######## pic_inta_sequencer ########
==> pic_inta_sequencer/class_map.png <==
Drawn at 8 px/micron.
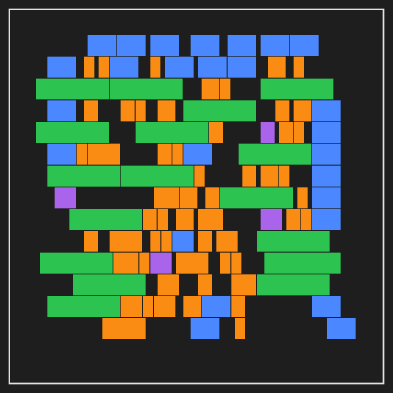

===== src/rtl/pic_inta_sequencer.sv =====
// Two-pulse 8086-style INTA sequencer between pic8259 and the CPU core.
// Captures the vector on the second pulse and offers it over valid/ready.
module pic_inta_sequencer #(
  parameter int unsigned SYNC_STAGES     = 2,
  parameter int unsigned PULSE_CYCLES    = 1,
  parameter int unsigned GAP_CYCLES      = 1,
  parameter int unsigned RECOVER_CYCLES  = 2,
  parameter logic [7:0]  SPURIOUS_VECTOR = 8'h07
) (
  input  logic       clock,
  input  logic       reset,
  input  logic       interrupt_to_cpu,
  input  logic       cpu_int_enable,
  output logic       interrupt_acknowledge_n,
  input  logic [7:0] data_bus_out,
  input  logic       data_bus_io,
  output logic       vector_valid,
  output logic [7:0] vector,
  output logic       vector_spurious,
  input  logic       vector_ready,
  output logic       busy
);

  localparam int unsigned MAX_PG  = (PULSE_CYCLES > GAP_CYCLES) ? PULSE_CYCLES : GAP_CYCLES;
  localparam int unsigned MAX_CYC = (MAX_PG > RECOVER_CYCLES) ? MAX_PG : RECOVER_CYCLES;
  localparam int unsigned CW      = (MAX_CYC > 1) ? $clog2(MAX_CYC) : 1;

  localparam logic [CW-1:0] PULSE_LOAD   = CW'(PULSE_CYCLES - 1);
  localparam logic [CW-1:0] GAP_LOAD     = CW'(GAP_CYCLES - 1);
  localparam logic [CW-1:0] RECOVER_LOAD = CW'(RECOVER_CYCLES - 1);

  localparam logic [2:0] IDLE    = 3'd0;
  localparam logic [2:0] INTA1   = 3'd1;
  localparam logic [2:0] GAP     = 3'd2;
  localparam logic [2:0] INTA2   = 3'd3;
  localparam logic [2:0] HOLD    = 3'd4;
  localparam logic [2:0] RECOVER = 3'd5;

  logic [2:0]             state;
  logic [CW-1:0]          count;
  logic [SYNC_STAGES-1:0] sync;
  logic                   int_s;

  assign int_s = sync[SYNC_STAGES-1];
  assign busy  = (state != IDLE);

  always_ff @(posedge clock or posedge reset) begin
    if (reset) begin
      sync <= '0;
    end else begin
      sync[0] <= interrupt_to_cpu;
      for (int unsigned i = 1; i < SYNC_STAGES; i++) sync[i] <= sync[i-1];
    end
  end

  // Each timed state loads count on entry and leaves when it reaches zero.
  always_ff @(posedge clock or posedge reset) begin
    if (reset) begin
      state                   <= IDLE;
      count                   <= '0;
      interrupt_acknowledge_n <= 1'b1;
      vector_valid            <= 1'b0;
      vector                  <= '0;
      vector_spurious         <= 1'b0;
    end else begin
      case (state)
        IDLE: begin
          if (int_s && cpu_int_enable) begin
            state                   <= INTA1;
            count                   <= PULSE_LOAD;
            interrupt_acknowledge_n <= 1'b0;
          end
        end
        INTA1: begin
          if (count == '0) begin
            state                   <= GAP;
            count                   <= GAP_LOAD;
            interrupt_acknowledge_n <= 1'b1;
          end else begin
            count <= count - 1'b1;
          end
        end
        GAP: begin
          if (count == '0) begin
            state                   <= INTA2;
            count                   <= PULSE_LOAD;
            interrupt_acknowledge_n <= 1'b0;
          end else begin
            count <= count - 1'b1;
          end
        end
        INTA2: begin
          if (count == '0) begin
            state                   <= HOLD;
            interrupt_acknowledge_n <= 1'b1;
            vector_valid            <= 1'b1;
            if (!data_bus_io) begin
              vector          <= data_bus_out;
              vector_spurious <= 1'b0;
            end else begin
              vector          <= SPURIOUS_VECTOR;
              vector_spurious <= 1'b1;
            end
          end else begin
            count <= count - 1'b1;
          end
        end
        HOLD: begin
          if (vector_ready) begin
            state        <= RECOVER;
            count        <= RECOVER_LOAD;
            vector_valid <= 1'b0;
          end
        end
        RECOVER: begin
          if (count == '0) state <= IDLE;
          else             count <= count - 1'b1;
        end
        default: begin
          state                   <= IDLE;
          interrupt_acknowledge_n <= 1'b1;
          vector_valid            <= 1'b0;
        end
      endcase
    end
  end

endmodule

===== config.mk =====
export PLATFORM = sky130hd
export DESIGN_NAME = pic_inta_sequencer
export DESIGN_NICKNAME = d
export VERILOG_FILES = /design/src/rtl/pic_inta_sequencer.sv
export SDC_FILE = /design/constraint.sdc
export NUM_CORES = 1
export LEC_CHECK = 0
export CORE_MARGIN = 3
export CORE_UTILIZATION = 47
export CTS_CLUSTER_SIZE = 25
export DETAILED_ROUTE_END_ITERATION = 6
export GPL_ROUTABILITY_DRIVEN = 0
export PLACE_DENSITY_LB_ADDON = 0.25
export SYNTH_ARGS = -nofsm -noshare
export SYNTH_HDL_FRONTEND = slang
export SYNTH_SLANG_ARGS = --single-unit

===== constraint.sdc =====
create_clock -name clock -period 3 [get_ports clock]
set_clock_uncertainty 0.15 [all_clocks]
set_input_delay 0.6 -clock clock [delete_from_list [all_inputs] [get_ports clock]]
set_output_delay 0.6 -clock clock [all_outputs]
set_load 0.02 [all_outputs]

######## gmii_tx_framer ########
===== config.mk =====
export PLATFORM = sky130hd
export DESIGN_NAME = gmii_tx_framer
export DESIGN_NICKNAME = d
export VERILOG_FILES = /design/src/rtl/gmii_pkg.sv /design/src/rtl/crc32_d8.sv /design/src/rtl/gmii_tx_framer.sv
export SDC_FILE = /design/constraint.sdc
export NUM_CORES = 1
export LEC_CHECK = 0
export CAP_MARGIN = 20
export CORE_ASPECT_RATIO = 0.8
export CORE_MARGIN = 1.5
export CORE_UTILIZATION = 45
export CTS_CLUSTER_SIZE = 12
export DETAILED_ROUTE_END_ITERATION = 16
export PLACE_DENSITY = 0.71
export SLEW_MARGIN = 20
export SYNTH_ARGS = -nofsm -noshare
export SYNTH_HDL_FRONTEND = slang
export SYNTH_HIERARCHICAL = 1
export SYNTH_SLANG_ARGS = --single-unit
export TNS_END_PERCENT = 5

===== constraint.sdc =====
create_clock -name gmii_tx_clk -period 3.8 [get_ports gmii_tx_clk]
set_clock_uncertainty 0.05 [all_clocks]
set_input_delay 0.57 -clock gmii_tx_clk [delete_from_list [all_inputs] [get_ports gmii_tx_clk]]
set_output_delay 0.57 -clock gmii_tx_clk [all_outputs]
set_load 0.03 [all_outputs]

===== src/rtl/gmii_pkg.sv =====
// gmii_pkg: shared FSM encodings, framing bytes and the CRC-32 byte-step
// function used by the GMII TX framer (and later by the RX checker).
package gmii_pkg;

   localparam logic [2:0] ST_IDLE     = 3'd0;
   localparam logic [2:0] ST_PREAMBLE = 3'd1;
   localparam logic [2:0] ST_SFD      = 3'd2;
   localparam logic [2:0] ST_DATA     = 3'd3;
   localparam logic [2:0] ST_PAD      = 3'd4;
   localparam logic [2:0] ST_FCS      = 3'd5;
   localparam logic [2:0] ST_IFG      = 3'd6;

   localparam logic [7:0]  PREAMBLE_BYTE = 8'h55;
   localparam logic [7:0]  SFD_BYTE      = 8'hD5;
   localparam int unsigned PREAMBLE_LEN  = 7;
   localparam logic [31:0] CRC32_POLY    = 32'hEDB88320;
   localparam logic [31:0] CRC32_INIT    = 32'hFFFFFFFF;

   // Reflected CRC-32: fold the byte into the low bits, then shift LSB-first.
   function automatic logic [31:0] crc32_next(input logic [31:0] crc,
                                              input logic [7:0]  data);
      logic [31:0] c;
      c = crc ^ {24'h000000, data};
      for (int i = 0; i < 8; i++) begin
         c = c[0] ? ((c >> 1) ^ CRC32_POLY) : (c >> 1);
      end
      return c;
   endfunction

endpackage


===== src/rtl/crc32_d8.sv =====
// crc32_d8: combinational next-CRC for one data byte (reflected 0xEDB88320).
// Shared between the TX framer and the RX FCS checker.
module crc32_d8
   import gmii_pkg::*;
(
   input  logic [31:0] crc_i,
   input  logic [7:0]  data_i,
   output logic [31:0] crc_o
);

   assign crc_o = crc32_next(crc_i, data_i);

endmodule


===== src/rtl/gmii_tx_framer.sv =====
// gmii_tx_framer: byte stream to GMII frame (preamble, SFD, data, FCS, IFG).
// Define GMII_TX_PAD_EN to compile in zero padding of short frames to MIN_LEN.
module gmii_tx_framer
   import gmii_pkg::*;
#(
   parameter int unsigned IFG_CYCLES = 12
`ifdef GMII_TX_PAD_EN
   ,parameter int unsigned MIN_LEN   = 60
`endif
) (
   input  logic       gmii_tx_clk,
   input  logic       rst_n,
   input  logic [7:0] s_data,
   input  logic       s_valid,
   input  logic       s_last,
   output logic       s_ready,
   output logic       gmii_tx_en,
   output logic [7:0] gmii_txd,
   output logic       tx_busy,
   output logic       tx_done,
   output logic       tx_underrun
);

   localparam logic [7:0] IFG_LAST = 8'(IFG_CYCLES - 1);
   localparam logic [7:0] PRE_LAST = 8'(PREAMBLE_LEN - 1);

   // state_q selects what is loaded into the output registers at the next edge.
   logic [2:0]  state_q, state_d;
   logic [7:0]  cnt_q, cnt_d;
   logic [31:0] crc_q, crc_d;
   logic        bad_fcs_q, bad_fcs_d;
   logic        tx_en_q, tx_en_d;
   logic [7:0]  txd_q, txd_d;
   logic        done_q, done_d;
   logic        underrun_q, underrun_d;

   logic [31:0] crc_next;
   logic [7:0]  crc_data;
   logic [31:0] fcs_word;
   logic [7:0]  fcs_byte;

`ifdef GMII_TX_PAD_EN
   localparam logic [10:0] MIN_LEN_C = 11'(MIN_LEN);

   // Byte count only matters for padding, so it exists only in that build.
   logic [10:0] byte_cnt_q, byte_cnt_d;
   logic [10:0] byte_inc;

   assign byte_inc = (byte_cnt_q == 11'h7FF) ? byte_cnt_q : byte_cnt_q + 11'd1;
   assign crc_data = (state_q == ST_PAD) ? 8'h00 : s_data;
`else
   assign crc_data = s_data;
`endif

   crc32_d8 u_crc (
      .crc_i  (crc_q),
      .data_i (crc_data),
      .crc_o  (crc_next)
   );

   assign fcs_word = bad_fcs_q ? crc_q : ~crc_q;

   always_comb begin
      case (cnt_q[1:0])
         2'd0:    fcs_byte = fcs_word[7:0];
         2'd1:    fcs_byte = fcs_word[15:8];
         2'd2:    fcs_byte = fcs_word[23:16];
         default: fcs_byte = fcs_word[31:24];
      endcase
   end

   assign s_ready     = (state_q == ST_DATA);
   assign tx_busy     = (state_q != ST_IDLE);
   assign gmii_tx_en  = tx_en_q;
   assign gmii_txd    = txd_q;
   assign tx_done     = done_q;
   assign tx_underrun = underrun_q;

   always_comb begin
      // NOTE: every signal gets a default before the case so no path infers a latch.
      state_d    = state_q;
      cnt_d      = cnt_q;
      crc_d      = crc_q;
      bad_fcs_d  = bad_fcs_q;
      tx_en_d    = 1'b0;
      txd_d      = 8'h00;
      done_d     = 1'b0;
      underrun_d = 1'b0;
`ifdef GMII_TX_PAD_EN
      byte_cnt_d = byte_cnt_q;
`endif
      case (state_q)
         ST_IDLE: begin
            crc_d     = CRC32_INIT;
            bad_fcs_d = 1'b0;
            cnt_d     = '0;
`ifdef GMII_TX_PAD_EN
            byte_cnt_d = '0;
`endif
            if (s_valid) begin
               state_d = ST_PREAMBLE;
               cnt_d   = 8'd1;
               tx_en_d = 1'b1;
               txd_d   = PREAMBLE_BYTE;
            end
         end
         ST_PREAMBLE: begin
            tx_en_d = 1'b1;
            txd_d   = PREAMBLE_BYTE;
            cnt_d   = cnt_q + 8'd1;
            if (cnt_q == PRE_LAST) begin
               state_d = ST_SFD;
            end
         end
         ST_SFD: begin
            tx_en_d = 1'b1;
            txd_d   = SFD_BYTE;
            state_d = ST_DATA;
         end
         ST_DATA: begin
            tx_en_d = 1'b1;
            if (s_valid) begin
               txd_d = s_data;
               crc_d = crc_next;
`ifdef GMII_TX_PAD_EN
               byte_cnt_d = byte_inc;
`endif
               if (s_last) begin
                  cnt_d   = '0;
                  state_d = ST_FCS;
`ifdef GMII_TX_PAD_EN
                  if (byte_inc < MIN_LEN_C) begin
                     state_d = ST_PAD;
                  end
`endif
               end
            end else begin
               // Underrun: the raw register is the complement of the good FCS,
               // so the receiver is guaranteed to see a CRC error.
               underrun_d = 1'b1;
               bad_fcs_d  = 1'b1;
               txd_d      = crc_q[7:0];
               cnt_d      = 8'd1;
               state_d    = ST_FCS;
            end
         end
`ifdef GMII_TX_PAD_EN
         ST_PAD: begin
            tx_en_d    = 1'b1;
            txd_d      = 8'h00;
            crc_d      = crc_next;
            byte_cnt_d = byte_inc;
            if (byte_inc >= MIN_LEN_C) begin
               cnt_d   = '0;
               state_d = ST_FCS;
            end
         end
`endif
         ST_FCS: begin
            tx_en_d = 1'b1;
            txd_d   = fcs_byte;
            cnt_d   = cnt_q + 8'd1;
            if (cnt_q[1:0] == 2'd3) begin
               cnt_d   = '0;
               state_d = ST_IFG;
            end
         end
         ST_IFG: begin
            // First IFG cycle has the last FCS byte on the wire; done follows it.
            done_d = (cnt_q == 8'd0);
            cnt_d  = cnt_q + 8'd1;
            if (cnt_q == IFG_LAST) begin
               cnt_d   = '0;
               state_d = ST_IDLE;
            end
         end
         default: begin
            state_d = ST_IDLE;
         end
      endcase
   end

   always_ff @(posedge gmii_tx_clk or negedge rst_n) begin
      if (!rst_n) begin
         state_q    <= ST_IDLE;
         cnt_q      <= '0;
         crc_q      <= CRC32_INIT;
         bad_fcs_q  <= 1'b0;
         tx_en_q    <= 1'b0;
         txd_q      <= 8'h00;
         done_q     <= 1'b0;
         underrun_q <= 1'b0;
`ifdef GMII_TX_PAD_EN
         byte_cnt_q <= '0;
`endif
      end else begin
         // NOTE: non-blocking updates so every register samples pre-edge values.
         state_q    <= state_d;
         cnt_q      <= cnt_d;
         crc_q      <= crc_d;
         bad_fcs_q  <= bad_fcs_d;
         tx_en_q    <= tx_en_d;
         txd_q      <= txd_d;
         done_q     <= done_d;
         underrun_q <= underrun_d;
`ifdef GMII_TX_PAD_EN
         byte_cnt_q <= byte_cnt_d;
`endif
      end
   end

endmodule


######## mux_word_writer_flat ########
$ cat src/rtl/mux_word_writer_if.sv
// Purpose: bundles the burst-control, word-input handshake and byte-memory write
//          signals of mux_word_writer so the DUT and its driver share one port.
// Ports  : start/base_addr/word_count (burst control), in_valid/in_ready/in_word
//          (word handshake), mem_wr_en/mem_addr/mem_wr_data (byte write), busy/done.
interface mux_word_writer_if #(
  parameter int ADDR_WIDTH = 10,
  parameter int MEM_WIDTH  = 8,
  parameter int WORD_WIDTH = 16,
  parameter int CNT_WIDTH  = 9
);
  logic                  start;
  logic [ADDR_WIDTH-1:0] base_addr;
  logic [CNT_WIDTH-1:0]  word_count;
  logic                  in_valid;
  logic                  in_ready;
  logic [WORD_WIDTH-1:0] in_word;
  logic                  mem_wr_en;
  logic [ADDR_WIDTH-1:0] mem_addr;
  logic [MEM_WIDTH-1:0]  mem_wr_data;
  logic                  busy;
  logic                  done;

  // Writer side.
  modport slave (
    input  start, base_addr, word_count, in_valid, in_word,
    output in_ready, mem_wr_en, mem_addr, mem_wr_data, busy, done
  );

  // Producer / controller side.
  modport master (
    output start, base_addr, word_count, in_valid, in_word,
    input  in_ready, mem_wr_en, mem_addr, mem_wr_data, busy, done
  );
endinterface

$ cat src/rtl/mux_word_writer.sv
// Purpose : stores a counted burst of 16-bit mux words into a byte memory, low byte first.
// Latency : word accepted at edge N -> low byte written in cycle N+1, high byte in N+2.
// Backpr. : in_ready only in LOAD, or in WR_HI while words remain; 1 word per 2 cycles max.
// Ports   : clk, nrst (async active-low); bus = mux_word_writer_if.slave carrying
//           start/base_addr/word_count, in_valid/in_ready/in_word, mem_wr_en/mem_addr/
//           mem_wr_data, busy, done. All outputs are decoded from registers only.
module mux_word_writer #(
  parameter int MEM_DEPTH  = 1024,
  parameter int ADDR_WIDTH = $clog2(MEM_DEPTH),
  parameter int MEM_WIDTH  = 8,
  parameter int WORD_WIDTH = 2 * MEM_WIDTH
) (
  input  logic             clk,
  input  logic             nrst,
  mux_word_writer_if.slave bus
);

  localparam int CNT_WIDTH = 9;

  typedef enum logic [2:0] {
    S_IDLE  = 3'd0,
    S_LOAD  = 3'd1,
    S_WR_LO = 3'd2,
    S_WR_HI = 3'd3,
    S_DONE  = 3'd4
  } state_t;

  state_t                r_state;
  state_t                w_next;
  logic [ADDR_WIDTH-1:0] r_ptr;
  logic [CNT_WIDTH-1:0]  r_rem;
  logic [WORD_WIDTH-1:0] r_word;
  logic                  w_in_ready;
  logic                  w_xfer;

  // Ready depends only on state and the remaining count, never on in_valid.
  // During WR_HI the next word may be taken while the current high byte is
  // still being written, since r_word only updates at the closing edge.
  assign w_in_ready   = (r_state == S_LOAD) ||
                        ((r_state == S_WR_HI) && (r_rem != '0));
  assign w_xfer       = bus.in_valid && w_in_ready;
  assign bus.in_ready = w_in_ready;

  always_ff @(posedge clk or negedge nrst) begin
    if (!nrst) begin
      r_state <= S_IDLE;
    end else begin
      r_state <= w_next;
    end
  end

  always_ff @(posedge clk or negedge nrst) begin
    if (!nrst) begin
      r_ptr  <= '0;
      r_rem  <= '0;
      r_word <= '0;
    end else begin
      if ((r_state == S_IDLE) && bus.start) begin
        r_ptr <= bus.base_addr;
        r_rem <= bus.word_count;
      end
      // Pointer wraps naturally at MEM_DEPTH through the fixed width.
      if (r_state == S_WR_HI) begin
        r_ptr <= r_ptr + ADDR_WIDTH'(2);
      end
      if (w_xfer) begin
        r_word <= bus.in_word;
        r_rem  <= r_rem - CNT_WIDTH'(1);
      end
    end
  end

  always_comb begin
    w_next          = r_state;
    bus.mem_wr_en   = 1'b0;
    bus.mem_addr    = '0;
    bus.mem_wr_data = '0;
    bus.busy        = 1'b1;
    bus.done        = 1'b0;
    case (r_state)
      S_IDLE: begin
        bus.busy = 1'b0;
        if (bus.start) begin
          w_next = (bus.word_count == '0) ? S_DONE : S_LOAD;
        end
      end
      S_LOAD: begin
        if (w_xfer) begin
          w_next = S_WR_LO;
        end
      end
      S_WR_LO: begin
        bus.mem_wr_en   = 1'b1;
        bus.mem_addr    = r_ptr;
        bus.mem_wr_data = r_word[MEM_WIDTH-1:0];
        w_next          = S_WR_HI;
      end
      S_WR_HI: begin
        bus.mem_wr_en   = 1'b1;
        bus.mem_addr    = r_ptr + ADDR_WIDTH'(1);
        bus.mem_wr_data = r_word[WORD_WIDTH-1 -: MEM_WIDTH];
        if (w_xfer) begin
          w_next = S_WR_LO;
        end else if (r_rem == '0) begin
          w_next = S_DONE;
        end else begin
          w_next = S_LOAD;
        end
      end
      S_DONE: begin
        bus.done = 1'b1;
        w_next   = S_IDLE;
      end
      default: begin
        bus.busy = 1'b0;
        w_next   = S_IDLE;
      end
    endcase
  end

endmodule
$ cat src/flat_wrapper.sv
// flat-port wrapper written by rule: the top's interface ports become plain ports
module mux_word_writer_flat 
#(
  parameter int MEM_DEPTH  = 1024,
  parameter int ADDR_WIDTH = $clog2(MEM_DEPTH),
  parameter int MEM_WIDTH  = 8,
  parameter int WORD_WIDTH = 2 * MEM_WIDTH
)
  (clk, nrst, bus_start, bus_base_addr, bus_word_count, bus_in_valid, bus_in_word, bus_in_ready, bus_mem_wr_en, bus_mem_addr, bus_mem_wr_data, bus_busy, bus_done);
  mux_word_writer_if #(.ADDR_WIDTH(ADDR_WIDTH), .MEM_WIDTH(MEM_WIDTH), .WORD_WIDTH(WORD_WIDTH)) bus_i ();
  input  logic clk;
  input  logic nrst;
  input wire logic [$bits(bus_i.start)-1:0] bus_start;
  input wire logic [$bits(bus_i.base_addr)-1:0] bus_base_addr;
  input wire logic [$bits(bus_i.word_count)-1:0] bus_word_count;
  input wire logic [$bits(bus_i.in_valid)-1:0] bus_in_valid;
  input wire logic [$bits(bus_i.in_word)-1:0] bus_in_word;
  output wire logic [$bits(bus_i.in_ready)-1:0] bus_in_ready;
  output wire logic [$bits(bus_i.mem_wr_en)-1:0] bus_mem_wr_en;
  output wire logic [$bits(bus_i.mem_addr)-1:0] bus_mem_addr;
  output wire logic [$bits(bus_i.mem_wr_data)-1:0] bus_mem_wr_data;
  output wire logic [$bits(bus_i.busy)-1:0] bus_busy;
  output wire logic [$bits(bus_i.done)-1:0] bus_done;
  assign bus_i.start = bus_start;
  assign bus_i.base_addr = bus_base_addr;
  assign bus_i.word_count = bus_word_count;
  assign bus_i.in_valid = bus_in_valid;
  assign bus_i.in_word = bus_in_word;
  assign bus_in_ready = bus_i.in_ready;
  assign bus_mem_wr_en = bus_i.mem_wr_en;
  assign bus_mem_addr = bus_i.mem_addr;
  assign bus_mem_wr_data = bus_i.mem_wr_data;
  assign bus_busy = bus_i.busy;
  assign bus_done = bus_i.done;
  mux_word_writer #(.MEM_DEPTH(MEM_DEPTH), .ADDR_WIDTH(ADDR_WIDTH), .MEM_WIDTH(MEM_WIDTH), .WORD_WIDTH(WORD_WIDTH)) u_core (.clk(clk), .nrst(nrst), .bus(bus_i));
endmodule
$ cat config.mk
export PLATFORM = sky130hd
export DESIGN_NAME = mux_word_writer_flat
export DESIGN_NICKNAME = d
export VERILOG_FILES = /design/src/rtl/mux_word_writer_if.sv /design/src/rtl/mux_word_writer.sv /design/src/flat_wrapper.sv
export SDC_FILE = /design/constraint.sdc
export NUM_CORES = 1
export LEC_CHECK = 0
export ABC_CLOCK_PERIOD_IN_PS = 1700
export CORE_ASPECT_RATIO = 1.75
export CORE_UTILIZATION = 44
export DETAILED_ROUTE_END_ITERATION = 16
export PLACE_DENSITY = 0.76
export SKIP_LAST_GASP = 1
export SYNTH_ARGS = -nofsm -noshare
export SYNTH_HDL_FRONTEND = slang
export SYNTH_SLANG_ARGS = --single-unit
$ cat constraint.sdc
create_clock -name clk -period 1.7 [get_ports clk]
set_input_delay 0.255 -clock clk [delete_from_list [all_inputs] [get_ports clk]]
set_output_delay 0.255 -clock clk [all_outputs]
set_load 0.05 [all_outputs]
######## mano_datapath_p ########
File: src/rtl/mano_datapath_p.sv
// Basic-computer datapath: common bus, register file, 8-op ALU, FGI/FGO valid-ready I/O.
// Define MANO_DP_INT_EN to implement IEN and irq; otherwise both are constant 0.
module mano_datapath_p #(
    parameter int DW  = 16,
    parameter int AW  = 12,
    parameter int IOW = 8
) (
    input  logic           clk,
    input  logic           reset,
    input  logic [2:0]     bus_sel,
    input  logic [2:0]     alu_sel,
    input  logic [5:0]     reg_ld,
    input  logic [5:0]     reg_inc,
    input  logic [5:0]     reg_clr,
    input  logic           e_clr,
    input  logic           e_cmp,
    input  logic           ien_set,
    input  logic           ien_clr,
    input  logic           outr_ld,
    input  logic           mem_write,
    output logic [AW-1:0]  mem_addr,
    output logic [DW-1:0]  mem_wdata,
    output logic           mem_we,
    input  logic [DW-1:0]  mem_rdata,
    input  logic [IOW-1:0] in_data,
    input  logic           in_valid,
    output logic           in_ready,
    output logic [IOW-1:0] out_data,
    output logic           out_valid,
    input  logic           out_ready,
    output logic [DW-1:0]  bus,
    output logic [AW-1:0]  ar,
    output logic [AW-1:0]  pc,
    output logic [DW-1:0]  dr,
    output logic [DW-1:0]  ac,
    output logic [DW-1:0]  ir,
    output logic           e,
    output logic           ien,
    output logic           fgi,
    output logic           fgo,
    output logic           irq
);

    logic [DW-1:0]  tr;
    logic [IOW-1:0] inpr;
    logic [IOW-1:0] outr;
    logic [DW-1:0]  alu_res;
    logic           alu_c;
    logic           alu_e_upd;
    logic           in_fire;
    logic           out_fire;
    logic           inp_op;

    always_comb begin
        case (bus_sel)
            3'd0:    bus = '0;
            3'd1:    bus = {{(DW-AW){1'b0}}, ar};
            3'd2:    bus = {{(DW-AW){1'b0}}, pc};
            3'd3:    bus = dr;
            3'd4:    bus = ac;
            3'd5:    bus = ir;
            3'd6:    bus = tr;
            default: bus = mem_rdata;
        endcase
    end

    always_comb begin
        alu_res   = ac;
        alu_c     = e;
        alu_e_upd = 1'b0;
        case (alu_sel)
            3'd0: alu_res = ac & dr;
            3'd1: begin
                {alu_c, alu_res} = {1'b0, ac} + {1'b0, dr};
                alu_e_upd = 1'b1;
            end
            3'd2: alu_res = dr;
            3'd3: alu_res = ~ac;
            3'd4: begin
                alu_res   = {e, ac[DW-1:1]};
                alu_c     = ac[0];
                alu_e_upd = 1'b1;
            end
            3'd5: begin
                alu_res   = {ac[DW-2:0], e};
                alu_c     = ac[DW-1];
                alu_e_upd = 1'b1;
            end
            3'd6:    alu_res = {ac[DW-1:IOW], inpr};
            default: alu_res = ac;
        endcase
    end

    assign mem_addr  = ar;
    assign mem_wdata = bus;
    assign mem_we    = mem_write;
    assign in_ready  = ~fgi;
    assign out_valid = ~fgo;
    assign out_data  = outr;
    assign in_fire   = in_valid & ~fgi;
    assign out_fire  = out_ready & ~fgo;
    assign inp_op    = reg_ld[3] && (alu_sel == 3'd6);

    always_ff @(posedge clk or posedge reset) begin
        if (reset) begin
            ar   <= '0;
            pc   <= '0;
            dr   <= '0;
            ac   <= '0;
            ir   <= '0;
            tr   <= '0;
            e    <= 1'b0;
            fgi  <= 1'b0;
            fgo  <= 1'b1;
            inpr <= '0;
            outr <= '0;
        end else begin
            if (reg_clr[0])      ar <= '0;
            else if (reg_ld[0])  ar <= bus[AW-1:0];
            else if (reg_inc[0]) ar <= ar + AW'(1);

            if (reg_clr[1])      pc <= '0;
            else if (reg_ld[1])  pc <= bus[AW-1:0];
            else if (reg_inc[1]) pc <= pc + AW'(1);

            if (reg_clr[2])      dr <= '0;
            else if (reg_ld[2])  dr <= bus;
            else if (reg_inc[2]) dr <= dr + DW'(1);

            if (reg_clr[3])      ac <= '0;
            else if (reg_ld[3])  ac <= alu_res;
            else if (reg_inc[3]) ac <= ac + DW'(1);

            if (reg_clr[4])      ir <= '0;
            else if (reg_ld[4])  ir <= bus;
            else if (reg_inc[4]) ir <= ir + DW'(1);

            if (reg_clr[5])      tr <= '0;
            else if (reg_ld[5])  tr <= bus;
            else if (reg_inc[5]) tr <= tr + DW'(1);

            if (e_clr)                       e <= 1'b0;
            else if (e_cmp)                  e <= ~e;
            else if (reg_ld[3] && alu_e_upd) e <= alu_c;

            // A capture in the same cycle as INP leaves FGI set; AC still gets the old INPR.
            if (in_fire) begin
                inpr <= in_data;
                fgi  <= 1'b1;
            end else if (inp_op) begin
                fgi  <= 1'b0;
            end

            if (outr_ld) begin
                outr <= ac[IOW-1:0];
                fgo  <= 1'b0;
            end else if (out_fire) begin
                fgo  <= 1'b1;
            end
        end
    end

`ifdef MANO_DP_INT_EN
    always_ff @(posedge clk or posedge reset) begin
        if (reset)        ien <= 1'b0;
        else if (ien_clr) ien <= 1'b0;
        else if (ien_set) ien <= 1'b1;
    end

    assign irq = ien & (fgi | fgo);
`else
    logic unused_ien;
    assign unused_ien = ien_set ^ ien_clr;
    assign ien        = 1'b0;
    assign irq        = 1'b0;
`endif

endmodule

File: config.mk
export PLATFORM = sky130hd
export DESIGN_NAME = mano_datapath_p
export DESIGN_NICKNAME = d
export VERILOG_FILES = /design/src/rtl/mano_datapath_p.sv
export SDC_FILE = /design/constraint.sdc
export NUM_CORES = 1
export LEC_CHECK = 0
export ABC_CLOCK_PERIOD_IN_PS = 3400
export CAP_MARGIN = 20
export CORE_MARGIN = 3
export CORE_UTILIZATION = 47
export DETAILED_ROUTE_END_ITERATION = 7
export PLACE_DENSITY = 0.89
export SLEW_MARGIN = 15
export SYNTH_ARGS = -nofsm -noshare
export SYNTH_HDL_FRONTEND = slang
export SYNTH_SLANG_ARGS = --single-unit
File: constraint.sdc
create_clock -name clk -period 3.4 [get_ports clk]
set_input_delay 0.51 -clock clk [delete_from_list [all_inputs] [get_ports clk]]
set_output_delay 0.51 -clock clk [all_outputs]
set_load 0.01 [all_outputs]
==> mux_word_writer_flat/placed.png <==
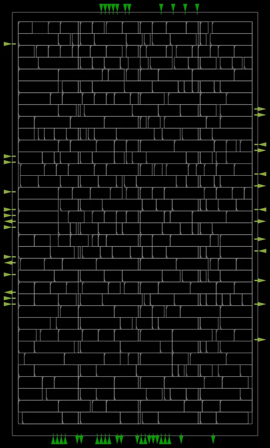
final core occ: 96.7%
FILL cells: 79

==> impl_results.html, mux_word_writer_flat <==
<h3>Run summary</h3>
<table>
<tr><th>Metric</th><th>Value</th></tr>
<tr><th colspan="2">Cells and area</th></tr>
<tr><td>Most instantiated logic cell after routing</td><td>sky130_fd_sc_hd__buf_4</td></tr>
<tr><th colspan="2">Final timing</th></tr>
<tr><td>Slack of the critical path</td><td>-0.539 ns</td></tr>
<tr><td>Tcrit/Tclk final</td><td>132%</td></tr>
<tr><td>Setup violations, final</td><td>59</td></tr>
<tr><td>Unrepaired setup endpoints after global routing</td><td>yes</td></tr>
<tr><th colspan="2">Pwr</th></tr>
<tr><td>Power Dens Cells</td><td>2300 nW/um^2</td></tr>
<tr><td>Power in sequential cells</td><td>1.96 mW</td></tr>
<tr><td>Sequential cell fraction of total power</td><td>17.7%</td></tr>
<tr><th colspan="2">Clock network</th></tr>
<tr><td>Post-cts gate resize count</td><td>68</td></tr>
<tr><th colspan="2">Route</th></tr>
<tr><td>Number of DRC markers after the initial detailed-route iteration</td><td>331</td></tr>
<tr><th colspan="2">Placed design</th></tr>
<tr><td>Placed instance count</td><td>between 300 and 400</td></tr>
<tr><th colspan="2">Setup path</th></tr>
<tr><td>Worst-path cell with the longest stage delay</td><td>sky130_fd_sc_hd__or3_4</td></tr>
<tr><th colspan="2">Synthesis</th></tr>
<tr><td>Synthesized area per cell</td><td>9.69 sq um</td></tr>
<tr><th colspan="2">Status</th></tr>
<tr><td>Run status</td><td>finished, violations left</td></tr>
<tr><td>Failing checks</td><td>negative setup slack</td></tr>
</table>
==> mux_word_writer_flat: cells by family (layout without fill, tap and decap cells) <==
kind of cell | count (synthesis) | count (layout) | synth area share [%]
buffers and inverters | 23 | 167 | 5.14
xor gates and xnor gates | 7 | 7 | 2.68
adders and majority gates | 4 | 4 | 2.19
DFF | 38 | 38 | 41.6
AOI/OAI and AO/OA | 46 | 46 | 14.4
muxes | 25 | 25 | 11.8
and+or+nand+nor | 93 | 94 | 22.2
==> mux_word_writer_flat: state kept, by name, summed over array words and instances (netlist names) <==
register        cells
u_core.r_word      16
u_core.r_ptr       10
u_core.r_rem        9
u_core.r_state      3
==> mux_word_writer_flat: metal layers <==
layer / global-route usage, % / wire length [microns] / vias to the layer above
met4: 21.6 / 1430 / 0
met1: 35.9 / 4070 / 1427
met2: 65.5 / 6530 / 270
met3: 4.39 / 1110 / 133
li1: - / - / 1154
met5: 0 / 0 / -
==> mux_word_writer_flat: area by class of cell <==
class	instances	area, sq um
Tap cell	54	67.6
Inverter	9	41.3
Fill cell	79	165
Timing Repair Buffer	151	1710
Multi-Input combinational cell	176	1920
Sequential cell	38	955
Clock buffer	6	82.6
Clock inverter	1	30.0
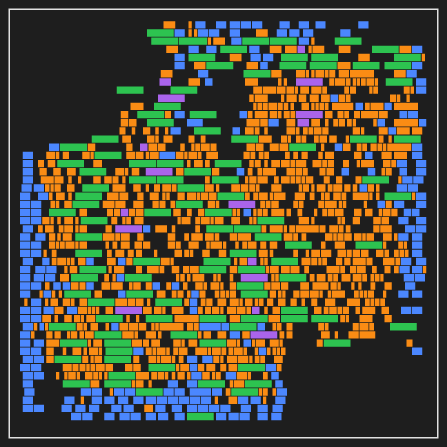
(mano_datapath_p/class_map.png)
Drawn at 3 px/micron.
class	color	cells	share of their area
remaining logic cells	orange	836	52%
registers	green	107	25%
remaining buffers and delay cells	blue	232	21%
clock drivers and dummy loads	purple	16	2.7%
Core Box Area: 18100 sq um
final cell area excluding filler cells: 11000 sq um

==> impl_results.html, mano_datapath_p <==
<h3>Run summary</h3>
<table>
<tr><th>Metric</th><th>Value</th></tr>
<tr><th colspan="2">Route</th></tr>
<tr><td>Antenna Violating Nets Remaining</td><td>0</td></tr>
<tr><td>Post-route met1 wirelength</td><td>12000 microns</td></tr>
<tr><td>Wire length on met3</td><td>3080 microns</td></tr>
<tr><th colspan="2">Status</th></tr>
<tr><td>Run status</td><td>completed</td></tr>
<tr><th colspan="2">Setup path</th></tr>
<tr><td>Most frequent cell on the critical path</td><td>sky130_fd_sc_hd__clkdlybuf4s50_1</td></tr>
<tr><td>Largest fanout on the critical path</td><td>43</td></tr>
<tr><th colspan="2">Synthesis</th></tr>
<tr><td>Count of distinct cell types in the synthesized netlist</td><td>approximately 87</td></tr>
<tr><th colspan="2">Clock network</th></tr>
<tr><td>TritonCTS Buffers</td><td>9</td></tr>
<tr><td>H-tree level count</td><td>3</td></tr>
<tr><td>Clock transition at the registers of the reported paths</td><td>roughly 0.07 ns</td></tr>
<tr><th colspan="2">GRT</th></tr>
<tr><td>Global Route met2 Usage</td><td>45.7%</td></tr>
<tr><td>Global-route met1 utilization</td><td>about 40%</td></tr>
<tr><th colspan="2">Final timing</th></tr>
<tr><td>Unrepaired setup endpoints after global routing</td><td>no</td></tr>
<tr><th colspan="2">Cells and area</th></tr>
<tr><td>Fin nets</td><td>1269</td></tr>
<tr><td>Fraction of layout cells with a size suffix above 1</td><td>a little over a tenth</td></tr>
<tr><th colspan="2">Run</th></tr>
<tr><td>OpenROAD warning count</td><td>29</td></tr>
<tr><th colspan="2">Pwr</th></tr>
<tr><td>Sequential cell fraction of total power</td><td>40.3%</td></tr>
</table>
[mano_datapath_p: through the flow]
stage	cells	utilization (%)	setup slack (ns)	hold WS, ns
global route	1420	60.9	0.0721	0.525
floorplan	1041	-	0.0744	0.475
detailed placement	1402	59.1	0.249	0.494
global placement	1402	59.1	0.273	0.490
finish	1420	60.9	0.210	0.505
CTS	1418	60.7	0.244	0.510
[mano_datapath_p: layout make-up]
| class | count | area [sq um] | share of cell area (%) |
|---|---|---|---|
| well taps | 229 | 287 | 2.60 |
| clock inverters | 7 | 61.3 | 0.557 |
| inverters | 38 | 145 | 1.32 |
| repair buffers | 232 | 2230 | 20.3 |
| multi-input cells | 798 | 5380 | 48.8 |
| flip-flops and latches | 107 | 2680 | 24.3 |
| clock buffers | 9 | 225 | 2.05 |
[mano_datapath_p: power by group through the flow]
stage,sequential [mW],combinational [mW],clock (mW)
detailed placement,1.63,1.32,0
global route,1.63,1.44,1.11
finish,1.62,1.34,1.06
floorplan,1.59,0.735,0
global placement,1.63,1.29,0
CTS,1.61,1.32,1.06
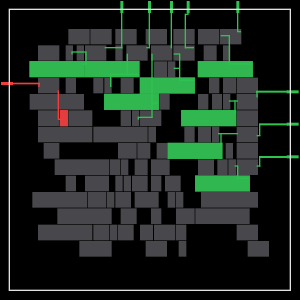
(pic_inta_sequencer/port_trees.png)
Drawn at 6 px/micron.
port	color	bits	direction	edge	end cells	buffers	wire
vector	green	8	output	5 top, 3 right	8	8	113 microns
reset	red	1	input	left	1	1	10.3 microns
total I/O pin count: 26
number of port buffers: 25

==> pic_inta_sequencer/util_map.png <==
Drawn at 8 px/micron. 9 x 9 tiles, from dark blue (low) to red (high), 0 to 100% covered.
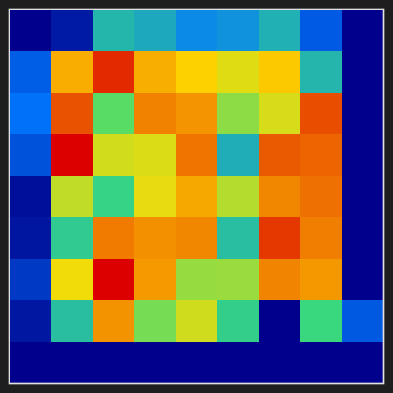
tiles over 75% full	32%
nearly empty tiles	22%
mean over tiles	47%
Core Box Area: 1520 sq um
core utilization before placement: 50.8%
final core occ: 68.6%

Notes on pic_inta_sequencer/class_map.png above:
class	color	cells	share of their area
clock drivers and dummy loads	purple	4	2.7%
remaining logic cells	orange	55	31%
remaining buffers and delay cells	blue	26	25%
registers	green	17	42%
register fraction of the total cell area: 40.8%
Row Count: 14

==> impl_results.html, pic_inta_sequencer <==
<h3>Run summary</h3>
<table>
<tr><th>Metric</th><th>Value</th></tr>
<tr><th colspan="2">Setup path</th></tr>
<tr><td>Largest fanout on the critical path</td><td>11</td></tr>
<tr><td>Worst-path cell chain</td><td>or3_1, clkdlybuf4s50_1</td></tr>
<tr><td>Startpoint of the most critical register-to-register path</td><td>state[2]</td></tr>
<tr><th colspan="2">Synthesis</th></tr>
<tr><td>Synthesized area per cell</td><td>10.1 sq um</td></tr>
<tr><td>Async set or reset register ratio after synthesis</td><td>100%</td></tr>
<tr><th colspan="2">Final timing</th></tr>
<tr><td>Tcrit/Tclk final</td><td>82.3%</td></tr>
<tr><td>Final hold violations</td><td>0</td></tr>
<tr><th colspan="2">Cells and area</th></tr>
<tr><td>Nonclk buf count</td><td>26</td></tr>
<tr><td>Number of multi-input combinational cells</td><td>approximately 51</td></tr>
<tr><th colspan="2">Clock network</th></tr>
<tr><td>H-tree level count</td><td>1</td></tr>
<tr><td>Number of hold buffers added after cts</td><td>0</td></tr>
<tr><th colspan="2">Pwr</th></tr>
<tr><td>Reported leakage power</td><td>0.463 nW</td></tr>
<tr><th colspan="2">Status</th></tr>
<tr><td>Run status</td><td>completed</td></tr>
<tr><th colspan="2">Placed design</th></tr>
<tr><td>Placed instance count</td><td>114</td></tr>
<tr><th colspan="2">Run</th></tr>
<tr><td>OpenROAD warning count</td><td>26</td></tr>
</table>
==> pic_inta_sequencer: registers in the layout (all words and copies together) (netlist names) <==
register,flops
count,1
interrupt_acknowledge_n,1
state,3
sync,2
vector,8
vector_spurious,1
vector_valid,1
==> pic_inta_sequencer: per-layer routing <==
layer	vias up	routed length (microns)	track usage [%]	part of all wire [%]
met4	0	24	6.82	1.7
met3	2	98	7.03	6.9
met2	16	664	22.3	47
met5	-	0	0	0
met1	283	629	20.0	44
li1	304	-	-	-
==> pic_inta_sequencer: cell families after synthesis <==
kind of cell | after synthesis | share of synthesized area (%)
AND/OR/NAND/NOR | 28 | 18.3
multiplexers | 2 | 2.91
buffers and inverters | 9 | 6.46
flip-flops | 17 | 55.1
AND-OR/OR-AND | 20 | 16.2
XOR/XNOR | 1 | 1.13
==> pic_inta_sequencer: where the power goes <==
part           switching, mW  internal, mW  total [mW]
Clock                 0.0687        0.0496       0.118
Combinational          0.233         0.253       0.486
Sequential            0.0822         0.321       0.404
==> pic_inta_sequencer: how the worst max path moves through the flow <==
stage | cells after the start | end
floorplan | 2 | busy
global placement | 2 | busy
detailed placement | 2 | busy
CTS | 2 | busy
global route | 2 | busy
finish | 2 | busy
==> gmii_tx_framer/port_trees.png <==
Drawn at 2 px/micron.
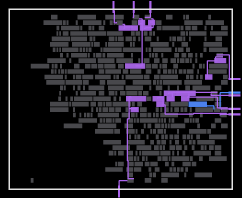
port	color	bits	direction	edge	end cells	buffers	wire
s_data	purple	8	input	4 right, 3 top, 1 bottom	16	8	283 microns
tx_underrun	blue	1	output	right	1	1	18.7 microns
total I/O pin count: 25
number of port buffers: 24

==> impl_results.html, gmii_tx_framer <==
<h3>Run summary</h3>
<table>
<tr><th>Metric</th><th>Value</th></tr>
<tr><th colspan="2">Status</th></tr>
<tr><td>Run status</td><td>completed</td></tr>
<tr><th colspan="2">Cells and area</th></tr>
<tr><td>Fin nets</td><td>465</td></tr>
<tr><th colspan="2">Final timing</th></tr>
<tr><td>Setup violations, final</td><td>0</td></tr>
<tr><td>Worst hold margin</td><td>between 0.3 and 0.4 ns</td></tr>
<tr><td>Setup TNS</td><td>0 ns</td></tr>
<tr><th colspan="2">Pwr</th></tr>
<tr><td>Sequential cell fraction of total power</td><td>27.5%</td></tr>
<tr><td>Worst supply voltage drop on vdd</td><td>approximately 0.37 mV</td></tr>
<tr><td>Cell internal power dissipation</td><td>2.37 mW</td></tr>
<tr><th colspan="2">GRT</th></tr>
<tr><td>Residual overflow from global routing</td><td>0</td></tr>
<tr><td>Largest net degree at the start of global routing</td><td>41</td></tr>
<tr><th colspan="2">Run</th></tr>
<tr><td>Max-cap violation count</td><td>0</td></tr>
<tr><th colspan="2">Synthesis</th></tr>
<tr><td>Synthesized netlist cell count</td><td>around 440</td></tr>
<tr><td>Post-synthesis xor/xnor area fraction</td><td>25.9%</td></tr>
<tr><td>Flops &amp; latches, synth</td><td>between 50 and 60</td></tr>
<tr><th colspan="2">Setup path</th></tr>
<tr><td>Category of the most critical setup path</td><td>reg -&gt; out</td></tr>
<tr><th colspan="2">Route</th></tr>
<tr><td>Post-route met1 wirelength</td><td>4950 microns</td></tr>
<tr><th colspan="2">Placed design</th></tr>
<tr><td>Gp weighted congestion</td><td>0.900</td></tr>
</table>
gmii_tx_framer: critical path: stages (launching register included):
cell and delay, ns:
sky130_fd_sc_hd__dfrtp_1 0.76, sky130_fd_sc_hd__nand2_1 0.31, sky130_fd_sc_hd__or2_2 0.42, sky130_fd_sc_hd__inv_1 0.08
sky130_fd_sc_hd__clkdlybuf4s50_1 0.66
gmii_tx_framer: state kept, by name, summed over array words and instances, names as in the netlist:
name	count
cnt_q	8
tx_underrun	1
gmii_txd	8
state_q	3
gmii_tx_en	1
crc_q	32
tx_done	1
bad_fcs_q	1
gmii_tx_framer: through the flow:
step	power, mW	cells	util [%]	worst slack [ns]	area, sq um
final	4.19	564	51.2	0.650	4630
after global routing	4.45	564	51.2	0.510	4630
after CTS	4.16	564	51.2	0.693	4630
after detailed placement	3.62	556	49.4	0.976	4470
after global placement	3.59	556	49.4	1.01	4470
after floorplan	3.08	436	-	1.72	4180
gmii_tx_framer: final cells by class:
cell class	instances	area (sq um)	area share, %
clock inverters	1	30.0	0.648
inverters	8	30.0	0.648
well taps	115	144	3.11
multi-input cells	347	2590	55.9
flip-flops and latches	55	1420	30.6
repair buffers	31	288	6.21
clock buffers	7	133	2.86

######## pc_sequencer ########
==> pc_sequencer/placed.png <==
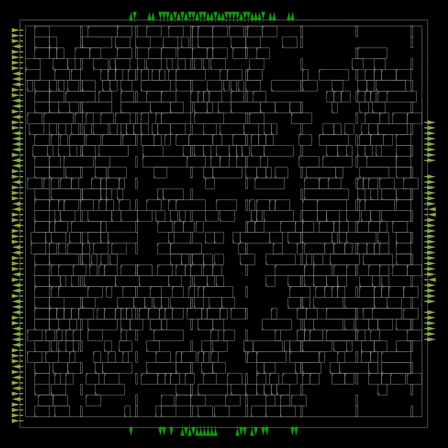

## src/rtl/pc_sequencer.sv

```systemverilog
// Program-counter sequencer: selects the next fetch address, paces instruction
// fetches against memory readiness and datapath stalls, and tracks fetch status.
module pc_sequencer #(
   parameter int            WL       = 32,
   parameter logic [WL-1:0] RESET_PC = '0
) (
   input  logic          CLK,
   input  logic          RSTn,
   input  logic          Stall,
   input  logic [1:0]    PCSrc,
   input  logic          BranchTaken,
   input  logic [WL-1:0] PCBranch,
   input  logic [WL-1:0] JumpTarget,
   input  logic          IMemReady,
   output logic [WL-1:0] PC,
   output logic [WL-1:0] PCPlus4,
   output logic          IMemReq,
   output logic          InstrValid,
   output logic          Redirect,
   output logic          Misaligned,
   output logic [31:0]   FetchCount
);

   typedef enum logic [1:0] {ST_RESET, ST_FETCH, ST_HOLD} state_t;

   state_t        state_q;
   logic [WL-1:0] pc_q;
   logic          redirect_q;
   logic          misaligned_q;
   logic [31:0]   fetch_count_q;

   logic [WL-1:0] next_pc_d;
   logic          target_sel_d;
   logic          load_en_d;

   assign PCPlus4 = pc_q + {{(WL-3){1'b0}}, 3'd4};

   always_comb begin
      next_pc_d    = PCPlus4;
      target_sel_d = 1'b0;
      if (PCSrc == 2'b01 && BranchTaken) begin
         next_pc_d    = PCBranch;
         target_sel_d = 1'b1;
      end else if (PCSrc == 2'b10) begin
         next_pc_d    = JumpTarget;
         target_sel_d = 1'b1;
      end
   end

   // A PC load happens on an accepted, unstalled fetch or when a hold is released.
   assign load_en_d = ((state_q == ST_FETCH) && IMemReady && !Stall) ||
                      ((state_q == ST_HOLD) && !Stall);

   always_ff @(posedge CLK) begin
      if (!RSTn) begin
         state_q       <= ST_RESET;
         pc_q          <= RESET_PC;
         redirect_q    <= 1'b0;
         misaligned_q  <= 1'b0;
         fetch_count_q <= '0;
      end else begin
         if (InstrValid)
            fetch_count_q <= fetch_count_q + 32'd1;
         redirect_q <= load_en_d && target_sel_d;
         if (load_en_d) begin
            pc_q <= {next_pc_d[WL-1:2], 2'b00};
            if (target_sel_d && (next_pc_d[1:0] != 2'b00))
               misaligned_q <= 1'b1;
         end
         case (state_q)
            ST_RESET: state_q <= ST_FETCH;
            ST_FETCH: if (IMemReady && Stall) state_q <= ST_HOLD;
            ST_HOLD:  if (!Stall) state_q <= ST_FETCH;
            default:  state_q <= ST_RESET;
         endcase
      end
   end

   // Request is masked while reset is held so nothing is fetched before the first reset edge.
   assign IMemReq    = RSTn && (state_q == ST_FETCH);
   assign InstrValid = IMemReq && IMemReady;
   assign PC         = pc_q;
   assign Redirect   = redirect_q;
   assign Misaligned = misaligned_q;
   assign FetchCount = fetch_count_q;

endmodule

```

## config.mk

```make
export PLATFORM = sky130hd
export DESIGN_NAME = pc_sequencer
export DESIGN_NICKNAME = d
export VERILOG_FILES = /design/src/rtl/pc_sequencer.sv
export SDC_FILE = /design/constraint.sdc
export NUM_CORES = 1
export LEC_CHECK = 0
export CAP_MARGIN = 5
export CORE_MARGIN = 1
export CORE_UTILIZATION = 40
export DETAILED_ROUTE_END_ITERATION = 7
export GPL_ROUTABILITY_DRIVEN = 0
export HOLD_SLACK_MARGIN = 0.1
export PLACE_DENSITY = 0.8
export SYNTH_ARGS = -nofsm -noshare
export SYNTH_HDL_FRONTEND = slang
export SYNTH_SLANG_ARGS = --single-unit
```

## constraint.sdc

```tcl
create_clock -name CLK -period 5.3 [get_ports CLK]
set_clock_uncertainty 0.15 [all_clocks]
set_input_delay 1.325 -clock CLK [delete_from_list [all_inputs] [get_ports CLK]]
set_output_delay 1.325 -clock CLK [all_outputs]
set_load 0.03 [all_outputs]
```

######## universal_shift_reg_flat ########
## src/rtl/universal_shift_reg_if.sv

```systemverilog
// Control/data bundle of the universal shift register: mode controls and load data in, register state out.
// master drives the controls; slave is the register itself.
interface universal_shift_reg_if #(
    parameter int WIDTH = 8
);
    localparam int CW = $clog2(WIDTH);

    logic             en;
    logic             sync_clr;
    logic [1:0]       mode;
    logic             ser_in_r;
    logic             ser_in_l;
    logic [WIDTH-1:0] D;
    logic [WIDTH-1:0] Q;
    logic [WIDTH-1:0] _Q;
    logic             ser_out_r;
    logic             ser_out_l;
    logic [CW-1:0]    shift_cnt;
    logic             word_done;

    modport master (
        output en, sync_clr, mode, ser_in_r, ser_in_l, D,
        input  Q, _Q, ser_out_r, ser_out_l, shift_cnt, word_done
    );

    modport slave (
        input  en, sync_clr, mode, ser_in_r, ser_in_l, D,
        output Q, _Q, ser_out_r, ser_out_l, shift_cnt, word_done
    );
endinterface

```

## src/rtl/universal_shift_reg.sv

```systemverilog
// Universal register (hold / shift right / shift left / load) with a shift counter that pulses word_done every WIDTH shifts.
// Latency 1 cycle for Q, shift_cnt and word_done; no backpressure, en=0 freezes state.
module universal_shift_reg #(
    parameter int               WIDTH     = 8,
    parameter logic [WIDTH-1:0] RESET_VAL = '0
) (
    input  logic                 clk,
    input  logic                 reset_n,
    universal_shift_reg_if.slave bus
);
    localparam int CW = $clog2(WIDTH);

    localparam logic [1:0] MODE_HOLD = 2'b00;
    localparam logic [1:0] MODE_SHR  = 2'b01;
    localparam logic [1:0] MODE_SHL  = 2'b10;
    localparam logic [1:0] MODE_LOAD = 2'b11;

    logic [WIDTH-1:0] q_q, q_d;
    logic [CW-1:0]    cnt_q, cnt_d;
    logic             done_q, done_d;
    logic             shift;

    always_comb begin
        q_d    = q_q;
        cnt_d  = cnt_q;
        done_d = 1'b0;
        shift  = 1'b0;
        if (bus.sync_clr) begin
            q_d   = RESET_VAL;
            cnt_d = '0;
        end else if (bus.en) begin
            case (bus.mode)
                MODE_SHR: begin
                    q_d   = {bus.ser_in_r, q_q[WIDTH-1:1]};
                    shift = 1'b1;
                end
                MODE_SHL: begin
                    q_d   = {q_q[WIDTH-2:0], bus.ser_in_l};
                    shift = 1'b1;
                end
                MODE_LOAD: begin
                    q_d   = bus.D;
                    cnt_d = '0;
                end
                MODE_HOLD: q_d = q_q;
                default:   q_d = q_q;
            endcase
            // Both directions advance the same count; the wrap edge raises the pulse.
            if (shift) begin
                if (cnt_q == CW'(WIDTH - 1)) begin
                    cnt_d  = '0;
                    done_d = 1'b1;
                end else begin
                    cnt_d = cnt_q + CW'(1);
                end
            end
        end
    end

    always_ff @(posedge clk or negedge reset_n) begin
        if (!reset_n) begin
            q_q    <= RESET_VAL;
            cnt_q  <= '0;
            done_q <= 1'b0;
        end else begin
            q_q    <= q_d;
            cnt_q  <= cnt_d;
            done_q <= done_d;
        end
    end

    assign bus.Q         = q_q;
    assign bus._Q        = ~q_q;
    assign bus.ser_out_r = q_q[0];
    assign bus.ser_out_l = q_q[WIDTH-1];
    assign bus.shift_cnt = cnt_q;
    assign bus.word_done = done_q;
endmodule

```

## src/flat_wrapper.sv

```systemverilog
// flat-port wrapper written by rule: the top's interface ports become plain ports
module universal_shift_reg_flat 
#(
    parameter int               WIDTH     = 8,
    parameter logic [WIDTH-1:0] RESET_VAL = '0
)
  (clk, reset_n, bus_en, bus_sync_clr, bus_mode, bus_ser_in_r, bus_ser_in_l, bus_D, bus_Q, bus__Q, bus_ser_out_r, bus_ser_out_l, bus_shift_cnt, bus_word_done);
  universal_shift_reg_if #(.WIDTH(WIDTH)) bus_i ();
  input  logic clk;
  input  logic reset_n;
  input wire logic [$bits(bus_i.en)-1:0] bus_en;
  input wire logic [$bits(bus_i.sync_clr)-1:0] bus_sync_clr;
  input wire logic [$bits(bus_i.mode)-1:0] bus_mode;
  input wire logic [$bits(bus_i.ser_in_r)-1:0] bus_ser_in_r;
  input wire logic [$bits(bus_i.ser_in_l)-1:0] bus_ser_in_l;
  input wire logic [$bits(bus_i.D)-1:0] bus_D;
  output wire logic [$bits(bus_i.Q)-1:0] bus_Q;
  output wire logic [$bits(bus_i._Q)-1:0] bus__Q;
  output wire logic [$bits(bus_i.ser_out_r)-1:0] bus_ser_out_r;
  output wire logic [$bits(bus_i.ser_out_l)-1:0] bus_ser_out_l;
  output wire logic [$bits(bus_i.shift_cnt)-1:0] bus_shift_cnt;
  output wire logic [$bits(bus_i.word_done)-1:0] bus_word_done;
  assign bus_i.en = bus_en;
  assign bus_i.sync_clr = bus_sync_clr;
  assign bus_i.mode = bus_mode;
  assign bus_i.ser_in_r = bus_ser_in_r;
  assign bus_i.ser_in_l = bus_ser_in_l;
  assign bus_i.D = bus_D;
  assign bus_Q = bus_i.Q;
  assign bus__Q = bus_i._Q;
  assign bus_ser_out_r = bus_i.ser_out_r;
  assign bus_ser_out_l = bus_i.ser_out_l;
  assign bus_shift_cnt = bus_i.shift_cnt;
  assign bus_word_done = bus_i.word_done;
  universal_shift_reg #(.WIDTH(WIDTH), .RESET_VAL(RESET_VAL)) u_core (.clk(clk), .reset_n(reset_n), .bus(bus_i));
endmodule
```

## config.mk

```make
export PLATFORM = sky130hd
export DESIGN_NAME = universal_shift_reg_flat
export DESIGN_NICKNAME = d
export VERILOG_FILES = /design/src/rtl/universal_shift_reg_if.sv /design/src/rtl/universal_shift_reg.sv /design/src/flat_wrapper.sv
export SDC_FILE = /design/constraint.sdc
export NUM_CORES = 1
export LEC_CHECK = 0
export CORE_MARGIN = 8
export CORE_UTILIZATION = 40
export DETAILED_ROUTE_END_ITERATION = 10
export PLACE_DENSITY = 0.81
export SKIP_CTS_REPAIR_TIMING = 1
export SYNTH_ARGS = -nofsm -noshare
export SYNTH_HDL_FRONTEND = slang
export SYNTH_SLANG_ARGS = --single-unit
```

## constraint.sdc

```tcl
create_clock -name clk -period 2.5 [get_ports clk]
set_clock_uncertainty 0.2 [all_clocks]
set_input_delay 0.5 -clock clk [delete_from_list [all_inputs] [get_ports clk]]
set_output_delay 0.5 -clock clk [all_outputs]
set_load 0.005 [all_outputs]
```

######## ifu_fetch_ctrl ########
## src/rtl/ifu_fetch_ctrl.sv

```systemverilog
`default_nettype none
// +----------------------------------------------------------------------------+
// | ifu_fetch_ctrl: in-order fetch sequencer with credit flow control,         |
// | response FIFO and redirect flush.                        Rev 1.0           |
// +----------------------------------------------------------------------------+
module ifu_fetch_ctrl #(
  parameter int XLEN                 = 32,
  parameter int INSTR_LEN            = 32,
  parameter int INSTR_MEM_ADDR_WIDTH = 16,
  parameter int FIFO_DEPTH           = 4
) (
  input  logic                            clk,
  input  logic                            rst_n,
  input  logic [XLEN-1:0]                 reset_vector,
  input  logic                            redirect_valid,
  input  logic [XLEN-1:0]                 redirect_pc,
  output logic [INSTR_MEM_ADDR_WIDTH-1:0] instr_mem_addr,
  output logic                            instr_mem_addr_valid,
  output logic [XLEN-1:0]                 instr_mem_tag_out,
  input  logic [INSTR_LEN-1:0]            instr_mem_rdata,
  input  logic                            instr_mem_rdata_valid,
  input  logic [XLEN-1:0]                 instr_mem_tag_in,
  input  logic                            pipe_stall,
  output logic [INSTR_LEN-1:0]            instr,
  output logic                            instr_valid,
  output logic [XLEN-1:0]                 instr_tag
);

  localparam int PW = $clog2(FIFO_DEPTH);
  localparam int CW = PW + 1;
  localparam logic [CW:0] CREDITS = (CW + 1)'(FIFO_DEPTH);

  typedef enum logic [0:0] {
    ST_BOOT = 1'b0,
    ST_RUN  = 1'b1
  } state_e;

  state_e          state_q, state_d;
  logic [XLEN-1:0] pc_q, pc_d;
  logic [CW-1:0]   inflight_q, inflight_d;
  logic [CW-1:0]   drop_q, drop_d;
  logic [CW-1:0]   count_q, count_d;
  logic [PW-1:0]   wr_ptr_q, wr_ptr_d;
  logic [PW-1:0]   rd_ptr_q, rd_ptr_d;

  logic [INSTR_LEN-1:0] data_q [FIFO_DEPTH];
  logic [XLEN-1:0]      tag_q  [FIFO_DEPTH];

  logic          resp_live;
  logic          issue;
  logic          push;
  logic          pop;
  logic [CW:0]   occupancy;

  always_comb begin
    // Responses arriving with nothing in flight are leftovers from before a reset.
    resp_live  = instr_mem_rdata_valid && (inflight_q != '0);
    occupancy  = {1'b0, inflight_q} + {1'b0, count_q};
    issue      = (state_q == ST_RUN) && !redirect_valid && (occupancy < CREDITS);
    push       = resp_live && (drop_q == '0) && !redirect_valid;
    pop        = (count_q != '0) && !pipe_stall;

    state_d    = ST_RUN;
    pc_d       = pc_q;
    inflight_d = inflight_q - CW'(resp_live) + CW'(issue);
    drop_d     = drop_q;
    count_d    = count_q + CW'(push) - CW'(pop);
    wr_ptr_d   = wr_ptr_q + PW'(push);
    rd_ptr_d   = rd_ptr_q + PW'(pop);

    if (redirect_valid) begin
      pc_d     = {redirect_pc[XLEN-1:2], 2'b00};
      drop_d   = inflight_q - CW'(resp_live);
      count_d  = '0;
      wr_ptr_d = '0;
      rd_ptr_d = '0;
    end else begin
      if (state_q == ST_BOOT) begin
        pc_d = reset_vector;
      end else if (issue) begin
        pc_d = pc_q + XLEN'(4);
      end
      if (resp_live && (drop_q != '0)) begin
        drop_d = drop_q - CW'(1);
      end
    end
  end

  always_ff @(posedge clk or negedge rst_n) begin
    if (!rst_n) begin
      state_q    <= ST_BOOT;
      pc_q       <= '0;
      inflight_q <= '0;
      drop_q     <= '0;
      count_q    <= '0;
      wr_ptr_q   <= '0;
      rd_ptr_q   <= '0;
    end else begin
      state_q    <= state_d;
      pc_q       <= pc_d;
      inflight_q <= inflight_d;
      drop_q     <= drop_d;
      count_q    <= count_d;
      wr_ptr_q   <= wr_ptr_d;
      rd_ptr_q   <= rd_ptr_d;
    end
  end

  always_ff @(posedge clk) begin
    if (push) begin
      data_q[wr_ptr_q] <= instr_mem_rdata;
      tag_q[wr_ptr_q]  <= instr_mem_tag_in;
    end
  end

  a_no_overflow: assert property (@(posedge clk) disable iff (!rst_n)
    !(push && !pop && (count_q == CW'(FIFO_DEPTH))));

  assign instr_mem_addr       = pc_q[INSTR_MEM_ADDR_WIDTH-1:0];
  assign instr_mem_addr_valid = issue;
  assign instr_mem_tag_out    = pc_q;
  assign instr_valid          = (count_q != '0);
  assign instr                = instr_valid ? data_q[rd_ptr_q] : '0;
  assign instr_tag            = instr_valid ? tag_q[rd_ptr_q] : '0;

endmodule
`default_nettype wire

```

## config.mk

```make
export PLATFORM = sky130hd
export DESIGN_NAME = ifu_fetch_ctrl
export DESIGN_NICKNAME = d
export VERILOG_FILES = /design/src/rtl/ifu_fetch_ctrl.sv
export SDC_FILE = /design/constraint.sdc
export NUM_CORES = 1
export LEC_CHECK = 0
export ABC_AREA = 0
export CAP_MARGIN = 15
export CORE_MARGIN = 2
export CORE_UTILIZATION = 47
export CTS_BUF_LIST = sky130_fd_sc_hd__clkbuf_8 sky130_fd_sc_hd__clkbuf_16
export DETAILED_ROUTE_END_ITERATION = 10
export HOLD_SLACK_MARGIN = 0.12
export PLACE_DENSITY = 0.83
export SLEW_MARGIN = 20
export SYNTH_ARGS = -nofsm -noshare
export SYNTH_HDL_FRONTEND = slang
export SYNTH_SLANG_ARGS = --single-unit
export TNS_END_PERCENT = 1
```

## constraint.sdc

```tcl
create_clock -name clk -period 6 [get_ports clk]
set_input_delay 1.8 -clock clk [delete_from_list [all_inputs] [get_ports clk]]
set_output_delay 1.8 -clock clk [all_outputs]
set_load 0.02 [all_outputs]
```

######## spart_rx_fifo ########
--- src/rtl/spart_rx_fifo.sv ---
// ============================================================================
//  Module   : spart_rx_fifo
//  Brief    : SPART receive byte FIFO with bus data/status read port.
//             Optional registered level/overrun interrupt: SPART_RX_FIFO_IRQ_EN.
//  Revision : 1.0  initial release
// ============================================================================
`default_nettype none

module spart_rx_fifo #(
    parameter int DEPTH_LOG2 = 3,
    parameter int IRQ_THRESH = 4
) (
    input  logic       clk,
    input  logic       rst,
    input  logic       rx_rda,
    input  logic [7:0] rx_data,
    input  logic       iocs,
    input  logic       iorw,
    input  logic [1:0] ioaddr,
    output logic [7:0] bus_dout,
    output logic       bus_dvalid,
`ifdef SPART_RX_FIFO_IRQ_EN
    output logic       irq,
`endif
    output logic       rda
);

    localparam int                    c_DEPTH   = 1 << DEPTH_LOG2;
    localparam logic [DEPTH_LOG2:0]   c_FULL    = (DEPTH_LOG2+1)'(c_DEPTH);
    localparam logic [DEPTH_LOG2-1:0] c_PTR_ONE = DEPTH_LOG2'(1);

    logic [7:0]            mem_q [0:c_DEPTH-1];
    logic [DEPTH_LOG2-1:0] wr_ptr_q, wr_ptr_d;
    logic [DEPTH_LOG2-1:0] rd_ptr_q, rd_ptr_d;
    logic [DEPTH_LOG2:0]   count_q, count_d;
    logic                  ovr_q, ovr_d;
    logic [7:0]            bus_dout_q, bus_dout_d;
    logic                  bus_dvalid_q, bus_dvalid_d;
    logic                  rx_rda_q;

    logic                  w_full;
    logic                  w_rda;
    logic                  w_push;
    logic                  w_pop_req;
    logic                  w_pop;
    logic                  w_stat;
    logic                  w_wr_en;
    logic                  w_ovr_set;
    logic [DEPTH_LOG2:0]   w_inc;
    logic [DEPTH_LOG2:0]   w_dec;

    assign w_full    = (count_q == c_FULL);
    assign w_rda     = (count_q != '0);
    assign w_push    = rx_rda & ~rx_rda_q;
    assign w_pop_req = iocs & iorw & (ioaddr == 2'b00);
    assign w_pop     = w_pop_req & w_rda;
    assign w_stat    = iocs & iorw & (ioaddr == 2'b01);
    // A pop in the same cycle frees the slot, so a full FIFO still accepts the byte.
    assign w_wr_en   = w_push & (~w_full | w_pop);
    assign w_ovr_set = w_push & w_full & ~w_pop;
    assign w_inc     = {{DEPTH_LOG2{1'b0}}, w_wr_en};
    assign w_dec     = {{DEPTH_LOG2{1'b0}}, w_pop};

    always_comb begin
        wr_ptr_d     = wr_ptr_q;
        rd_ptr_d     = rd_ptr_q;
        count_d      = count_q + w_inc - w_dec;
        ovr_d        = ovr_q;
        bus_dout_d   = bus_dout_q;
        bus_dvalid_d = w_pop_req | w_stat;

        if (w_wr_en) begin
            wr_ptr_d = wr_ptr_q + c_PTR_ONE;
        end
        if (w_pop) begin
            rd_ptr_d = rd_ptr_q + c_PTR_ONE;
        end

        if (w_pop_req) begin
            bus_dout_d = w_pop ? mem_q[rd_ptr_q] : 8'h00;
        end else if (w_stat) begin
            bus_dout_d = {ovr_q, w_full, w_rda, 1'b0, 4'(count_q)};
        end

        // Overrun set takes priority over the clear-on-status-read.
        if (w_ovr_set) begin
            ovr_d = 1'b1;
        end else if (w_stat) begin
            ovr_d = 1'b0;
        end
    end

    always_ff @(posedge clk) begin
        if (rst) begin
            wr_ptr_q     <= '0;
            rd_ptr_q     <= '0;
            count_q      <= '0;
            ovr_q        <= 1'b0;
            bus_dout_q   <= 8'h00;
            bus_dvalid_q <= 1'b0;
            rx_rda_q     <= 1'b0;
        end else begin
            wr_ptr_q     <= wr_ptr_d;
            rd_ptr_q     <= rd_ptr_d;
            count_q      <= count_d;
            ovr_q        <= ovr_d;
            bus_dout_q   <= bus_dout_d;
            bus_dvalid_q <= bus_dvalid_d;
            rx_rda_q     <= rx_rda;
        end
    end

    always_ff @(posedge clk) begin
        if (w_wr_en) begin
            mem_q[wr_ptr_q] <= rx_data;
        end
    end

`ifdef SPART_RX_FIFO_IRQ_EN
    localparam logic [DEPTH_LOG2:0] c_IRQ_THRESH = (DEPTH_LOG2+1)'(IRQ_THRESH);

    logic irq_q;

    always_ff @(posedge clk) begin
        if (rst) begin
            irq_q <= 1'b0;
        end else begin
            irq_q <= (count_q >= c_IRQ_THRESH) | ovr_q;
        end
    end

    assign irq = irq_q;
`endif

    assign bus_dout   = bus_dout_q;
    assign bus_dvalid = bus_dvalid_q;
    assign rda        = w_rda;

endmodule

`default_nettype wire

--- config.mk ---
export PLATFORM = sky130hd
export DESIGN_NAME = spart_rx_fifo
export DESIGN_NICKNAME = d
export VERILOG_FILES = /design/src/rtl/spart_rx_fifo.sv
export SDC_FILE = /design/constraint.sdc
export NUM_CORES = 1
export LEC_CHECK = 0
export ABC_AREA = 1
export CORE_MARGIN = 2
export CORE_UTILIZATION = 35
export DETAILED_ROUTE_END_ITERATION = 8
export PLACE_DENSITY = 0.58
export SLEW_MARGIN = 20
export SYNTH_ARGS = -nofsm -noshare
export SYNTH_HDL_FRONTEND = slang
export SYNTH_SLANG_ARGS = --single-unit
export TNS_END_PERCENT = 10
--- constraint.sdc ---
create_clock -name clk -period 2 [get_ports clk]
set_clock_uncertainty 0.15 [all_clocks]
set_input_delay 0.3 -clock clk [delete_from_list [all_inputs] [get_ports clk]]
set_output_delay 0.3 -clock clk [all_outputs]
set_load 0.005 [all_outputs]
==> spart_rx_fifo/m1.png <==
Drawn at 4 px/micron. Supply wires on this layer in gray.
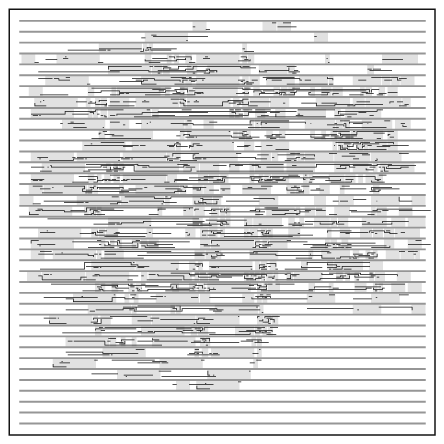
share of all routed wire	47%
longest straight run	37.7 microns
nets with wire on the layer	394
wire length reported by the detailed router: 8310 microns
routed via count: 2577
global-route met1 utilization: 20.9%

==> impl_results.html, spart_rx_fifo <==
<h3>Run summary</h3>
<table>
<tr><th>Metric</th><th>Value</th></tr>
<tr><th colspan="2">Placed design</th></tr>
<tr><td>Placement-stage cell area</td><td>approximately 4300 sq um</td></tr>
<tr><th colspan="2">Status</th></tr>
<tr><td>Failing checks</td><td>negative setup slack</td></tr>
<tr><td>Run status</td><td>finished, violations left</td></tr>
<tr><th colspan="2">Route</th></tr>
<tr><td>Met2 layer wire length in the routed design</td><td>roughly 4000 microns</td></tr>
<tr><th colspan="2">Final timing</th></tr>
<tr><td>Slack of the critical path</td><td>-0.0271 ns</td></tr>
<tr><td>Minimum clock period</td><td>2.03 ns</td></tr>
<tr><td>Slew HR</td><td>64.1%</td></tr>
<tr><td>Setup violations, final</td><td>2</td></tr>
<tr><th colspan="2">Setup path</th></tr>
<tr><td>Most frequent cell on the critical path</td><td>sky130_fd_sc_hd__nand2_4</td></tr>
<tr><td>Crit path largest cell delay</td><td>between 0.4 and 0.5 ns</td></tr>
<tr><th colspan="2">Clock network</th></tr>
<tr><td>Number of hold buffers added after cts</td><td>0</td></tr>
<tr><th colspan="2">Pwr</th></tr>
<tr><td>Clk power</td><td>~1.2 mW</td></tr>
<tr><td>Sequential cell fraction of total power</td><td>51.6%</td></tr>
<tr><td>Reported leakage power</td><td>1.73 nW</td></tr>
<tr><th colspan="2">GRT</th></tr>
<tr><td>Residual overflow from global routing</td><td>0</td></tr>
<tr><th colspan="2">Cells and area</th></tr>
<tr><td>Ant. Diodes</td><td>0</td></tr>
<tr><td>Clock buffer and inverter area fraction after layout</td><td>4.20%</td></tr>
<tr><th colspan="2">Synthesis</th></tr>
<tr><td>Library cell with the highest instance count after synthesis</td><td>sky130_fd_sc_hd__nor2_1</td></tr>
<tr><td># Cells Yosys</td><td>about 340</td></tr>
<tr><td>Synthesis Warnings</td><td>0</td></tr>
</table>
spart_rx_fifo: layout by cell type (no fill, tap or decap), drive strengths merged:
| cell | instances |
|---|---|
| clkinvlp | 1 |
| fa | 1 |
| nand3 | 25 |
| ha | 7 |
| clkbuf | 10 |
| o21ai | 40 |
| o211ai | 7 |
| xor2 | 2 |
| bufinv | 1 |
| dlymetal6s2s | 1 |
| clkdlybuf4s50 | 23 |
| nand2 | 31 |
| inv | 31 |
| edfxtp | 64 |
| and3 | 2 |
| nor2 | 70 |
| nor3b | 1 |
| clkinv | 5 |
| dfxtp | 24 |
| buf | 41 |
| a21oi | 20 |
spart_rx_fifo: worst min-delay path: stages, from the launching register on:
cell,delay (ns)
sky130_fd_sc_hd__dfxtp_1,0.32
sky130_fd_sc_hd__nand2_1,0.08
sky130_fd_sc_hd__a21oi_2,0.05
spart_rx_fifo: flip-flops by register name, summed over array words and instances, names as in the netlist, named ones only:
register / cells
wr_ptr_q: 3
ovr_q: 1
bus_dout: 8
bus_dvalid: 1
rx_rda_q: 1
count_q: 4
mem_q: 64
rd_ptr_q: 3
==> ifu_fetch_ctrl/placed.png <==
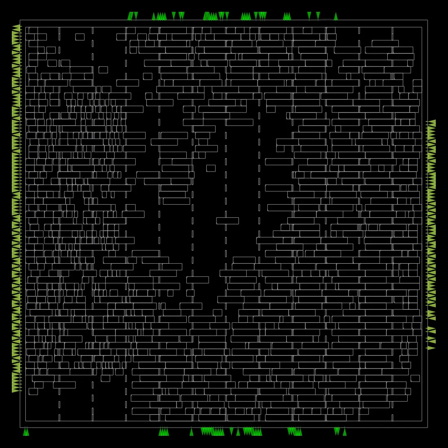
final core occ: 61.9%
register fraction of the total cell area: 53.3%
Core Box Area: 26800 sq um
Seq Cell Count: 302

==> impl_results.html, ifu_fetch_ctrl <==
<h3>Run summary</h3>
<table>
<tr><th>Metric</th><th>Value</th></tr>
<tr><th colspan="2">Die</th></tr>
<tr><td>Core utilization before placement</td><td>47.7%</td></tr>
<tr><th colspan="2">Status</th></tr>
<tr><td>Run status</td><td>completed</td></tr>
<tr><th colspan="2">Clock network</th></tr>
<tr><td>Clock latency of the later-clocked register in the worst-skew pair</td><td>0.50 ns</td></tr>
<tr><th colspan="2">Synthesis</th></tr>
<tr><td>Library cell with the highest instance count after synthesis</td><td>sky130_fd_sc_hd__edfxtp_1</td></tr>
<tr><td>Count of distinct cell types in the synthesized netlist</td><td>a little under 60</td></tr>
<tr><td>Count of flip-flops with a built-in enable after synthesis</td><td>256</td></tr>
<tr><th colspan="2">Route</th></tr>
<tr><td>Antenna Violating Nets Remaining</td><td>0</td></tr>
<tr><th colspan="2">Cells and area</th></tr>
<tr><td>MI comb area</td><td>3640 sq um</td></tr>
<tr><td>Commonest non-fill, non-tap cells in the layout</td><td>sky130_fd_sc_hd__edfxtp_1, sky130_fd_sc_hd__clkdlybuf4s50_1, sky130_fd_sc_hd__and2_1</td></tr>
<tr><td>Nonclk buf count</td><td>around 260</td></tr>
<tr><th colspan="2">Setup path</th></tr>
<tr><td>Worst-path cell with the longest stage delay</td><td>sky130_fd_sc_hd__clkinv_2</td></tr>
<tr><td>Element type at the critical path start</td><td>flop</td></tr>
<tr><td>Crit. End Element</td><td>primary output</td></tr>
<tr><td>Worst reg2reg path depth</td><td>6</td></tr>
<tr><th colspan="2">Pwr</th></tr>
<tr><td>Switching portion of total power</td><td>31.5%</td></tr>
</table>
-- ifu_fetch_ctrl: per-stage QoR --
step                cell area (sq um)  utilization (%)  hold slack, ns  setup WS (ns)
floorplan                       12800                -           0.543          0.297
global placement                15500             58.0           0.545           1.06
detailed placement              15500             58.0           0.557           1.08
CTS                             16600             61.9           0.579          0.936
global route                    16600             61.9           0.640          0.693
finish                          16600             61.9           0.574          0.962
-- ifu_fetch_ctrl: per-layer routing --
metal	wire length, microns	track usage (%)	vias to the layer above
li1	-	-	3504
met1	11400	25.1	3849
met2	14900	36.5	333
met3	2310	5.52	57
met4	779	6.78	2
met5	13	0	-
-- ifu_fetch_ctrl: state kept, by name, summed over array words and instances (netlist names), 2 cells and up --
| name | cells |
|---|---|
| count_q | 3 |
| data_q | 128 |
| wr_ptr_q | 2 |
| rd_ptr_q | 2 |
| drop_q | 3 |
| tag_q | 128 |
| instr_mem_tag_out | 32 |
| inflight_q | 3 |
-- ifu_fetch_ctrl: critical path, delay by kind of cell, from the launching register on --
kind | cells | cell delay (ns)
buffers and inverters | 2 | 1.38
and+or+nand+nor | 2 | 0.88
DFF | 1 | 0.44
==> universal_shift_reg_flat/m1.png <==
Drawn at 8 px/micron. Supply wires on this layer in gray.
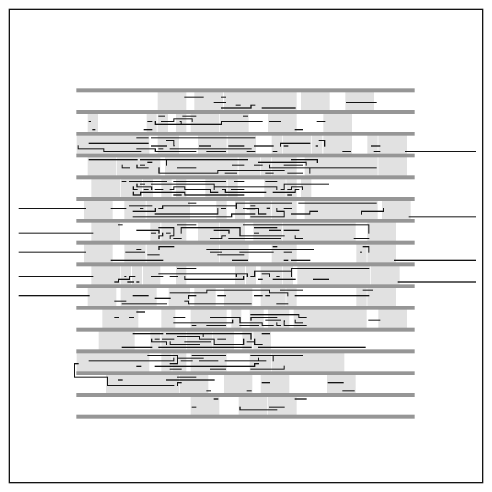
nets with wire on the layer	120
wire length on this layer	853 microns
share of all routed wire	42%
main direction	horizontal
routed via count: 696
global-route met1 utilization: 13.2%
wire length reported by the detailed router: 2010 microns

==> impl_results.html, universal_shift_reg_flat <==
<h3>Run summary</h3>
<table>
<tr><th>Metric</th><th>Value</th></tr>
<tr><th colspan="2">Cells and area</th></tr>
<tr><td>Ant. Diodes</td><td>0</td></tr>
<tr><td>Commonest non-fill, non-tap cells in the layout</td><td>sky130_fd_sc_hd__clkdlybuf4s50_1, sky130_fd_sc_hd__dfrtp_1, sky130_fd_sc_hd__nand2_1</td></tr>
<tr><td>Seq Cell Count</td><td>12</td></tr>
<tr><td>Most instantiated logic cell after routing</td><td>sky130_fd_sc_hd__clkdlybuf4s50_1</td></tr>
<tr><td>Clock buffer count</td><td>3</td></tr>
<tr><td>Non-filler cells, final</td><td>between 100 and 150</td></tr>
<tr><th colspan="2">Clock network</th></tr>
<tr><td>Clk root buf</td><td>sky130_fd_sc_hd__clkbuf_4</td></tr>
<tr><td>Clock latency of the later-clocked register in the worst-skew pair</td><td>0.27 ns</td></tr>
<tr><th colspan="2">Status</th></tr>
<tr><td>Run status</td><td>completed</td></tr>
<tr><th colspan="2">Die</th></tr>
<tr><td>Total I/O pin count</td><td>38</td></tr>
<tr><th colspan="2">Setup path</th></tr>
<tr><td>Category of the most critical setup path</td><td>in -&gt; reg</td></tr>
<tr><th colspan="2">Run</th></tr>
<tr><td>Max-cap violation count</td><td>0</td></tr>
<tr><th colspan="2">Route</th></tr>
<tr><td>First-pass iteration count of the detailed router</td><td>4</td></tr>
<tr><th colspan="2">Placed design</th></tr>
<tr><td>DP Worst Slack</td><td>~0.18 ns</td></tr>
<tr><td>Placement-stage cell area</td><td>around 1100 sq um</td></tr>
</table>
universal_shift_reg_flat: worst paths after layout:
path                                          from                 endpoint  slack, ns  cells after the start
max                                    bus_mode[1]          u_core.bus.Q[5]       0.47                      5
min                        u_core.bus.shift_cnt[2]  u_core.bus.shift_cnt[2]       0.37                      2
max reg2reg                u_core.bus.shift_cnt[0]  u_core.bus.shift_cnt[0]       0.87                      4
min reg2reg                u_core.bus.shift_cnt[2]  u_core.bus.shift_cnt[2]       0.37                      2
max in group asynchronous                  reset_n          u_core.bus.Q[7]       1.34                      1
min in group asynchronous                  reset_n  u_core.bus.shift_cnt[2]       0.39                      1
universal_shift_reg_flat: worst min-delay path, delay by kind of cell, from the launching register on:
| family | cells | cell delay, ns |
|---|---|---|
| AOI/OAI and AO/OA | 1 | 0.06 |
| DFF | 1 | 0.38 |
| and+or+nand+nor | 1 | 0.09 |
universal_shift_reg_flat: flip-flops by register name, indices dropped and copies added, names as in the netlist:
| name | count |
|---|---|
| u_core.bus.Q | 8 |
| u_core.bus.shift_cnt | 3 |
| u_core.bus.word_done | 1 |
==> pc_sequencer/class_map.png <==
Drawn at 4 px/micron.
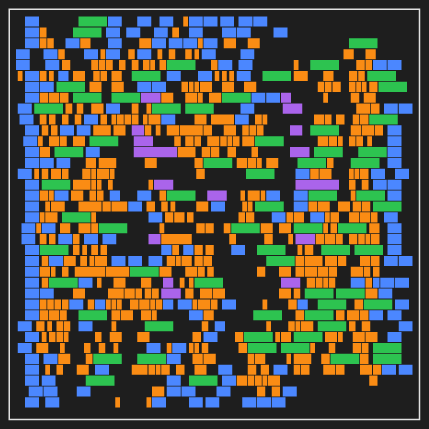
class	color	cells	share of their area
registers	green	66	23%
remaining logic cells	orange	411	44%
clock drivers and dummy loads	purple	16	3.9%
remaining buffers and delay cells	blue	174	30%
final core occ: 61.4%
final cell area excluding filler cells: 5970 sq um
register fraction of the total cell area: 22.1%
Core Box Area: 9730 sq um
Row Count: 36

Notes on pc_sequencer/placed.png above:
Seq Cell Count: 66
FILL cells: 946

==> impl_results.html, pc_sequencer <==
<h3>Run summary</h3>
<table>
<tr><th>Metric</th><th>Value</th></tr>
<tr><th colspan="2">GRT</th></tr>
<tr><td>Residual overflow from global routing</td><td>0</td></tr>
<tr><th colspan="2">Pwr</th></tr>
<tr><td>Part of the power in combinational logic</td><td>20.4%</td></tr>
<tr><td>Reported combinational group power</td><td>approximately 260 uW</td></tr>
<tr><th colspan="2">Die</th></tr>
<tr><td>Total I/O pin count</td><td>about 170</td></tr>
<tr><td>Total Die Area</td><td>about 10000 sq um</td></tr>
<tr><th colspan="2">Cells and area</th></tr>
<tr><td>Cell group occupying the most layout area</td><td>logic gates</td></tr>
<tr><td>Fin nets</td><td>735</td></tr>
<tr><td>Number of multi-input combinational cells</td><td>400</td></tr>
<tr><th colspan="2">Placed design</th></tr>
<tr><td>Placed instance count</td><td>784</td></tr>
<tr><th colspan="2">Clock network</th></tr>
<tr><td>CTS sink cnt</td><td>66</td></tr>
<tr><td>Post-CTS setup-driven buffer insertion count</td><td>0</td></tr>
<tr><th colspan="2">Setup path</th></tr>
<tr><td>Element type at the critical path start</td><td>flop</td></tr>
<tr><th colspan="2">Synthesis</th></tr>
<tr><td>Flops &amp; latches, synth</td><td>66</td></tr>
<tr><td>Top post-synthesis cells by count</td><td>sky130_fd_sc_hd__dfxtp_1, sky130_fd_sc_hd__o21ai_0, sky130_fd_sc_hd__nor2_1</td></tr>
<tr><th colspan="2">Status</th></tr>
<tr><td>Run status</td><td>completed</td></tr>
<tr><th colspan="2">Final timing</th></tr>
<tr><td>Pins over their slew limit</td><td>0</td></tr>
<tr><td>Setup violations, final</td><td>0</td></tr>
<tr><th colspan="2">Route</th></tr>
<tr><td>Top layer reached by signal wires</td><td>met4</td></tr>
</table>
==> pc_sequencer: path summary, 6_finish.rpt <==
path | from | depth (start not counted) | to | slack [ns]
max | PC[5] | 7 | PCPlus4[31] | 0.92
min | Misaligned | 1 | Misaligned | 0.32
max reg2reg | state_q[0] | 6 | PC[3] | 2.86
min reg2reg | Misaligned | 1 | Misaligned | 0.32
==> pc_sequencer: cell usage in the layout, fill, tap and decap left out, drive strengths merged, types with 6 or more instances in the layout <==
cell type,count
a21boi,16
a21oi,34
and2,20
and3,13
buf,9
clkbuf,9
clkdlybuf4s50,165
dfxtp,66
inv,12
nand2,36
nand2b,7
nand3,32
nand4,21
nor2,39
nor3,11
o211ai,6
o21ai,47
or3,13
xnor2,31
xor2,14
==> pc_sequencer: logic make-up after synthesis <==
kind of cell	Yosys count	synth area share (%)
AND/OR/NAND/NOR	207	28.8
AND-OR/OR-AND	141	21.9
flip-flops	66	32.9
buffers and inverters	47	5.08
XOR/XNOR	45	10.4
adder cells (fa/ha/maj)	2	0.623
other	1	0.0934
multiplexers	1	0.249
==> pc_sequencer: sequential cells by signal (all words and copies together), names as in the netlist <==
register,flops
FetchCount,32
Misaligned,1
PC,30
Redirect,1
state_q,2

######## median_window_feeder ########
==> median_window_feeder/m1.png <==
Drawn at 3 px/micron. Supply wires on this layer in gray.
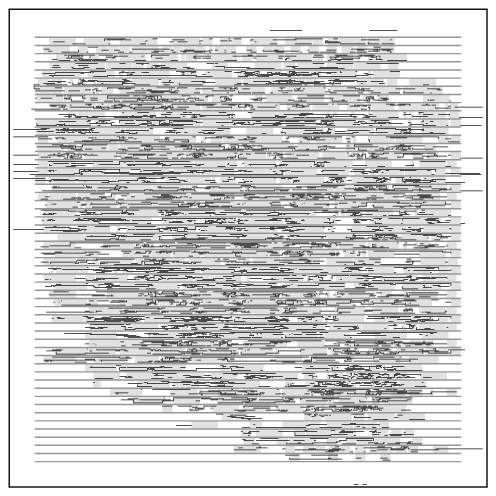

**config.mk**
```make
export PLATFORM = sky130hd
export DESIGN_NAME = median_window_feeder
export DESIGN_NICKNAME = d
export VERILOG_FILES = /design/src/rtl/median_window_feeder_pkg.sv /design/src/rtl/median_window_feeder_line_buf.sv /design/src/rtl/median_window_feeder.sv
export SDC_FILE = /design/constraint.sdc
export NUM_CORES = 1
export LEC_CHECK = 0
export ABC_AREA = 0
export CAP_MARGIN = 20
export CORE_MARGIN = 8
export CORE_UTILIZATION = 57
export CTS_CLUSTER_SIZE = 8
export DETAILED_ROUTE_END_ITERATION = 7
export GPL_TIMING_DRIVEN = 0
export PLACE_DENSITY = 0.79
export SYNTH_ARGS = -nofsm -noshare
export SYNTH_HDL_FRONTEND = slang
export SYNTH_SLANG_ARGS = --single-unit
```
**constraint.sdc**
```tcl
create_clock -name clk_i -period 2.9 [get_ports clk_i]
set_input_delay 0.87 -clock clk_i [delete_from_list [all_inputs] [get_ports clk_i]]
set_output_delay 0.87 -clock clk_i [all_outputs]
set_load 0.01 [all_outputs]
```
**src/rtl/median_window_feeder_pkg.sv**
```systemverilog
// Shared types and constants for the median filter window feeder.
package median_pkg;
    localparam int PIX_W = 8;
    localparam int WIN_N = 9;

    typedef enum logic [2:0] {
        FILL,
        LOAD,
        RUN,
        RELEASE,
        EMIT
    } state_t;
endpackage

```
**src/rtl/median_window_feeder_line_buf.sv**
```systemverilog
// Single-port line memory: one row of pixels, combinational read at the write address.
module median_line_buf
    import median_pkg::*;
#(
    parameter  int DEPTH = 8,
    localparam int AW    = $clog2(DEPTH)
) (
    input  logic             clk_i,
    input  logic             we_i,
    input  logic [AW-1:0]    addr_i,
    input  logic [PIX_W-1:0] wdata_i,
    output logic [PIX_W-1:0] rdata_o
);
    logic [PIX_W-1:0] mem [DEPTH];

    always_ff @(posedge clk_i) begin
        if (we_i) mem[addr_i] <= wdata_i;
    end

    assign rdata_o = mem[addr_i];
endmodule

```
**src/rtl/median_window_feeder.sv**
```systemverilog
// Raster-stream to 3x3 window feeder for the median filter, with result capture.
// Optional RUN watchdog enabled by defining MEDIAN_FEEDER_TIMEOUT_EN.
module median_window_feeder
    import median_pkg::*;
#(
    parameter int IMG_W       = 8,
    parameter int IMG_H       = 8,
    parameter int MED_MIN_LAT = 6,
    parameter int TIMEOUT     = 64
) (
    input  logic             clk_i,
    input  logic             rst_ni,
    input  logic             pix_valid_i,
    input  logic [PIX_W-1:0] pix_i,
    output logic             pix_ready_o,
    output logic [PIX_W-1:0] win_o_0,
    output logic [PIX_W-1:0] win_o_1,
    output logic [PIX_W-1:0] win_o_2,
    output logic [PIX_W-1:0] win_o_3,
    output logic [PIX_W-1:0] win_o_4,
    output logic [PIX_W-1:0] win_o_5,
    output logic [PIX_W-1:0] win_o_6,
    output logic [PIX_W-1:0] win_o_7,
    output logic [PIX_W-1:0] win_o_8,
    output logic             med_en_o,
    input  logic [PIX_W-1:0] med_data_i,
    input  logic             med_done_i,
    output logic             res_valid_o,
    output logic [PIX_W-1:0] res_o,
    input  logic             res_ready_i,
    output logic             res_err_o
);
    localparam int COL_W   = $clog2(IMG_W);
    localparam int ROW_W   = $clog2(IMG_H);
    localparam int CNT_TOP = (MED_MIN_LAT > TIMEOUT) ? MED_MIN_LAT : TIMEOUT;
    localparam int CNT_W   = $clog2(CNT_TOP + 1);

    state_t           state;
    logic [COL_W-1:0] col;
    logic [ROW_W-1:0] row;
    logic [CNT_W-1:0] lat_cnt;
    logic [PIX_W-1:0] lb0_q, lb1_q;
    logic [PIX_W-1:0] win_q   [WIN_N];
    logic [PIX_W-1:0] win_out [WIN_N];
    logic             xfer, win_done, done_ok;

    assign xfer     = pix_valid_i & pix_ready_o;
    assign win_done = (row >= ROW_W'(2)) && (col >= COL_W'(2));
    assign done_ok  = med_done_i && (lat_cnt >= CNT_W'(MED_MIN_LAT - 1));

    // lb0 holds the previous row, lb1 the row before; both advance on every transfer.
    median_line_buf #(.DEPTH(IMG_W)) u_lb0 (
        .clk_i  (clk_i),
        .we_i   (xfer),
        .addr_i (col),
        .wdata_i(pix_i),
        .rdata_o(lb0_q)
    );

    median_line_buf #(.DEPTH(IMG_W)) u_lb1 (
        .clk_i  (clk_i),
        .we_i   (xfer),
        .addr_i (col),
        .wdata_i(lb0_q),
        .rdata_o(lb1_q)
    );

    always_ff @(posedge clk_i or negedge rst_ni) begin
        if (!rst_ni) begin
            win_q <= '{default: '0};
        end else if (xfer) begin
            win_q[0] <= win_q[1];
            win_q[1] <= win_q[2];
            win_q[2] <= lb1_q;
            win_q[3] <= win_q[4];
            win_q[4] <= win_q[5];
            win_q[5] <= lb0_q;
            win_q[6] <= win_q[7];
            win_q[7] <= win_q[8];
            win_q[8] <= pix_i;
        end
    end

`ifdef MEDIAN_FEEDER_TIMEOUT_EN
    logic res_err_q;
    assign res_err_o = res_err_q;
`else
    assign res_err_o = 1'b0;
`endif

    always_ff @(posedge clk_i or negedge rst_ni) begin
        if (!rst_ni) begin
            state       <= FILL;
            col         <= '0;
            row         <= '0;
            lat_cnt     <= '0;
            pix_ready_o <= 1'b0;
            med_en_o    <= 1'b0;
            res_valid_o <= 1'b0;
            res_o       <= '0;
            win_out     <= '{default: '0};
`ifdef MEDIAN_FEEDER_TIMEOUT_EN
            res_err_q   <= 1'b0;
`endif
        end else begin
            case (state)
                FILL: begin
                    pix_ready_o <= 1'b1;
                    if (xfer) begin
                        if (col == COL_W'(IMG_W - 1)) begin
                            col <= '0;
                            row <= (row == ROW_W'(IMG_H - 1)) ? '0 : row + 1'b1;
                        end else begin
                            col <= col + 1'b1;
                        end
                        if (win_done) begin
                            pix_ready_o <= 1'b0;
                            state       <= LOAD;
                        end
                    end
                end
                LOAD: begin
                    win_out  <= win_q;
                    med_en_o <= 1'b1;
                    lat_cnt  <= '0;
                    state    <= RUN;
                end
                RUN: begin
                    // lat_cnt doubles as the watchdog; it saturates above both limits
                    if (lat_cnt != '1) lat_cnt <= lat_cnt + 1'b1;
                    if (done_ok) begin
                        res_o    <= med_data_i;
                        med_en_o <= 1'b0;
                        state    <= RELEASE;
                    end
`ifdef MEDIAN_FEEDER_TIMEOUT_EN
                    else if (lat_cnt == CNT_W'(TIMEOUT - 1)) begin
                        res_o     <= '0;
                        res_err_q <= 1'b1;
                        med_en_o  <= 1'b0;
                        state     <= RELEASE;
                    end
`endif
                end
                RELEASE: begin
                    res_valid_o <= 1'b1;
                    state       <= EMIT;
                end
                EMIT: begin
                    if (res_ready_i) begin
                        res_valid_o <= 1'b0;
                        pix_ready_o <= 1'b1;
`ifdef MEDIAN_FEEDER_TIMEOUT_EN
                        res_err_q   <= 1'b0;
`endif
                        state       <= FILL;
                    end
                end
                default: state <= FILL;
            endcase
        end
    end

    assign win_o_0 = win_out[0];
    assign win_o_1 = win_out[1];
    assign win_o_2 = win_out[2];
    assign win_o_3 = win_out[3];
    assign win_o_4 = win_out[4];
    assign win_o_5 = win_out[5];
    assign win_o_6 = win_out[6];
    assign win_o_7 = win_out[7];
    assign win_o_8 = win_out[8];
endmodule

```
######## piso_serializer ########
**src/rtl/piso_serializer.sv**
```systemverilog
// rtl/piso_serializer.sv - parallel-in/serial-out framer with optional parity bit
module piso_serializer #(
  parameter int WIDTH      = 8,
  parameter int MSB_FIRST  = 1,
  parameter int PARITY_EN  = 1,
  parameter int PARITY_ODD = 0
) (
  input  logic             clk,
  input  logic             rst,
  input  logic [WIDTH-1:0] din,
  input  logic             din_valid,
  output logic             din_ready,
  input  logic             abort,
  output logic             sout,
  output logic             sout_valid,
  output logic             sof,
  output logic             eof,
  output logic             busy
);

  localparam int FRAME_LEN = WIDTH + ((PARITY_EN != 0) ? 1 : 0);
  localparam int CW        = $clog2(FRAME_LEN + 1);
  localparam logic [CW-1:0] WIDTH_C = CW'(WIDTH);
  localparam logic [CW-1:0] LAST_C  = CW'(FRAME_LEN - 1);
  localparam logic          MSB_C   = (MSB_FIRST != 0);
  localparam logic          ODD_C   = (PARITY_ODD != 0);
  localparam logic          PAR_C   = (PARITY_EN != 0);

  typedef enum logic [1:0] {
    IDLE = 2'd0,
    DATA = 2'd1,
    PAR  = 2'd2
  } state_t;

  state_t           state_q, state_d;
  logic [WIDTH-1:0] shreg_q, shreg_d;
  logic [CW-1:0]    cnt_q, cnt_d;
  logic             par_q, par_d;
  logic             sout_d, sout_valid_d, sof_d, eof_d, busy_d;
  logic             accept;

  // A new word may enter when idle or while the last bit of the current frame is on the wire
  assign din_ready = rst & ~abort & ((state_q == IDLE) | eof);
  assign accept    = din_valid & din_ready;

  // State, datapath and output registers; every output is a flop
  always_ff @(posedge clk or negedge rst) begin
    if (!rst) begin
      state_q    <= IDLE;
      shreg_q    <= '0;
      cnt_q      <= '0;
      par_q      <= 1'b0;
      sout       <= 1'b0;
      sout_valid <= 1'b0;
      sof        <= 1'b0;
      eof        <= 1'b0;
      busy       <= 1'b0;
    end else begin
      state_q    <= state_d;
      shreg_q    <= shreg_d;
      cnt_q      <= cnt_d;
      par_q      <= par_d;
      sout       <= sout_d;
      sout_valid <= sout_valid_d;
      sof        <= sof_d;
      eof        <= eof_d;
      busy       <= busy_d;
    end
  end

  // Next-state and next-output decode; the shift register holds the bits not yet presented
  always_comb begin
    state_d      = state_q;
    shreg_d      = shreg_q;
    cnt_d        = cnt_q;
    par_d        = par_q;
    sout_d       = 1'b0;
    sout_valid_d = 1'b0;
    sof_d        = 1'b0;
    eof_d        = 1'b0;
    if (abort) begin
      state_d = IDLE;
      cnt_d   = '0;
    end else if (accept) begin
      state_d      = DATA;
      cnt_d        = CW'(1);
      par_d        = (^din) ^ ODD_C;
      sout_d       = MSB_C ? din[WIDTH-1] : din[0];
      shreg_d      = MSB_C ? (din << 1) : (din >> 1);
      sout_valid_d = 1'b1;
      sof_d        = 1'b1;
    end else if (eof) begin
      state_d = IDLE;
      cnt_d   = '0;
    end else begin
      case (state_q)
        DATA: begin
          if (cnt_q < WIDTH_C) begin
            sout_d       = MSB_C ? shreg_q[WIDTH-1] : shreg_q[0];
            shreg_d      = MSB_C ? (shreg_q << 1) : (shreg_q >> 1);
            sout_valid_d = 1'b1;
            eof_d        = (cnt_q == LAST_C);
            cnt_d        = cnt_q + CW'(1);
          end else if (PAR_C) begin
            state_d      = PAR;
            sout_d       = par_q;
            sout_valid_d = 1'b1;
            eof_d        = 1'b1;
            cnt_d        = cnt_q + CW'(1);
          end else begin
            state_d = IDLE;
            cnt_d   = '0;
          end
        end
        PAR: begin
          state_d = IDLE;
          cnt_d   = '0;
        end
        default: begin
          state_d = IDLE;
          cnt_d   = '0;
        end
      endcase
    end
    busy_d = (state_d != IDLE);
  end

endmodule

```
**config.mk**
```make
export PLATFORM = sky130hd
export DESIGN_NAME = piso_serializer
export DESIGN_NICKNAME = d
export VERILOG_FILES = /design/src/rtl/piso_serializer.sv
export SDC_FILE = /design/constraint.sdc
export NUM_CORES = 1
export LEC_CHECK = 0
export CELL_PAD_IN_SITES_DETAIL_PLACEMENT = 0
export CELL_PAD_IN_SITES_GLOBAL_PLACEMENT = 1
export CORE_MARGIN = 2
export CORE_UTILIZATION = 38
export DETAILED_ROUTE_END_ITERATION = 10
export MAX_ROUTING_LAYER = met4
export PLACE_DENSITY = 0.74
export SLEW_MARGIN = 5
export SYNTH_ARGS = -nofsm -noshare
export SYNTH_HDL_FRONTEND = slang
export SYNTH_SLANG_ARGS = --single-unit
```
**constraint.sdc**
```tcl
create_clock -name clk -period 1.9 [get_ports clk]
set_input_delay 0.475 -clock clk [delete_from_list [all_inputs] [get_ports clk]]
set_output_delay 0.475 -clock clk [all_outputs]
set_load 0.01 [all_outputs]
```
######## onchip_mem_s2_arbiter ########
<file path="config.mk">
export PLATFORM = sky130hd
export DESIGN_NAME = onchip_mem_s2_arbiter
export DESIGN_NICKNAME = d
export VERILOG_FILES = /design/src/rtl/onchip_mem_s2_arbiter.sv
export SDC_FILE = /design/constraint.sdc
export NUM_CORES = 1
export LEC_CHECK = 0
export CAP_MARGIN = 20
export CORE_UTILIZATION = 36
export CTS_CLUSTER_DIAMETER = 80
export DETAILED_ROUTE_END_ITERATION = 7
export MAX_ROUTING_LAYER = met4
export PLACE_DENSITY = 0.86
export RECOVER_POWER = 100
export SLEW_MARGIN = 5
export SYNTH_ARGS = -nofsm -noshare
export SYNTH_HDL_FRONTEND = slang
export SYNTH_SLANG_ARGS = --single-unit
</file>
<file path="constraint.sdc">
create_clock -name clk -period 3.6 [get_ports clk]
set_clock_uncertainty 0.05 [all_clocks]
set_input_delay 0.54 -clock clk [delete_from_list [all_inputs] [get_ports clk]]
set_output_delay 0.54 -clock clk [all_outputs]
set_load 0.02 [all_outputs]
</file>
<file path="src/rtl/onchip_mem_s2_arbiter.sv">
// -----------------------------------------------------------------------------
// onchip_mem_s2_arbiter
//
// Shares the s2 port of a dual-port on-chip memory between NUM_REQ fabric-side
// requesters. It issues at most one access per cycle and grants round-robin
// from a rotating pointer. A requester can hold the port across several beats
// by keeping req_lock high. Read data goes back to the requester that issued
// the read. A tag pipeline whose length matches the memory read latency does
// the routing, so data always returns in issue order.
//
// Parameters
//   NUM_REQ   number of requesters (2..8)
//   ADDR_W    s2 word-address width
//   DATA_W    data width (byteenable width is DATA_W/8)
//   READ_LAT  memory s2 read latency in cycles (1 or 2)
//
// Ports
//   clk, reset     single clock; synchronous active-high reset
//   req            per-requester request, held by the requester until gnt
//   req_lock       with req, the owner keeps the port on the next cycle
//   req_write      1 = write, 0 = read
//   req_addr       packed addresses, requester i at [i*ADDR_W +: ADDR_W]
//   req_wdata      packed write data, requester i at [i*DATA_W +: DATA_W]
//   req_be         packed byteenables, requester i at [i*DATA_W/8 +: DATA_W/8]
//   gnt            one-hot combinational grant (request accepted this cycle)
//   rvalid         one-hot read-data-valid toward the originating requester
//   rdata          shared read data, qualified by rvalid
//   s2_*           registered Avalon-MM command toward the memory s2 slave
//   s2_readdata    memory read data
//
// Timing: a grant in cycle N puts the command on s2 during N+1. Read data
// appears on rvalid/rdata during N+1+READ_LAT.
// -----------------------------------------------------------------------------
module onchip_mem_s2_arbiter #(
  parameter int NUM_REQ  = 2,
  parameter int ADDR_W   = 10,
  parameter int DATA_W   = 32,
  parameter int READ_LAT = 1
) (
  input  logic                          clk,
  input  logic                          reset,

  input  logic [NUM_REQ-1:0]            req,
  input  logic [NUM_REQ-1:0]            req_lock,
  input  logic [NUM_REQ-1:0]            req_write,
  input  logic [NUM_REQ*ADDR_W-1:0]     req_addr,
  input  logic [NUM_REQ*DATA_W-1:0]     req_wdata,
  input  logic [NUM_REQ*DATA_W/8-1:0]   req_be,

  output logic [NUM_REQ-1:0]            gnt,
  output logic [NUM_REQ-1:0]            rvalid,
  output logic [DATA_W-1:0]             rdata,

  output logic [ADDR_W-1:0]             s2_address,
  output logic [DATA_W-1:0]             s2_writedata,
  output logic [DATA_W/8-1:0]           s2_byteenable,
  output logic                          s2_chipselect,
  output logic                          s2_write,
  output logic                          s2_clken,
  input  logic [DATA_W-1:0]             s2_readdata
);

  localparam int BE_W   = DATA_W / 8;
  localparam int IDX_W  = (NUM_REQ > 1) ? $clog2(NUM_REQ) : 1;
  // One stage covers the command register and READ_LAT stages cover the memory.
  localparam int PIPE_D = 1 + READ_LAT;

  typedef enum logic {
    ARB   = 1'b0,
    OWNED = 1'b1
  } state_t;

  typedef struct packed {
    logic             valid;
    logic [IDX_W-1:0] idx;
  } tag_t;

  state_t           state;
  logic [IDX_W-1:0] ptr;
  logic [IDX_W-1:0] owner;

  logic             sel_valid;
  logic [IDX_W-1:0] sel_idx;
  logic [IDX_W-1:0] cand;
  logic [IDX_W-1:0] ptr_next;

  // Per-requester views of the packed command buses.
  logic [ADDR_W-1:0] addr_arr  [NUM_REQ];
  logic [DATA_W-1:0] wdata_arr [NUM_REQ];
  logic [BE_W-1:0]   be_arr    [NUM_REQ];

  tag_t tag_pipe [PIPE_D];
  tag_t tag_out;

  for (genvar i = 0; i < NUM_REQ; i++) begin : g_unpack
    assign addr_arr[i]  = req_addr[i*ADDR_W +: ADDR_W];
    assign wdata_arr[i] = req_wdata[i*DATA_W +: DATA_W];
    assign be_arr[i]    = req_be[i*BE_W +: BE_W];
  end

  // ---------------------------------------------------------------------------
  // Selection: in OWNED only the owner can win. In ARB the first requester at
  // or above ptr wins, wrapping to 0. Reset suppresses every grant.
  // ---------------------------------------------------------------------------
  always_comb begin
    // NOTE: every variable gets a default before any branch, so no path leaves
    // a value unassigned and no latch is inferred.
    sel_valid = 1'b0;
    sel_idx   = '0;
    cand      = '0;
    if (state == OWNED) begin
      sel_valid = req[owner];
      sel_idx   = owner;
    end else begin
      for (int k = 0; k < NUM_REQ; k++) begin
        cand = IDX_W'((int'(ptr) + k) % NUM_REQ);
        if (!sel_valid && req[cand]) begin
          sel_valid = 1'b1;
          sel_idx   = cand;
        end
      end
    end
    if (reset) begin
      sel_valid = 1'b0;
    end
  end

  always_comb begin
    gnt = '0;
    if (sel_valid) begin
      gnt[sel_idx] = 1'b1;
    end
  end

  assign ptr_next = (sel_idx == IDX_W'(NUM_REQ - 1)) ? '0 : sel_idx + 1'b1;

  // ---------------------------------------------------------------------------
  // Arbitration FSM. The pointer moves only on an ARB grant. Beats granted in
  // OWNED go to the requester that ARB already passed, so they leave ptr as is.
  // ---------------------------------------------------------------------------
  always_ff @(posedge clk) begin
    if (reset) begin
      state <= ARB;
      ptr   <= '0;
      owner <= '0;
    end else begin
      // NOTE: sequential state is updated with non-blocking assignments so that
      // every register samples values from before the edge, whatever the order
      // of the statements.
      case (state)
        ARB: begin
          if (sel_valid) begin
            ptr <= ptr_next;
            if (req_lock[sel_idx]) begin
              state <= OWNED;
              owner <= sel_idx;
            end
          end
        end
        OWNED: begin
          // Leave when the owner drops req (no grant) or sends an unlocked beat.
          if (!sel_valid || !req_lock[owner]) begin
            state <= ARB;
          end
        end
        default: state <= ARB;
      endcase
    end
  end

  // ---------------------------------------------------------------------------
  // s2 command register. When no grant is issued the data fields keep their
  // last value and only the strobes drop.
  // ---------------------------------------------------------------------------
  always_ff @(posedge clk) begin
    if (reset) begin
      s2_chipselect <= 1'b0;
      s2_write      <= 1'b0;
      s2_clken      <= 1'b0;
      s2_address    <= '0;
      s2_writedata  <= '0;
      s2_byteenable <= '0;
    end else begin
      s2_clken      <= 1'b1;
      s2_chipselect <= sel_valid;
      s2_write      <= sel_valid & req_write[sel_idx];
      if (sel_valid) begin
        s2_address    <= addr_arr[sel_idx];
        s2_writedata  <= wdata_arr[sel_idx];
        s2_byteenable <= be_arr[sel_idx];
      end
    end
  end

  // ---------------------------------------------------------------------------
  // Read tag pipeline. Stage 0 runs alongside the command register. The last
  // stage lines up with s2_readdata.
  // ---------------------------------------------------------------------------
  always_ff @(posedge clk) begin
    if (reset) begin
      // NOTE: this storage is cleared on reset on purpose. Flushing it is what
      // stops reads in flight at reset from ever raising rvalid.
      for (int k = 0; k < PIPE_D; k++) begin
        tag_pipe[k] <= '0;
      end
    end else begin
      tag_pipe[0] <= '{valid: sel_valid & ~req_write[sel_idx], idx: sel_idx};
      for (int k = 1; k < PIPE_D; k++) begin
        tag_pipe[k] <= tag_pipe[k-1];
      end
    end
  end

  assign tag_out = tag_pipe[PIPE_D-1];

  // Return path. Gating by reset keeps rvalid/rdata at 0 in the first reset
  // cycle too, before the flush has taken effect.
  always_comb begin
    rvalid = '0;
    rdata  = '0;
    if (tag_out.valid && !reset) begin
      rvalid[tag_out.idx] = 1'b1;
      rdata               = s2_readdata;
    end
  end

endmodule

</file>
######## pipelined_datapath ########
**config.mk**
```make
export PLATFORM = sky130hd
export DESIGN_NAME = pipelined_datapath
export DESIGN_NICKNAME = d
export VERILOG_FILES = /design/src/rtl/pipelined_datapath.sv
export SDC_FILE = /design/constraint.sdc
export NUM_CORES = 1
export LEC_CHECK = 0
export CORE_ASPECT_RATIO = 1.2
export CORE_MARGIN = 8
export CORE_UTILIZATION = 45
export DETAILED_ROUTE_END_ITERATION = 16
export DONT_BUFFER_PORTS = 1
export HOLD_SLACK_MARGIN = 0.02
export PLACE_DENSITY = 0.65
export SYNTH_ARGS = -nofsm -noshare
export SYNTH_HDL_FRONTEND = slang
export SYNTH_SLANG_ARGS = --single-unit
```
**constraint.sdc**
```tcl
create_clock -name clk -period 5.9 [get_ports clk]
set_input_delay 0.59 -clock clk [delete_from_list [all_inputs] [get_ports clk]]
set_output_delay 0.59 -clock clk [all_outputs]
set_load 0.02 [all_outputs]
```
**src/rtl/pipelined_datapath.sv**
```systemverilog
// -----------------------------------------------------------------------------
// pipelined_datapath
//
// Two-stage register-file datapath: EX (operand read, ALU, result select) and
// WB (register file write). One instruction per cycle is accepted whenever
// issue_valid is high. A result is written into the register file one cycle
// after issue, and that pending result is forwarded to readers in the
// meantime.
//
// Parameters
//   DATA_W  operand / result / register width in bits (4..32)
//   NREG    number of registers, power of two (2..64)
//
// Ports
//   clk              clock, all state changes on the rising edge
//   rst_n            synchronous active-low reset
//   issue_valid      an instruction is presented this cycle
//   alu_en           1: write the ALU result, 0: write user_write_data
//   alu_opcode       ALU operation select
//   user_write_data  external write value used when alu_en=0
//   write_addr       destination register
//   ra_addr/rb_addr  source register addresses
//   write_en         the instruction writes write_addr
//   read_a/read_b    forwarded operand values (combinational)
//   wb_valid         WB stage holds a pending register write
//   wb_addr/wb_data  pending writeback address and data
//   zero_flag        registered ALU zero flag
//   carry_flag       registered ALU carry / borrow flag
// -----------------------------------------------------------------------------
module pipelined_datapath #(
  parameter int DATA_W = 8,
  parameter int NREG   = 16,
  localparam int ADDR_W = $clog2(NREG)
) (
  input  logic              clk,
  input  logic              rst_n,
  input  logic              issue_valid,
  input  logic              alu_en,
  input  logic [3:0]        alu_opcode,
  input  logic [DATA_W-1:0] user_write_data,
  input  logic [ADDR_W-1:0] write_addr,
  input  logic [ADDR_W-1:0] ra_addr,
  input  logic [ADDR_W-1:0] rb_addr,
  input  logic              write_en,
  output logic [DATA_W-1:0] read_a,
  output logic [DATA_W-1:0] read_b,
  output logic              wb_valid,
  output logic [ADDR_W-1:0] wb_addr,
  output logic [DATA_W-1:0] wb_data,
  output logic              zero_flag,
  output logic              carry_flag
);

  // ---------------------------------------------------------------------------
  // ALU operation encoding
  // ---------------------------------------------------------------------------
  typedef enum logic [3:0] {
    OP_ADD  = 4'd0,
    OP_SUB  = 4'd1,
    OP_AND  = 4'd2,
    OP_OR   = 4'd3,
    OP_XOR  = 4'd4,
    OP_NOT  = 4'd5,
    OP_SHL  = 4'd6,
    OP_SHR  = 4'd7,
    OP_PASS = 4'd8,
    OP_INC  = 4'd9,
    OP_DEC  = 4'd10
  } alu_op_e;

  localparam logic [DATA_W:0] ONE_W = {{DATA_W{1'b0}}, 1'b1};

  // ---------------------------------------------------------------------------
  // State
  // ---------------------------------------------------------------------------
  logic [DATA_W-1:0] regs_q [NREG];
  logic [DATA_W-1:0] regs_d [NREG];

  logic              wb_valid_q,   wb_valid_d;
  logic [ADDR_W-1:0] wb_addr_q,    wb_addr_d;
  logic [DATA_W-1:0] wb_data_q,    wb_data_d;
  logic              zero_flag_q,  zero_flag_d;
  logic              carry_flag_q, carry_flag_d;

  // ---------------------------------------------------------------------------
  // Operand read with forwarding from the WB stage. Only the already-registered
  // WB result is bypassed; the instruction currently in EX is never visible
  // here, so there is no combinational path from write inputs to read_a/b.
  // ---------------------------------------------------------------------------
  logic [DATA_W-1:0] op_a;
  logic [DATA_W-1:0] op_b;

  always_comb begin
    op_a = regs_q[ra_addr];
    op_b = regs_q[rb_addr];
    if (wb_valid_q && (wb_addr_q == ra_addr)) op_a = wb_data_q;
    if (wb_valid_q && (wb_addr_q == rb_addr)) op_b = wb_data_q;
  end

  assign read_a = op_a;
  assign read_b = op_b;

  // ---------------------------------------------------------------------------
  // ALU. Arithmetic is done one bit wider so the extra MSB directly gives the
  // carry-out (ADD/INC) or borrow (SUB/DEC: the wrap below zero sets it).
  // ---------------------------------------------------------------------------
  logic [DATA_W:0]   alu_wide;
  logic [DATA_W-1:0] alu_out;
  logic              alu_carry;
  logic              alu_zero;

  // NOTE: every signal assigned in an always_comb gets a default at the top of
  // the block, so no path through the case leaves it unassigned (no latch).
  always_comb begin
    alu_wide  = '0;
    alu_out   = '0;
    alu_carry = 1'b0;
    case (alu_opcode)
      OP_ADD: begin
        alu_wide  = {1'b0, op_a} + {1'b0, op_b};
        alu_out   = alu_wide[DATA_W-1:0];
        alu_carry = alu_wide[DATA_W];
      end
      OP_SUB: begin
        alu_wide  = {1'b0, op_a} - {1'b0, op_b};
        alu_out   = alu_wide[DATA_W-1:0];
        alu_carry = alu_wide[DATA_W];
      end
      OP_AND:  alu_out = op_a & op_b;
      OP_OR:   alu_out = op_a | op_b;
      OP_XOR:  alu_out = op_a ^ op_b;
      OP_NOT:  alu_out = ~op_a;
      OP_SHL: begin
        alu_out   = {op_a[DATA_W-2:0], 1'b0};
        alu_carry = op_a[DATA_W-1];
      end
      OP_SHR: begin
        alu_out   = {1'b0, op_a[DATA_W-1:1]};
        alu_carry = op_a[0];
      end
      OP_PASS: alu_out = op_b;
      OP_INC: begin
        alu_wide  = {1'b0, op_a} + ONE_W;
        alu_out   = alu_wide[DATA_W-1:0];
        alu_carry = alu_wide[DATA_W];
      end
      OP_DEC: begin
        alu_wide  = {1'b0, op_a} - ONE_W;
        alu_out   = alu_wide[DATA_W-1:0];
        alu_carry = alu_wide[DATA_W];
      end
      default: begin
        alu_out   = '0;
        alu_carry = 1'b0;
      end
    endcase
  end

  assign alu_zero = (alu_out == '0);

  // ---------------------------------------------------------------------------
  // Next-state: EX -> WB register, flags, register file write
  // ---------------------------------------------------------------------------
  always_comb begin
    wb_valid_d   = issue_valid & write_en;
    wb_addr_d    = write_addr;
    wb_data_d    = alu_en ? alu_out : user_write_data;

    // Flags track only ALU instructions; plain data loads leave them alone.
    zero_flag_d  = zero_flag_q;
    carry_flag_d = carry_flag_q;
    if (issue_valid && alu_en) begin
      zero_flag_d  = alu_zero;
      carry_flag_d = alu_carry;
    end

    regs_d = regs_q;
    if (wb_valid_q) regs_d[wb_addr_q] = wb_data_q;
  end

  // NOTE: state is updated with non-blocking assignments only, so every flop
  // samples the values from before this edge regardless of statement order.
  always_ff @(posedge clk) begin
    if (!rst_n) begin
      wb_valid_q   <= 1'b0;
      wb_addr_q    <= '0;
      wb_data_q    <= '0;
      zero_flag_q  <= 1'b0;
      carry_flag_q <= 1'b0;
      // NOTE: the register file is cleared on reset because software relies
      // on reading zero from never-written registers; this keeps it in flops
      // rather than a RAM macro, which is acceptable at these sizes.
      for (int i = 0; i < NREG; i++) regs_q[i] <= '0;
    end else begin
      wb_valid_q   <= wb_valid_d;
      wb_addr_q    <= wb_addr_d;
      wb_data_q    <= wb_data_d;
      zero_flag_q  <= zero_flag_d;
      carry_flag_q <= carry_flag_d;
      for (int i = 0; i < NREG; i++) regs_q[i] <= regs_d[i];
    end
  end

  assign wb_valid   = wb_valid_q;
  assign wb_addr    = wb_addr_q;
  assign wb_data    = wb_data_q;
  assign zero_flag  = zero_flag_q;
  assign carry_flag = carry_flag_q;

endmodule

```
==> onchip_mem_s2_arbiter/placed.png <==
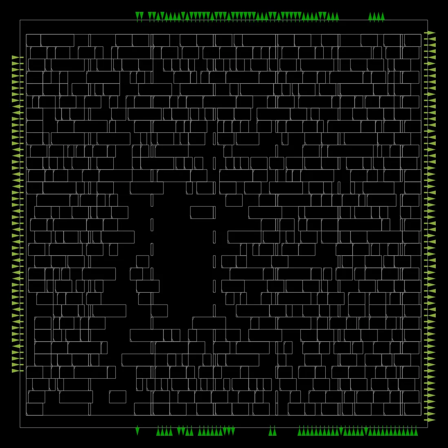
final core occ: 68.2%
Row Count: 31

==> impl_results.html, onchip_mem_s2_arbiter <==
<h3>Run summary</h3>
<table>
<tr><th>Metric</th><th>Value</th></tr>
<tr><th colspan="2">Die</th></tr>
<tr><td>Core utilization before placement</td><td>38.0%</td></tr>
<tr><td>Core Box Area</td><td>7370 sq um</td></tr>
<tr><td>Total I/O pin count</td><td>between 200 and 250</td></tr>
<tr><th colspan="2">GRT</th></tr>
<tr><td>Overall track demand over capacity in global routing</td><td>25.1%</td></tr>
<tr><td>Initial antenna violation count</td><td>2</td></tr>
<tr><td>Global Route met2 Usage</td><td>44.8%</td></tr>
<tr><th colspan="2">Setup path</th></tr>
<tr><td>Number of gates on the worst path with buffers counted</td><td>5</td></tr>
<tr><td>CP required</td><td>between 3 and 4 ns</td></tr>
<tr><td>Largest fanout on the critical path</td><td>34</td></tr>
<tr><td>Worst-path cell chain</td><td>dlygate4sd3_1, nor2b_1, clkbuf_2, and2_1, dlygate4sd3_1</td></tr>
<tr><th colspan="2">Cells and area</th></tr>
<tr><td>Nonclk buf count</td><td>223</td></tr>
<tr><td>Seq Cell Count</td><td>56</td></tr>
<tr><td>MI comb area</td><td>roughly 1500 sq um</td></tr>
<tr><td>Fraction of area in multi-input gates</td><td>29.5%</td></tr>
<tr><th colspan="2">Route</th></tr>
<tr><td>Remaining design rule violation count</td><td>0</td></tr>
<tr><td>Met2 layer wire length in the routed design</td><td>between 5000 and 6000 microns</td></tr>
<tr><td>Antenna Violating Nets Remaining</td><td>0</td></tr>
<tr><th colspan="2">Placed design</th></tr>
<tr><td>Number of port buffers</td><td>around 220</td></tr>
<tr><th colspan="2">Clock network</th></tr>
<tr><td>Post-cts gate resize count</td><td>0</td></tr>
<tr><td>CTS sink cnt</td><td>56</td></tr>
<tr><th colspan="2">Pwr</th></tr>
<tr><td>Part of the power in combinational logic</td><td>34.8%</td></tr>
<tr><th colspan="2">Final timing</th></tr>
<tr><td>Slack of the critical path</td><td>roughly 0.49 ns</td></tr>
<tr><th colspan="2">Status</th></tr>
<tr><td>Run status</td><td>completed</td></tr>
</table>
## onchip_mem_s2_arbiter: kinds of logic after synthesis
group,count (synthesis)
muxes,3
AOI/OAI and AO/OA,146
and+or+nand+nor,97
DFF,56
buffers and inverters,30
## onchip_mem_s2_arbiter: through the flow
step                power [mW]  hold WS [ns]  instances  utilization [%]  instance area (sq um)
finish                    1.62         0.392        635             68.2                   5020
CTS                       1.66         0.394        633             68.4                   5040
floorplan                 1.02         0.364        332                -                   2800
global placement          1.30         0.371        625             67.2                   4950
detailed placement        1.32         0.373        625             67.2                   4950
global route              1.70         0.418        635             68.2                   5020
## onchip_mem_s2_arbiter: registers in the layout, summed over array words and instances (netlist names)
| signal | flops |
|---|---|
| s2_writedata | 32 |
| s2_address | 10 |
| s2_byteenable | 4 |
| tag_pipe | 4 |
| owner | 1 |
| ptr | 1 |
| s2_chipselect | 1 |
| s2_clken | 1 |
| s2_write | 1 |
| state | 1 |
==> pipelined_datapath/util_map.png <==
Drawn at 2 px/micron. 15 x 18 tiles, from dark blue (low) to red (high), 0 to 100% covered.
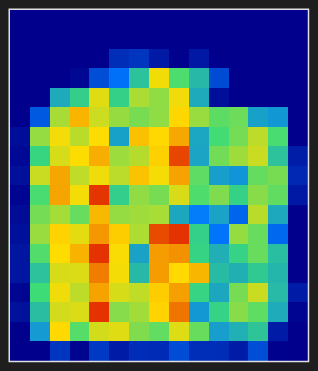
mean over tiles	38%
nearly empty tiles	27%
fullest tile	94%
tiles over 75% full	13%
densest ninth of the die	center
emptiest ninth of the die	upper right
Core Box Area: 20900 sq um
core utilization before placement: 45.6%
final core occ: 49.1%

==> impl_results.html, pipelined_datapath <==
<h3>Run summary</h3>
<table>
<tr><th>Metric</th><th>Value</th></tr>
<tr><th colspan="2">Cells and area</th></tr>
<tr><td>Fraction of layout cells with a size suffix above 1</td><td>14.0%</td></tr>
<tr><td>Commonest non-fill, non-tap cells in the layout</td><td>sky130_fd_sc_hd__nor2_1, sky130_fd_sc_hd__dfxtp_1, sky130_fd_sc_hd__mux2i_1</td></tr>
<tr><td>Clock buffer count</td><td>18</td></tr>
<tr><th colspan="2">Synthesis</th></tr>
<tr><td>Flops &amp; latches, synth</td><td>143</td></tr>
<tr><th colspan="2">Setup path</th></tr>
<tr><td>Element type at the critical path start</td><td>flop</td></tr>
<tr><td>Category of the most critical setup path</td><td>reg -&gt; reg</td></tr>
<tr><th colspan="2">Route</th></tr>
<tr><td>Number of DRC markers after the initial detailed-route iteration</td><td>736</td></tr>
<tr><td>First-pass iteration count of the detailed router</td><td>5</td></tr>
<tr><td>Antenna Violating Nets Remaining</td><td>0</td></tr>
<tr><th colspan="2">Die</th></tr>
<tr><td>Height of the die</td><td>~180 microns</td></tr>
<tr><th colspan="2">Pwr</th></tr>
<tr><td>Reported leakage power</td><td>4.00 nW</td></tr>
<tr><th colspan="2">Final timing</th></tr>
<tr><td>Minimum clock period</td><td>between 4 and 5 ns</td></tr>
<tr><td>Worst hold margin</td><td>between 0.2 and 0.3 ns</td></tr>
<tr><th colspan="2">Clock network</th></tr>
<tr><td>CTS max path bufs</td><td>2</td></tr>
<tr><td>Clock latency of the later-clocked register in the worst-skew pair</td><td>0.42 ns</td></tr>
<tr><th colspan="2">Placed design</th></tr>
<tr><td>Placement-stage cell area</td><td>9650 sq um</td></tr>
<tr><th colspan="2">Status</th></tr>
<tr><td>Run status</td><td>completed</td></tr>
</table>
## pipelined_datapath: worst paths after layout
kind / from / end / cells after the start / slack [ns]
min reg2reg: regs_q[89] / regs_q[89] / 2 / 0.51
max reg2reg: wb_addr[0] / carry_flag / 16 / 0.97
min: alu_en / wb_data[6] / 1 / 0.27
max: wb_addr[0] / carry_flag / 16 / 0.97
## pipelined_datapath: registers in the layout (all words and copies together), names as in the netlist
| signal | flops |
|---|---|
| regs_q | 128 |
| carry_flag | 1 |
| wb_valid | 1 |
| wb_addr | 4 |
| wb_data | 8 |
| zero_flag | 1 |
## pipelined_datapath: power breakdown
part	internal (mW)	total [mW]	switching [mW]
Sequential	0.974	1.00	0.0270
Combinational	0.0728	0.181	0.109
Clock	0.707	1.14	0.434
Total	1.75	2.32	0.569
## pipelined_datapath: kinds of logic after synthesis
logic type / synth area share (%)
fa+ha+maj: 3.97
mux: 30.5
flops: 30.0
buf+inv: 5.33
simple gates: 16.4
compound gates: 12.7
xor+xnor: 1.01
## pipelined_datapath: layer usage
metal	part of all wire, %	track usage, %
met5	0	0
met4	5.2	14.4
met3	7.1	4.58
met2	48	38.7
met1	39	27.0
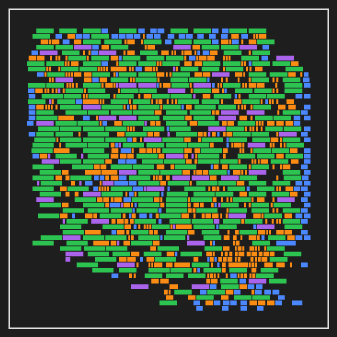
(median_window_feeder/class_map.png)
Drawn at 2 px/micron.
class	color	cells	share of their area
remaining buffers and delay cells	blue	165	10%
registers	green	299	57%
clock drivers and dummy loads	purple	68	8.6%
remaining logic cells	orange	494	24%
Row Count: 52
Core Box Area: 20100 sq um

==> median_window_feeder/util_map.png <==
Drawn at 2 px/micron. 16 x 16 tiles, from dark blue (low) to red (high), 0 to 100% covered.
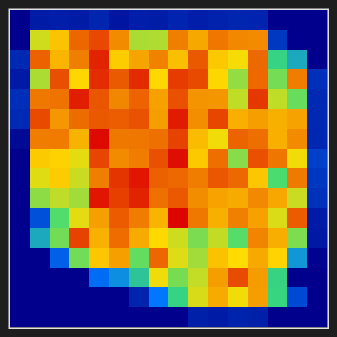
mean over tiles	56%
nearly empty tiles	16%
tiles over 75% full	50%
emptiest ninth of the die	lower left
final core occ: 72.0%
core utilization before placement: 57.7%

About median_window_feeder/m1.png:
share of all routed wire	39%
nets with wire on the layer	965
wire length reported by the detailed router: 27900 microns
routed via count: 7544
global-route met1 utilization: 26.8%

==> impl_results.html, median_window_feeder <==
<h3>Run summary</h3>
<table>
<tr><th>Metric</th><th>Value</th></tr>
<tr><th colspan="2">Clock network</th></tr>
<tr><td>CTS sink cnt</td><td>roughly 300</td></tr>
<tr><td>Clock transition at the registers of the reported paths</td><td>roughly 0.05 ns</td></tr>
<tr><th colspan="2">Synthesis</th></tr>
<tr><td>Synthesized netlist cell count</td><td>836</td></tr>
<tr><td>Post-synthesis instance area</td><td>11600 sq um</td></tr>
<tr><td>Count of flip-flops with a built-in enable after synthesis</td><td>128</td></tr>
<tr><td>Area fraction in and, or, nand and nor cells</td><td>9.42%</td></tr>
<tr><td>Synth top area cells</td><td>sky130_fd_sc_hd__dfrtp_1, sky130_fd_sc_hd__edfxtp_1, sky130_fd_sc_hd__mux2_2</td></tr>
<tr><th colspan="2">GRT</th></tr>
<tr><td>Wire length of the first global-routing pass</td><td>43800 microns</td></tr>
<tr><th colspan="2">Setup path</th></tr>
<tr><td>Crit. End Element</td><td>flop</td></tr>
<tr><td>Register-to-register path setup slack</td><td>between 0.15 and 0.2 ns</td></tr>
<tr><td>Largest fanout on the critical path</td><td>10</td></tr>
<tr><td>Crit path largest cell delay</td><td>roughly 0.80 ns</td></tr>
<tr><th colspan="2">Route</th></tr>
<tr><td>First-pass iteration count of the detailed router</td><td>5</td></tr>
<tr><td>WL/cell</td><td>about 22 microns</td></tr>
<tr><th colspan="2">Pwr</th></tr>
<tr><td>Clk power</td><td>around 4.5 mW</td></tr>
<tr><td>Reported combinational group power</td><td>5.93 mW</td></tr>
<tr><th colspan="2">Cells and area</th></tr>
<tr><td>Ant. Diodes</td><td>0</td></tr>
<tr><th colspan="2">Final timing</th></tr>
<tr><td>Minimum clock period</td><td>2.77 ns</td></tr>
<tr><th colspan="2">Status</th></tr>
<tr><td>Run status</td><td>completed</td></tr>
</table>
median_window_feeder: worst max path at each step:
| stage | startpoint | to | slack, ns | depth (start not counted) |
|---|---|---|---|---|
| after floorplan | pix_valid_i | u_lb0.mem[0][0] | 0.16 | 3 |
| after detailed placement | pix_valid_i | u_lb1.mem[4][4] | -0.83 | 7 |
| final | pix_valid_i | u_lb1.mem[0][7] | 0.13 | 5 |
| after global routing | pix_valid_i | u_lb1.mem[4][4] | 0.09 | 7 |
| after CTS | pix_valid_i | u_lb0.mem[4][6] | 0.007 | 7 |
| after global placement | rst_ni | win_o_8[5] | -6.07 | 1 |
median_window_feeder: layout make-up:
class / count / area [sq um]
buffer: 42 / 180
clock buffer: 65 / 1180
clock inverter: 3 / 32.5
fill: 1249 / 5630
inverter: 8 / 30.0
multi-input combinational: 486 / 3320
sequential: 299 / 8120
tap: 270 / 338
timing repair buffer: 123 / 1270
median_window_feeder: layer usage:
metal  part of all wire, %  GRT usage, %
met3                   7.8          6.00
met4                   3.7          9.48
met1                    39          26.8
met5                     0             0
met2                    49          36.7
==> piso_serializer/util_map.png <==
Drawn at 8 px/micron. 10 x 10 tiles, from dark blue (low) to red (high), 0 to 100% covered.
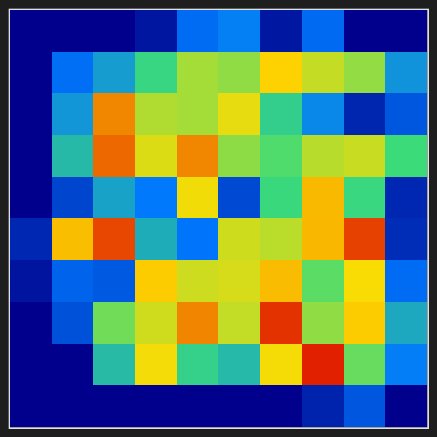
emptiest ninth of the die	lower left
fullest tile	96%
tiles over 75% full	15%
nearly empty tiles	20%
mean over tiles	40%
core utilization before placement: 39.9%
Core Box Area: 2210 sq um

==> impl_results.html, piso_serializer <==
<h3>Run summary</h3>
<table>
<tr><th>Metric</th><th>Value</th></tr>
<tr><th colspan="2">Status</th></tr>
<tr><td>Run status</td><td>completed</td></tr>
<tr><th colspan="2">Setup path</th></tr>
<tr><td>Number of gates on the worst path with buffers counted</td><td>3</td></tr>
<tr><td>Crit. End Element</td><td>primary output</td></tr>
<tr><td>Worst reg2reg path depth</td><td>4</td></tr>
<tr><td>Worst setup endpoint</td><td>din_ready</td></tr>
<tr><td>Register-to-register path setup slack</td><td>0.33 ns</td></tr>
<tr><td>Worst Path Buf+Inv</td><td>2</td></tr>
<tr><td>Startpoint of the most critical register-to-register path</td><td>state_q[1]</td></tr>
<tr><th colspan="2">Cells and area</th></tr>
<tr><td>Top register by number of flip-flops</td><td>shreg_q</td></tr>
<tr><td>Commonest non-fill, non-tap cells in the layout</td><td>sky130_fd_sc_hd__dfrtp_1, sky130_fd_sc_hd__clkdlybuf4s50_1, sky130_fd_sc_hd__inv_1</td></tr>
<tr><th colspan="2">Synthesis</th></tr>
<tr><td>Count of flip-flops with a built-in enable after synthesis</td><td>0</td></tr>
<tr><td># Cells Yosys</td><td>82</td></tr>
<tr><th colspan="2">Pwr</th></tr>
<tr><td>Cell internal power dissipation</td><td>642 uW</td></tr>
<tr><td>Worst supply voltage drop on vdd</td><td>0.397 mV</td></tr>
<tr><th colspan="2">Run</th></tr>
<tr><td>OpenROAD warning count</td><td>28</td></tr>
<tr><th colspan="2">Final timing</th></tr>
<tr><td>Layout Skew</td><td>0.00113 ns</td></tr>
<tr><th colspan="2">Placed design</th></tr>
<tr><td>DP Wirelength</td><td>1130 microns</td></tr>
</table>
-- piso_serializer: metal layers --
metal	global-route usage, %	up-vias
li1	-	305
met1	16.4	303
met2	23.0	17
met3	2.00	4
met4	7.69	0
met5	-	-
-- piso_serializer: power groups by stage --
stage                     registers, mW  clock network, mW  logic (mW)
after global placement            0.495                  0       0.185
after global routing              0.495              0.234       0.210
after detailed placement          0.496                  0       0.188
after floorplan                   0.492                  0       0.120
after CTS                         0.489              0.212       0.188
final                             0.488              0.200       0.185
-- piso_serializer: logic make-up (layout without fill, tap and decap cells) --
kind of cell,count (synthesis),after routing,synth area share (%)
simple gates,19,19,11.5
buf+inv,16,38,8.65
mux,1,1,1.13
flops,19,19,53.9
compound gates,16,16,13.0
fa+ha+maj,2,2,2.84
xor+xnor,9,9,8.94
-- piso_serializer: through the flow --
step	cell area [sq um]	utilization (%)	cells
2_1_floorplan	882	-	82
3_3_place_gp	1090	49.4	128
3_5_place_dp	1090	49.4	128
4_1_cts	1120	50.6	132
5_1_grt	1120	50.6	132
6_report	1120	50.6	132
-- piso_serializer: timing repair --
action / CTS / global route
resized: 2 / 3
endpoints found under the hold margin: 0 / 0
setup endpoints to repair: 1 / 6


## Gallery

Metal 1.
image #1
Drawn at 4 px/micron. Supply wires on this layer in gray.
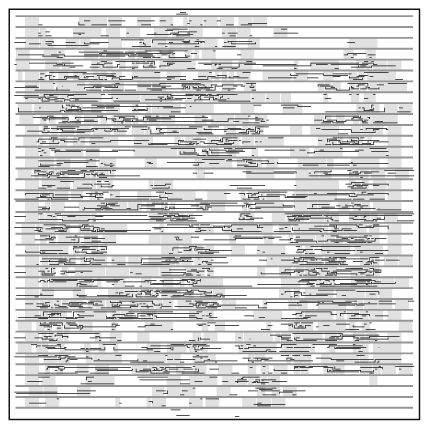
image #2
Drawn at 6 px/micron. Supply wires on this layer in gray.
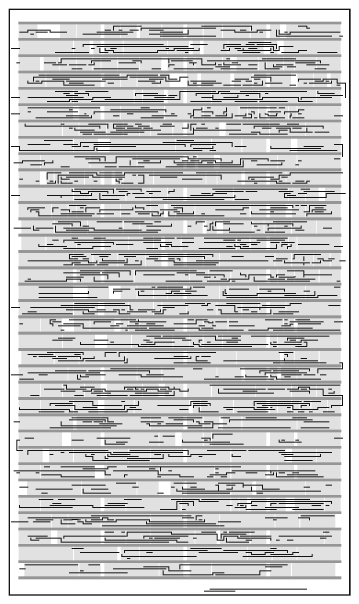
image #3
Drawn at 3 px/micron. Supply wires on this layer in gray.
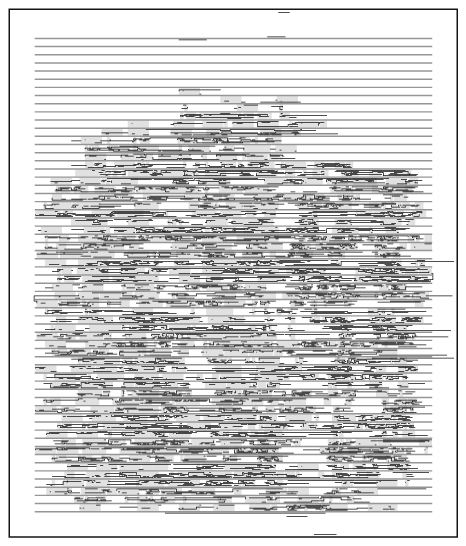
image #4
Drawn at 3 px/micron. Supply wires on this layer in gray.
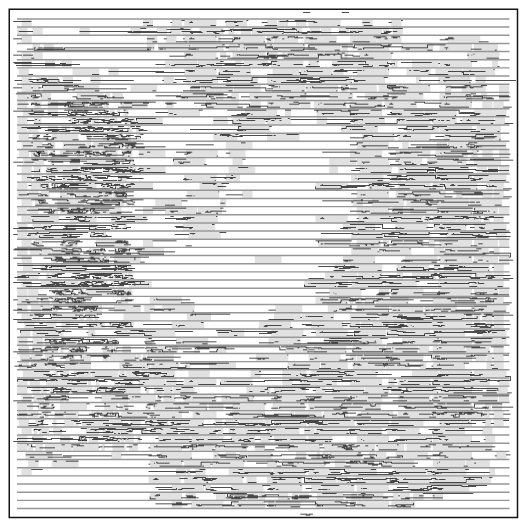
image #5
Drawn at 10 px/micron. Supply wires on this layer in gray.
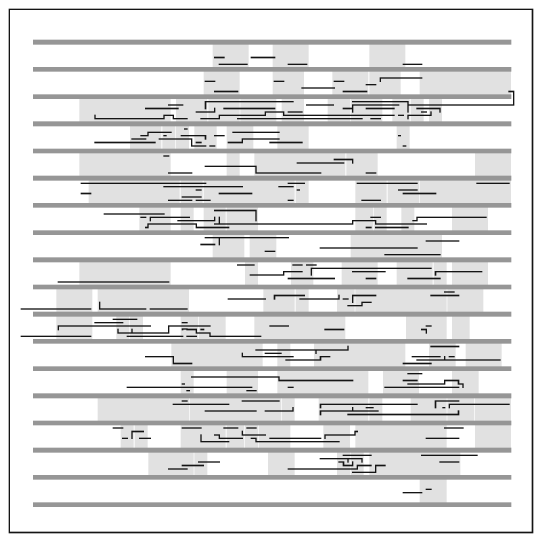
image #6
Drawn at 4 px/micron. Supply wires on this layer in gray.
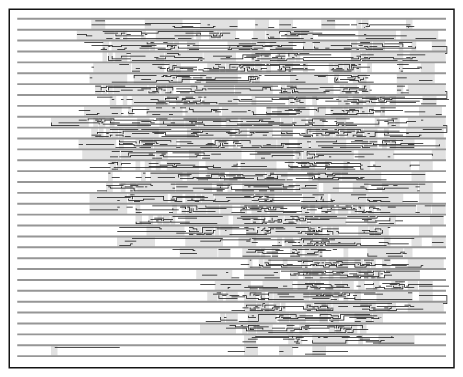
- pc_sequencer = image #1
- ifu_fetch_ctrl = image #4
- mux_word_writer_flat = image #2
- pipelined_datapath = image #3
- piso_serializer = image #5
- gmii_tx_framer = image #6
- smallest die: image #5


==> screenshots <==
Cell outlines without signal wires.
Plate I
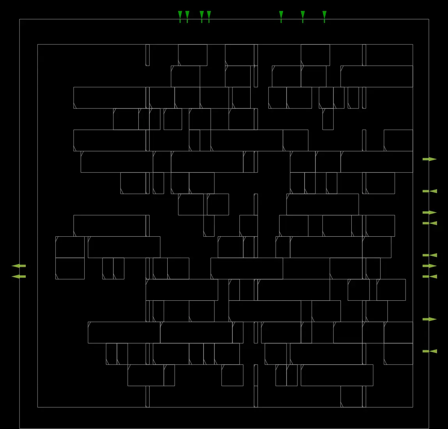
Plate II
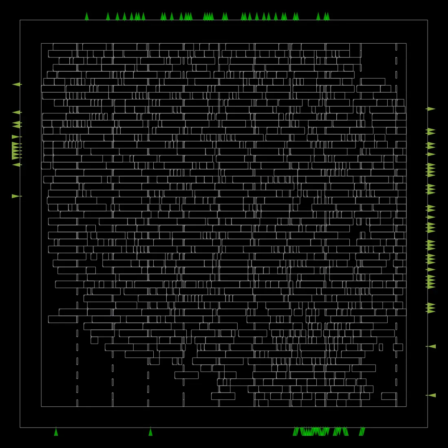
Plate III
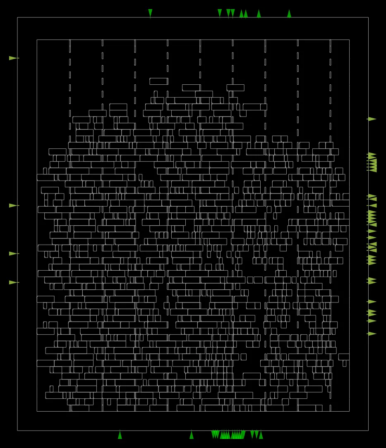
Plate IV
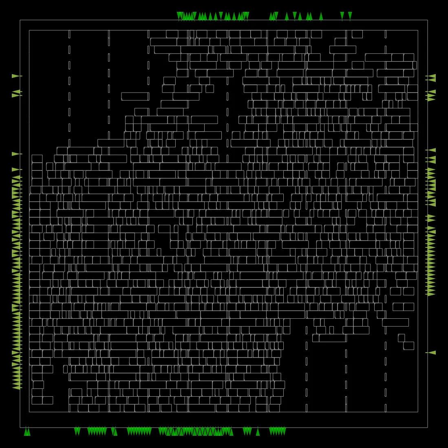
Plate V
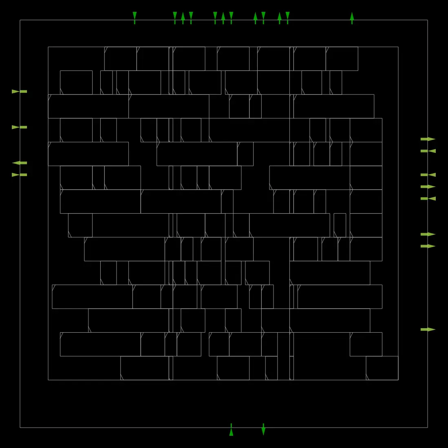
Plate VI
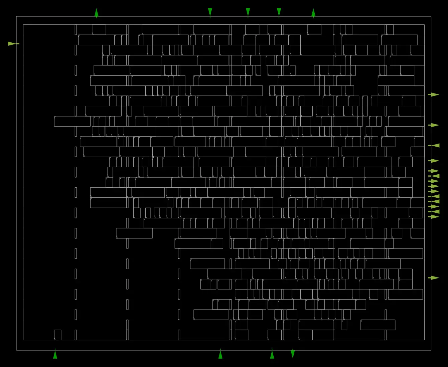
Plate IV -> mano_datapath_p
Plate VI -> gmii_tx_framer
Plate I -> piso_serializer
Plate II -> median_window_feeder
Plate V -> pic_inta_sequencer
Plate III -> pipelined_datapath

No activity file was given, so power comes from the tool's default toggle rates.
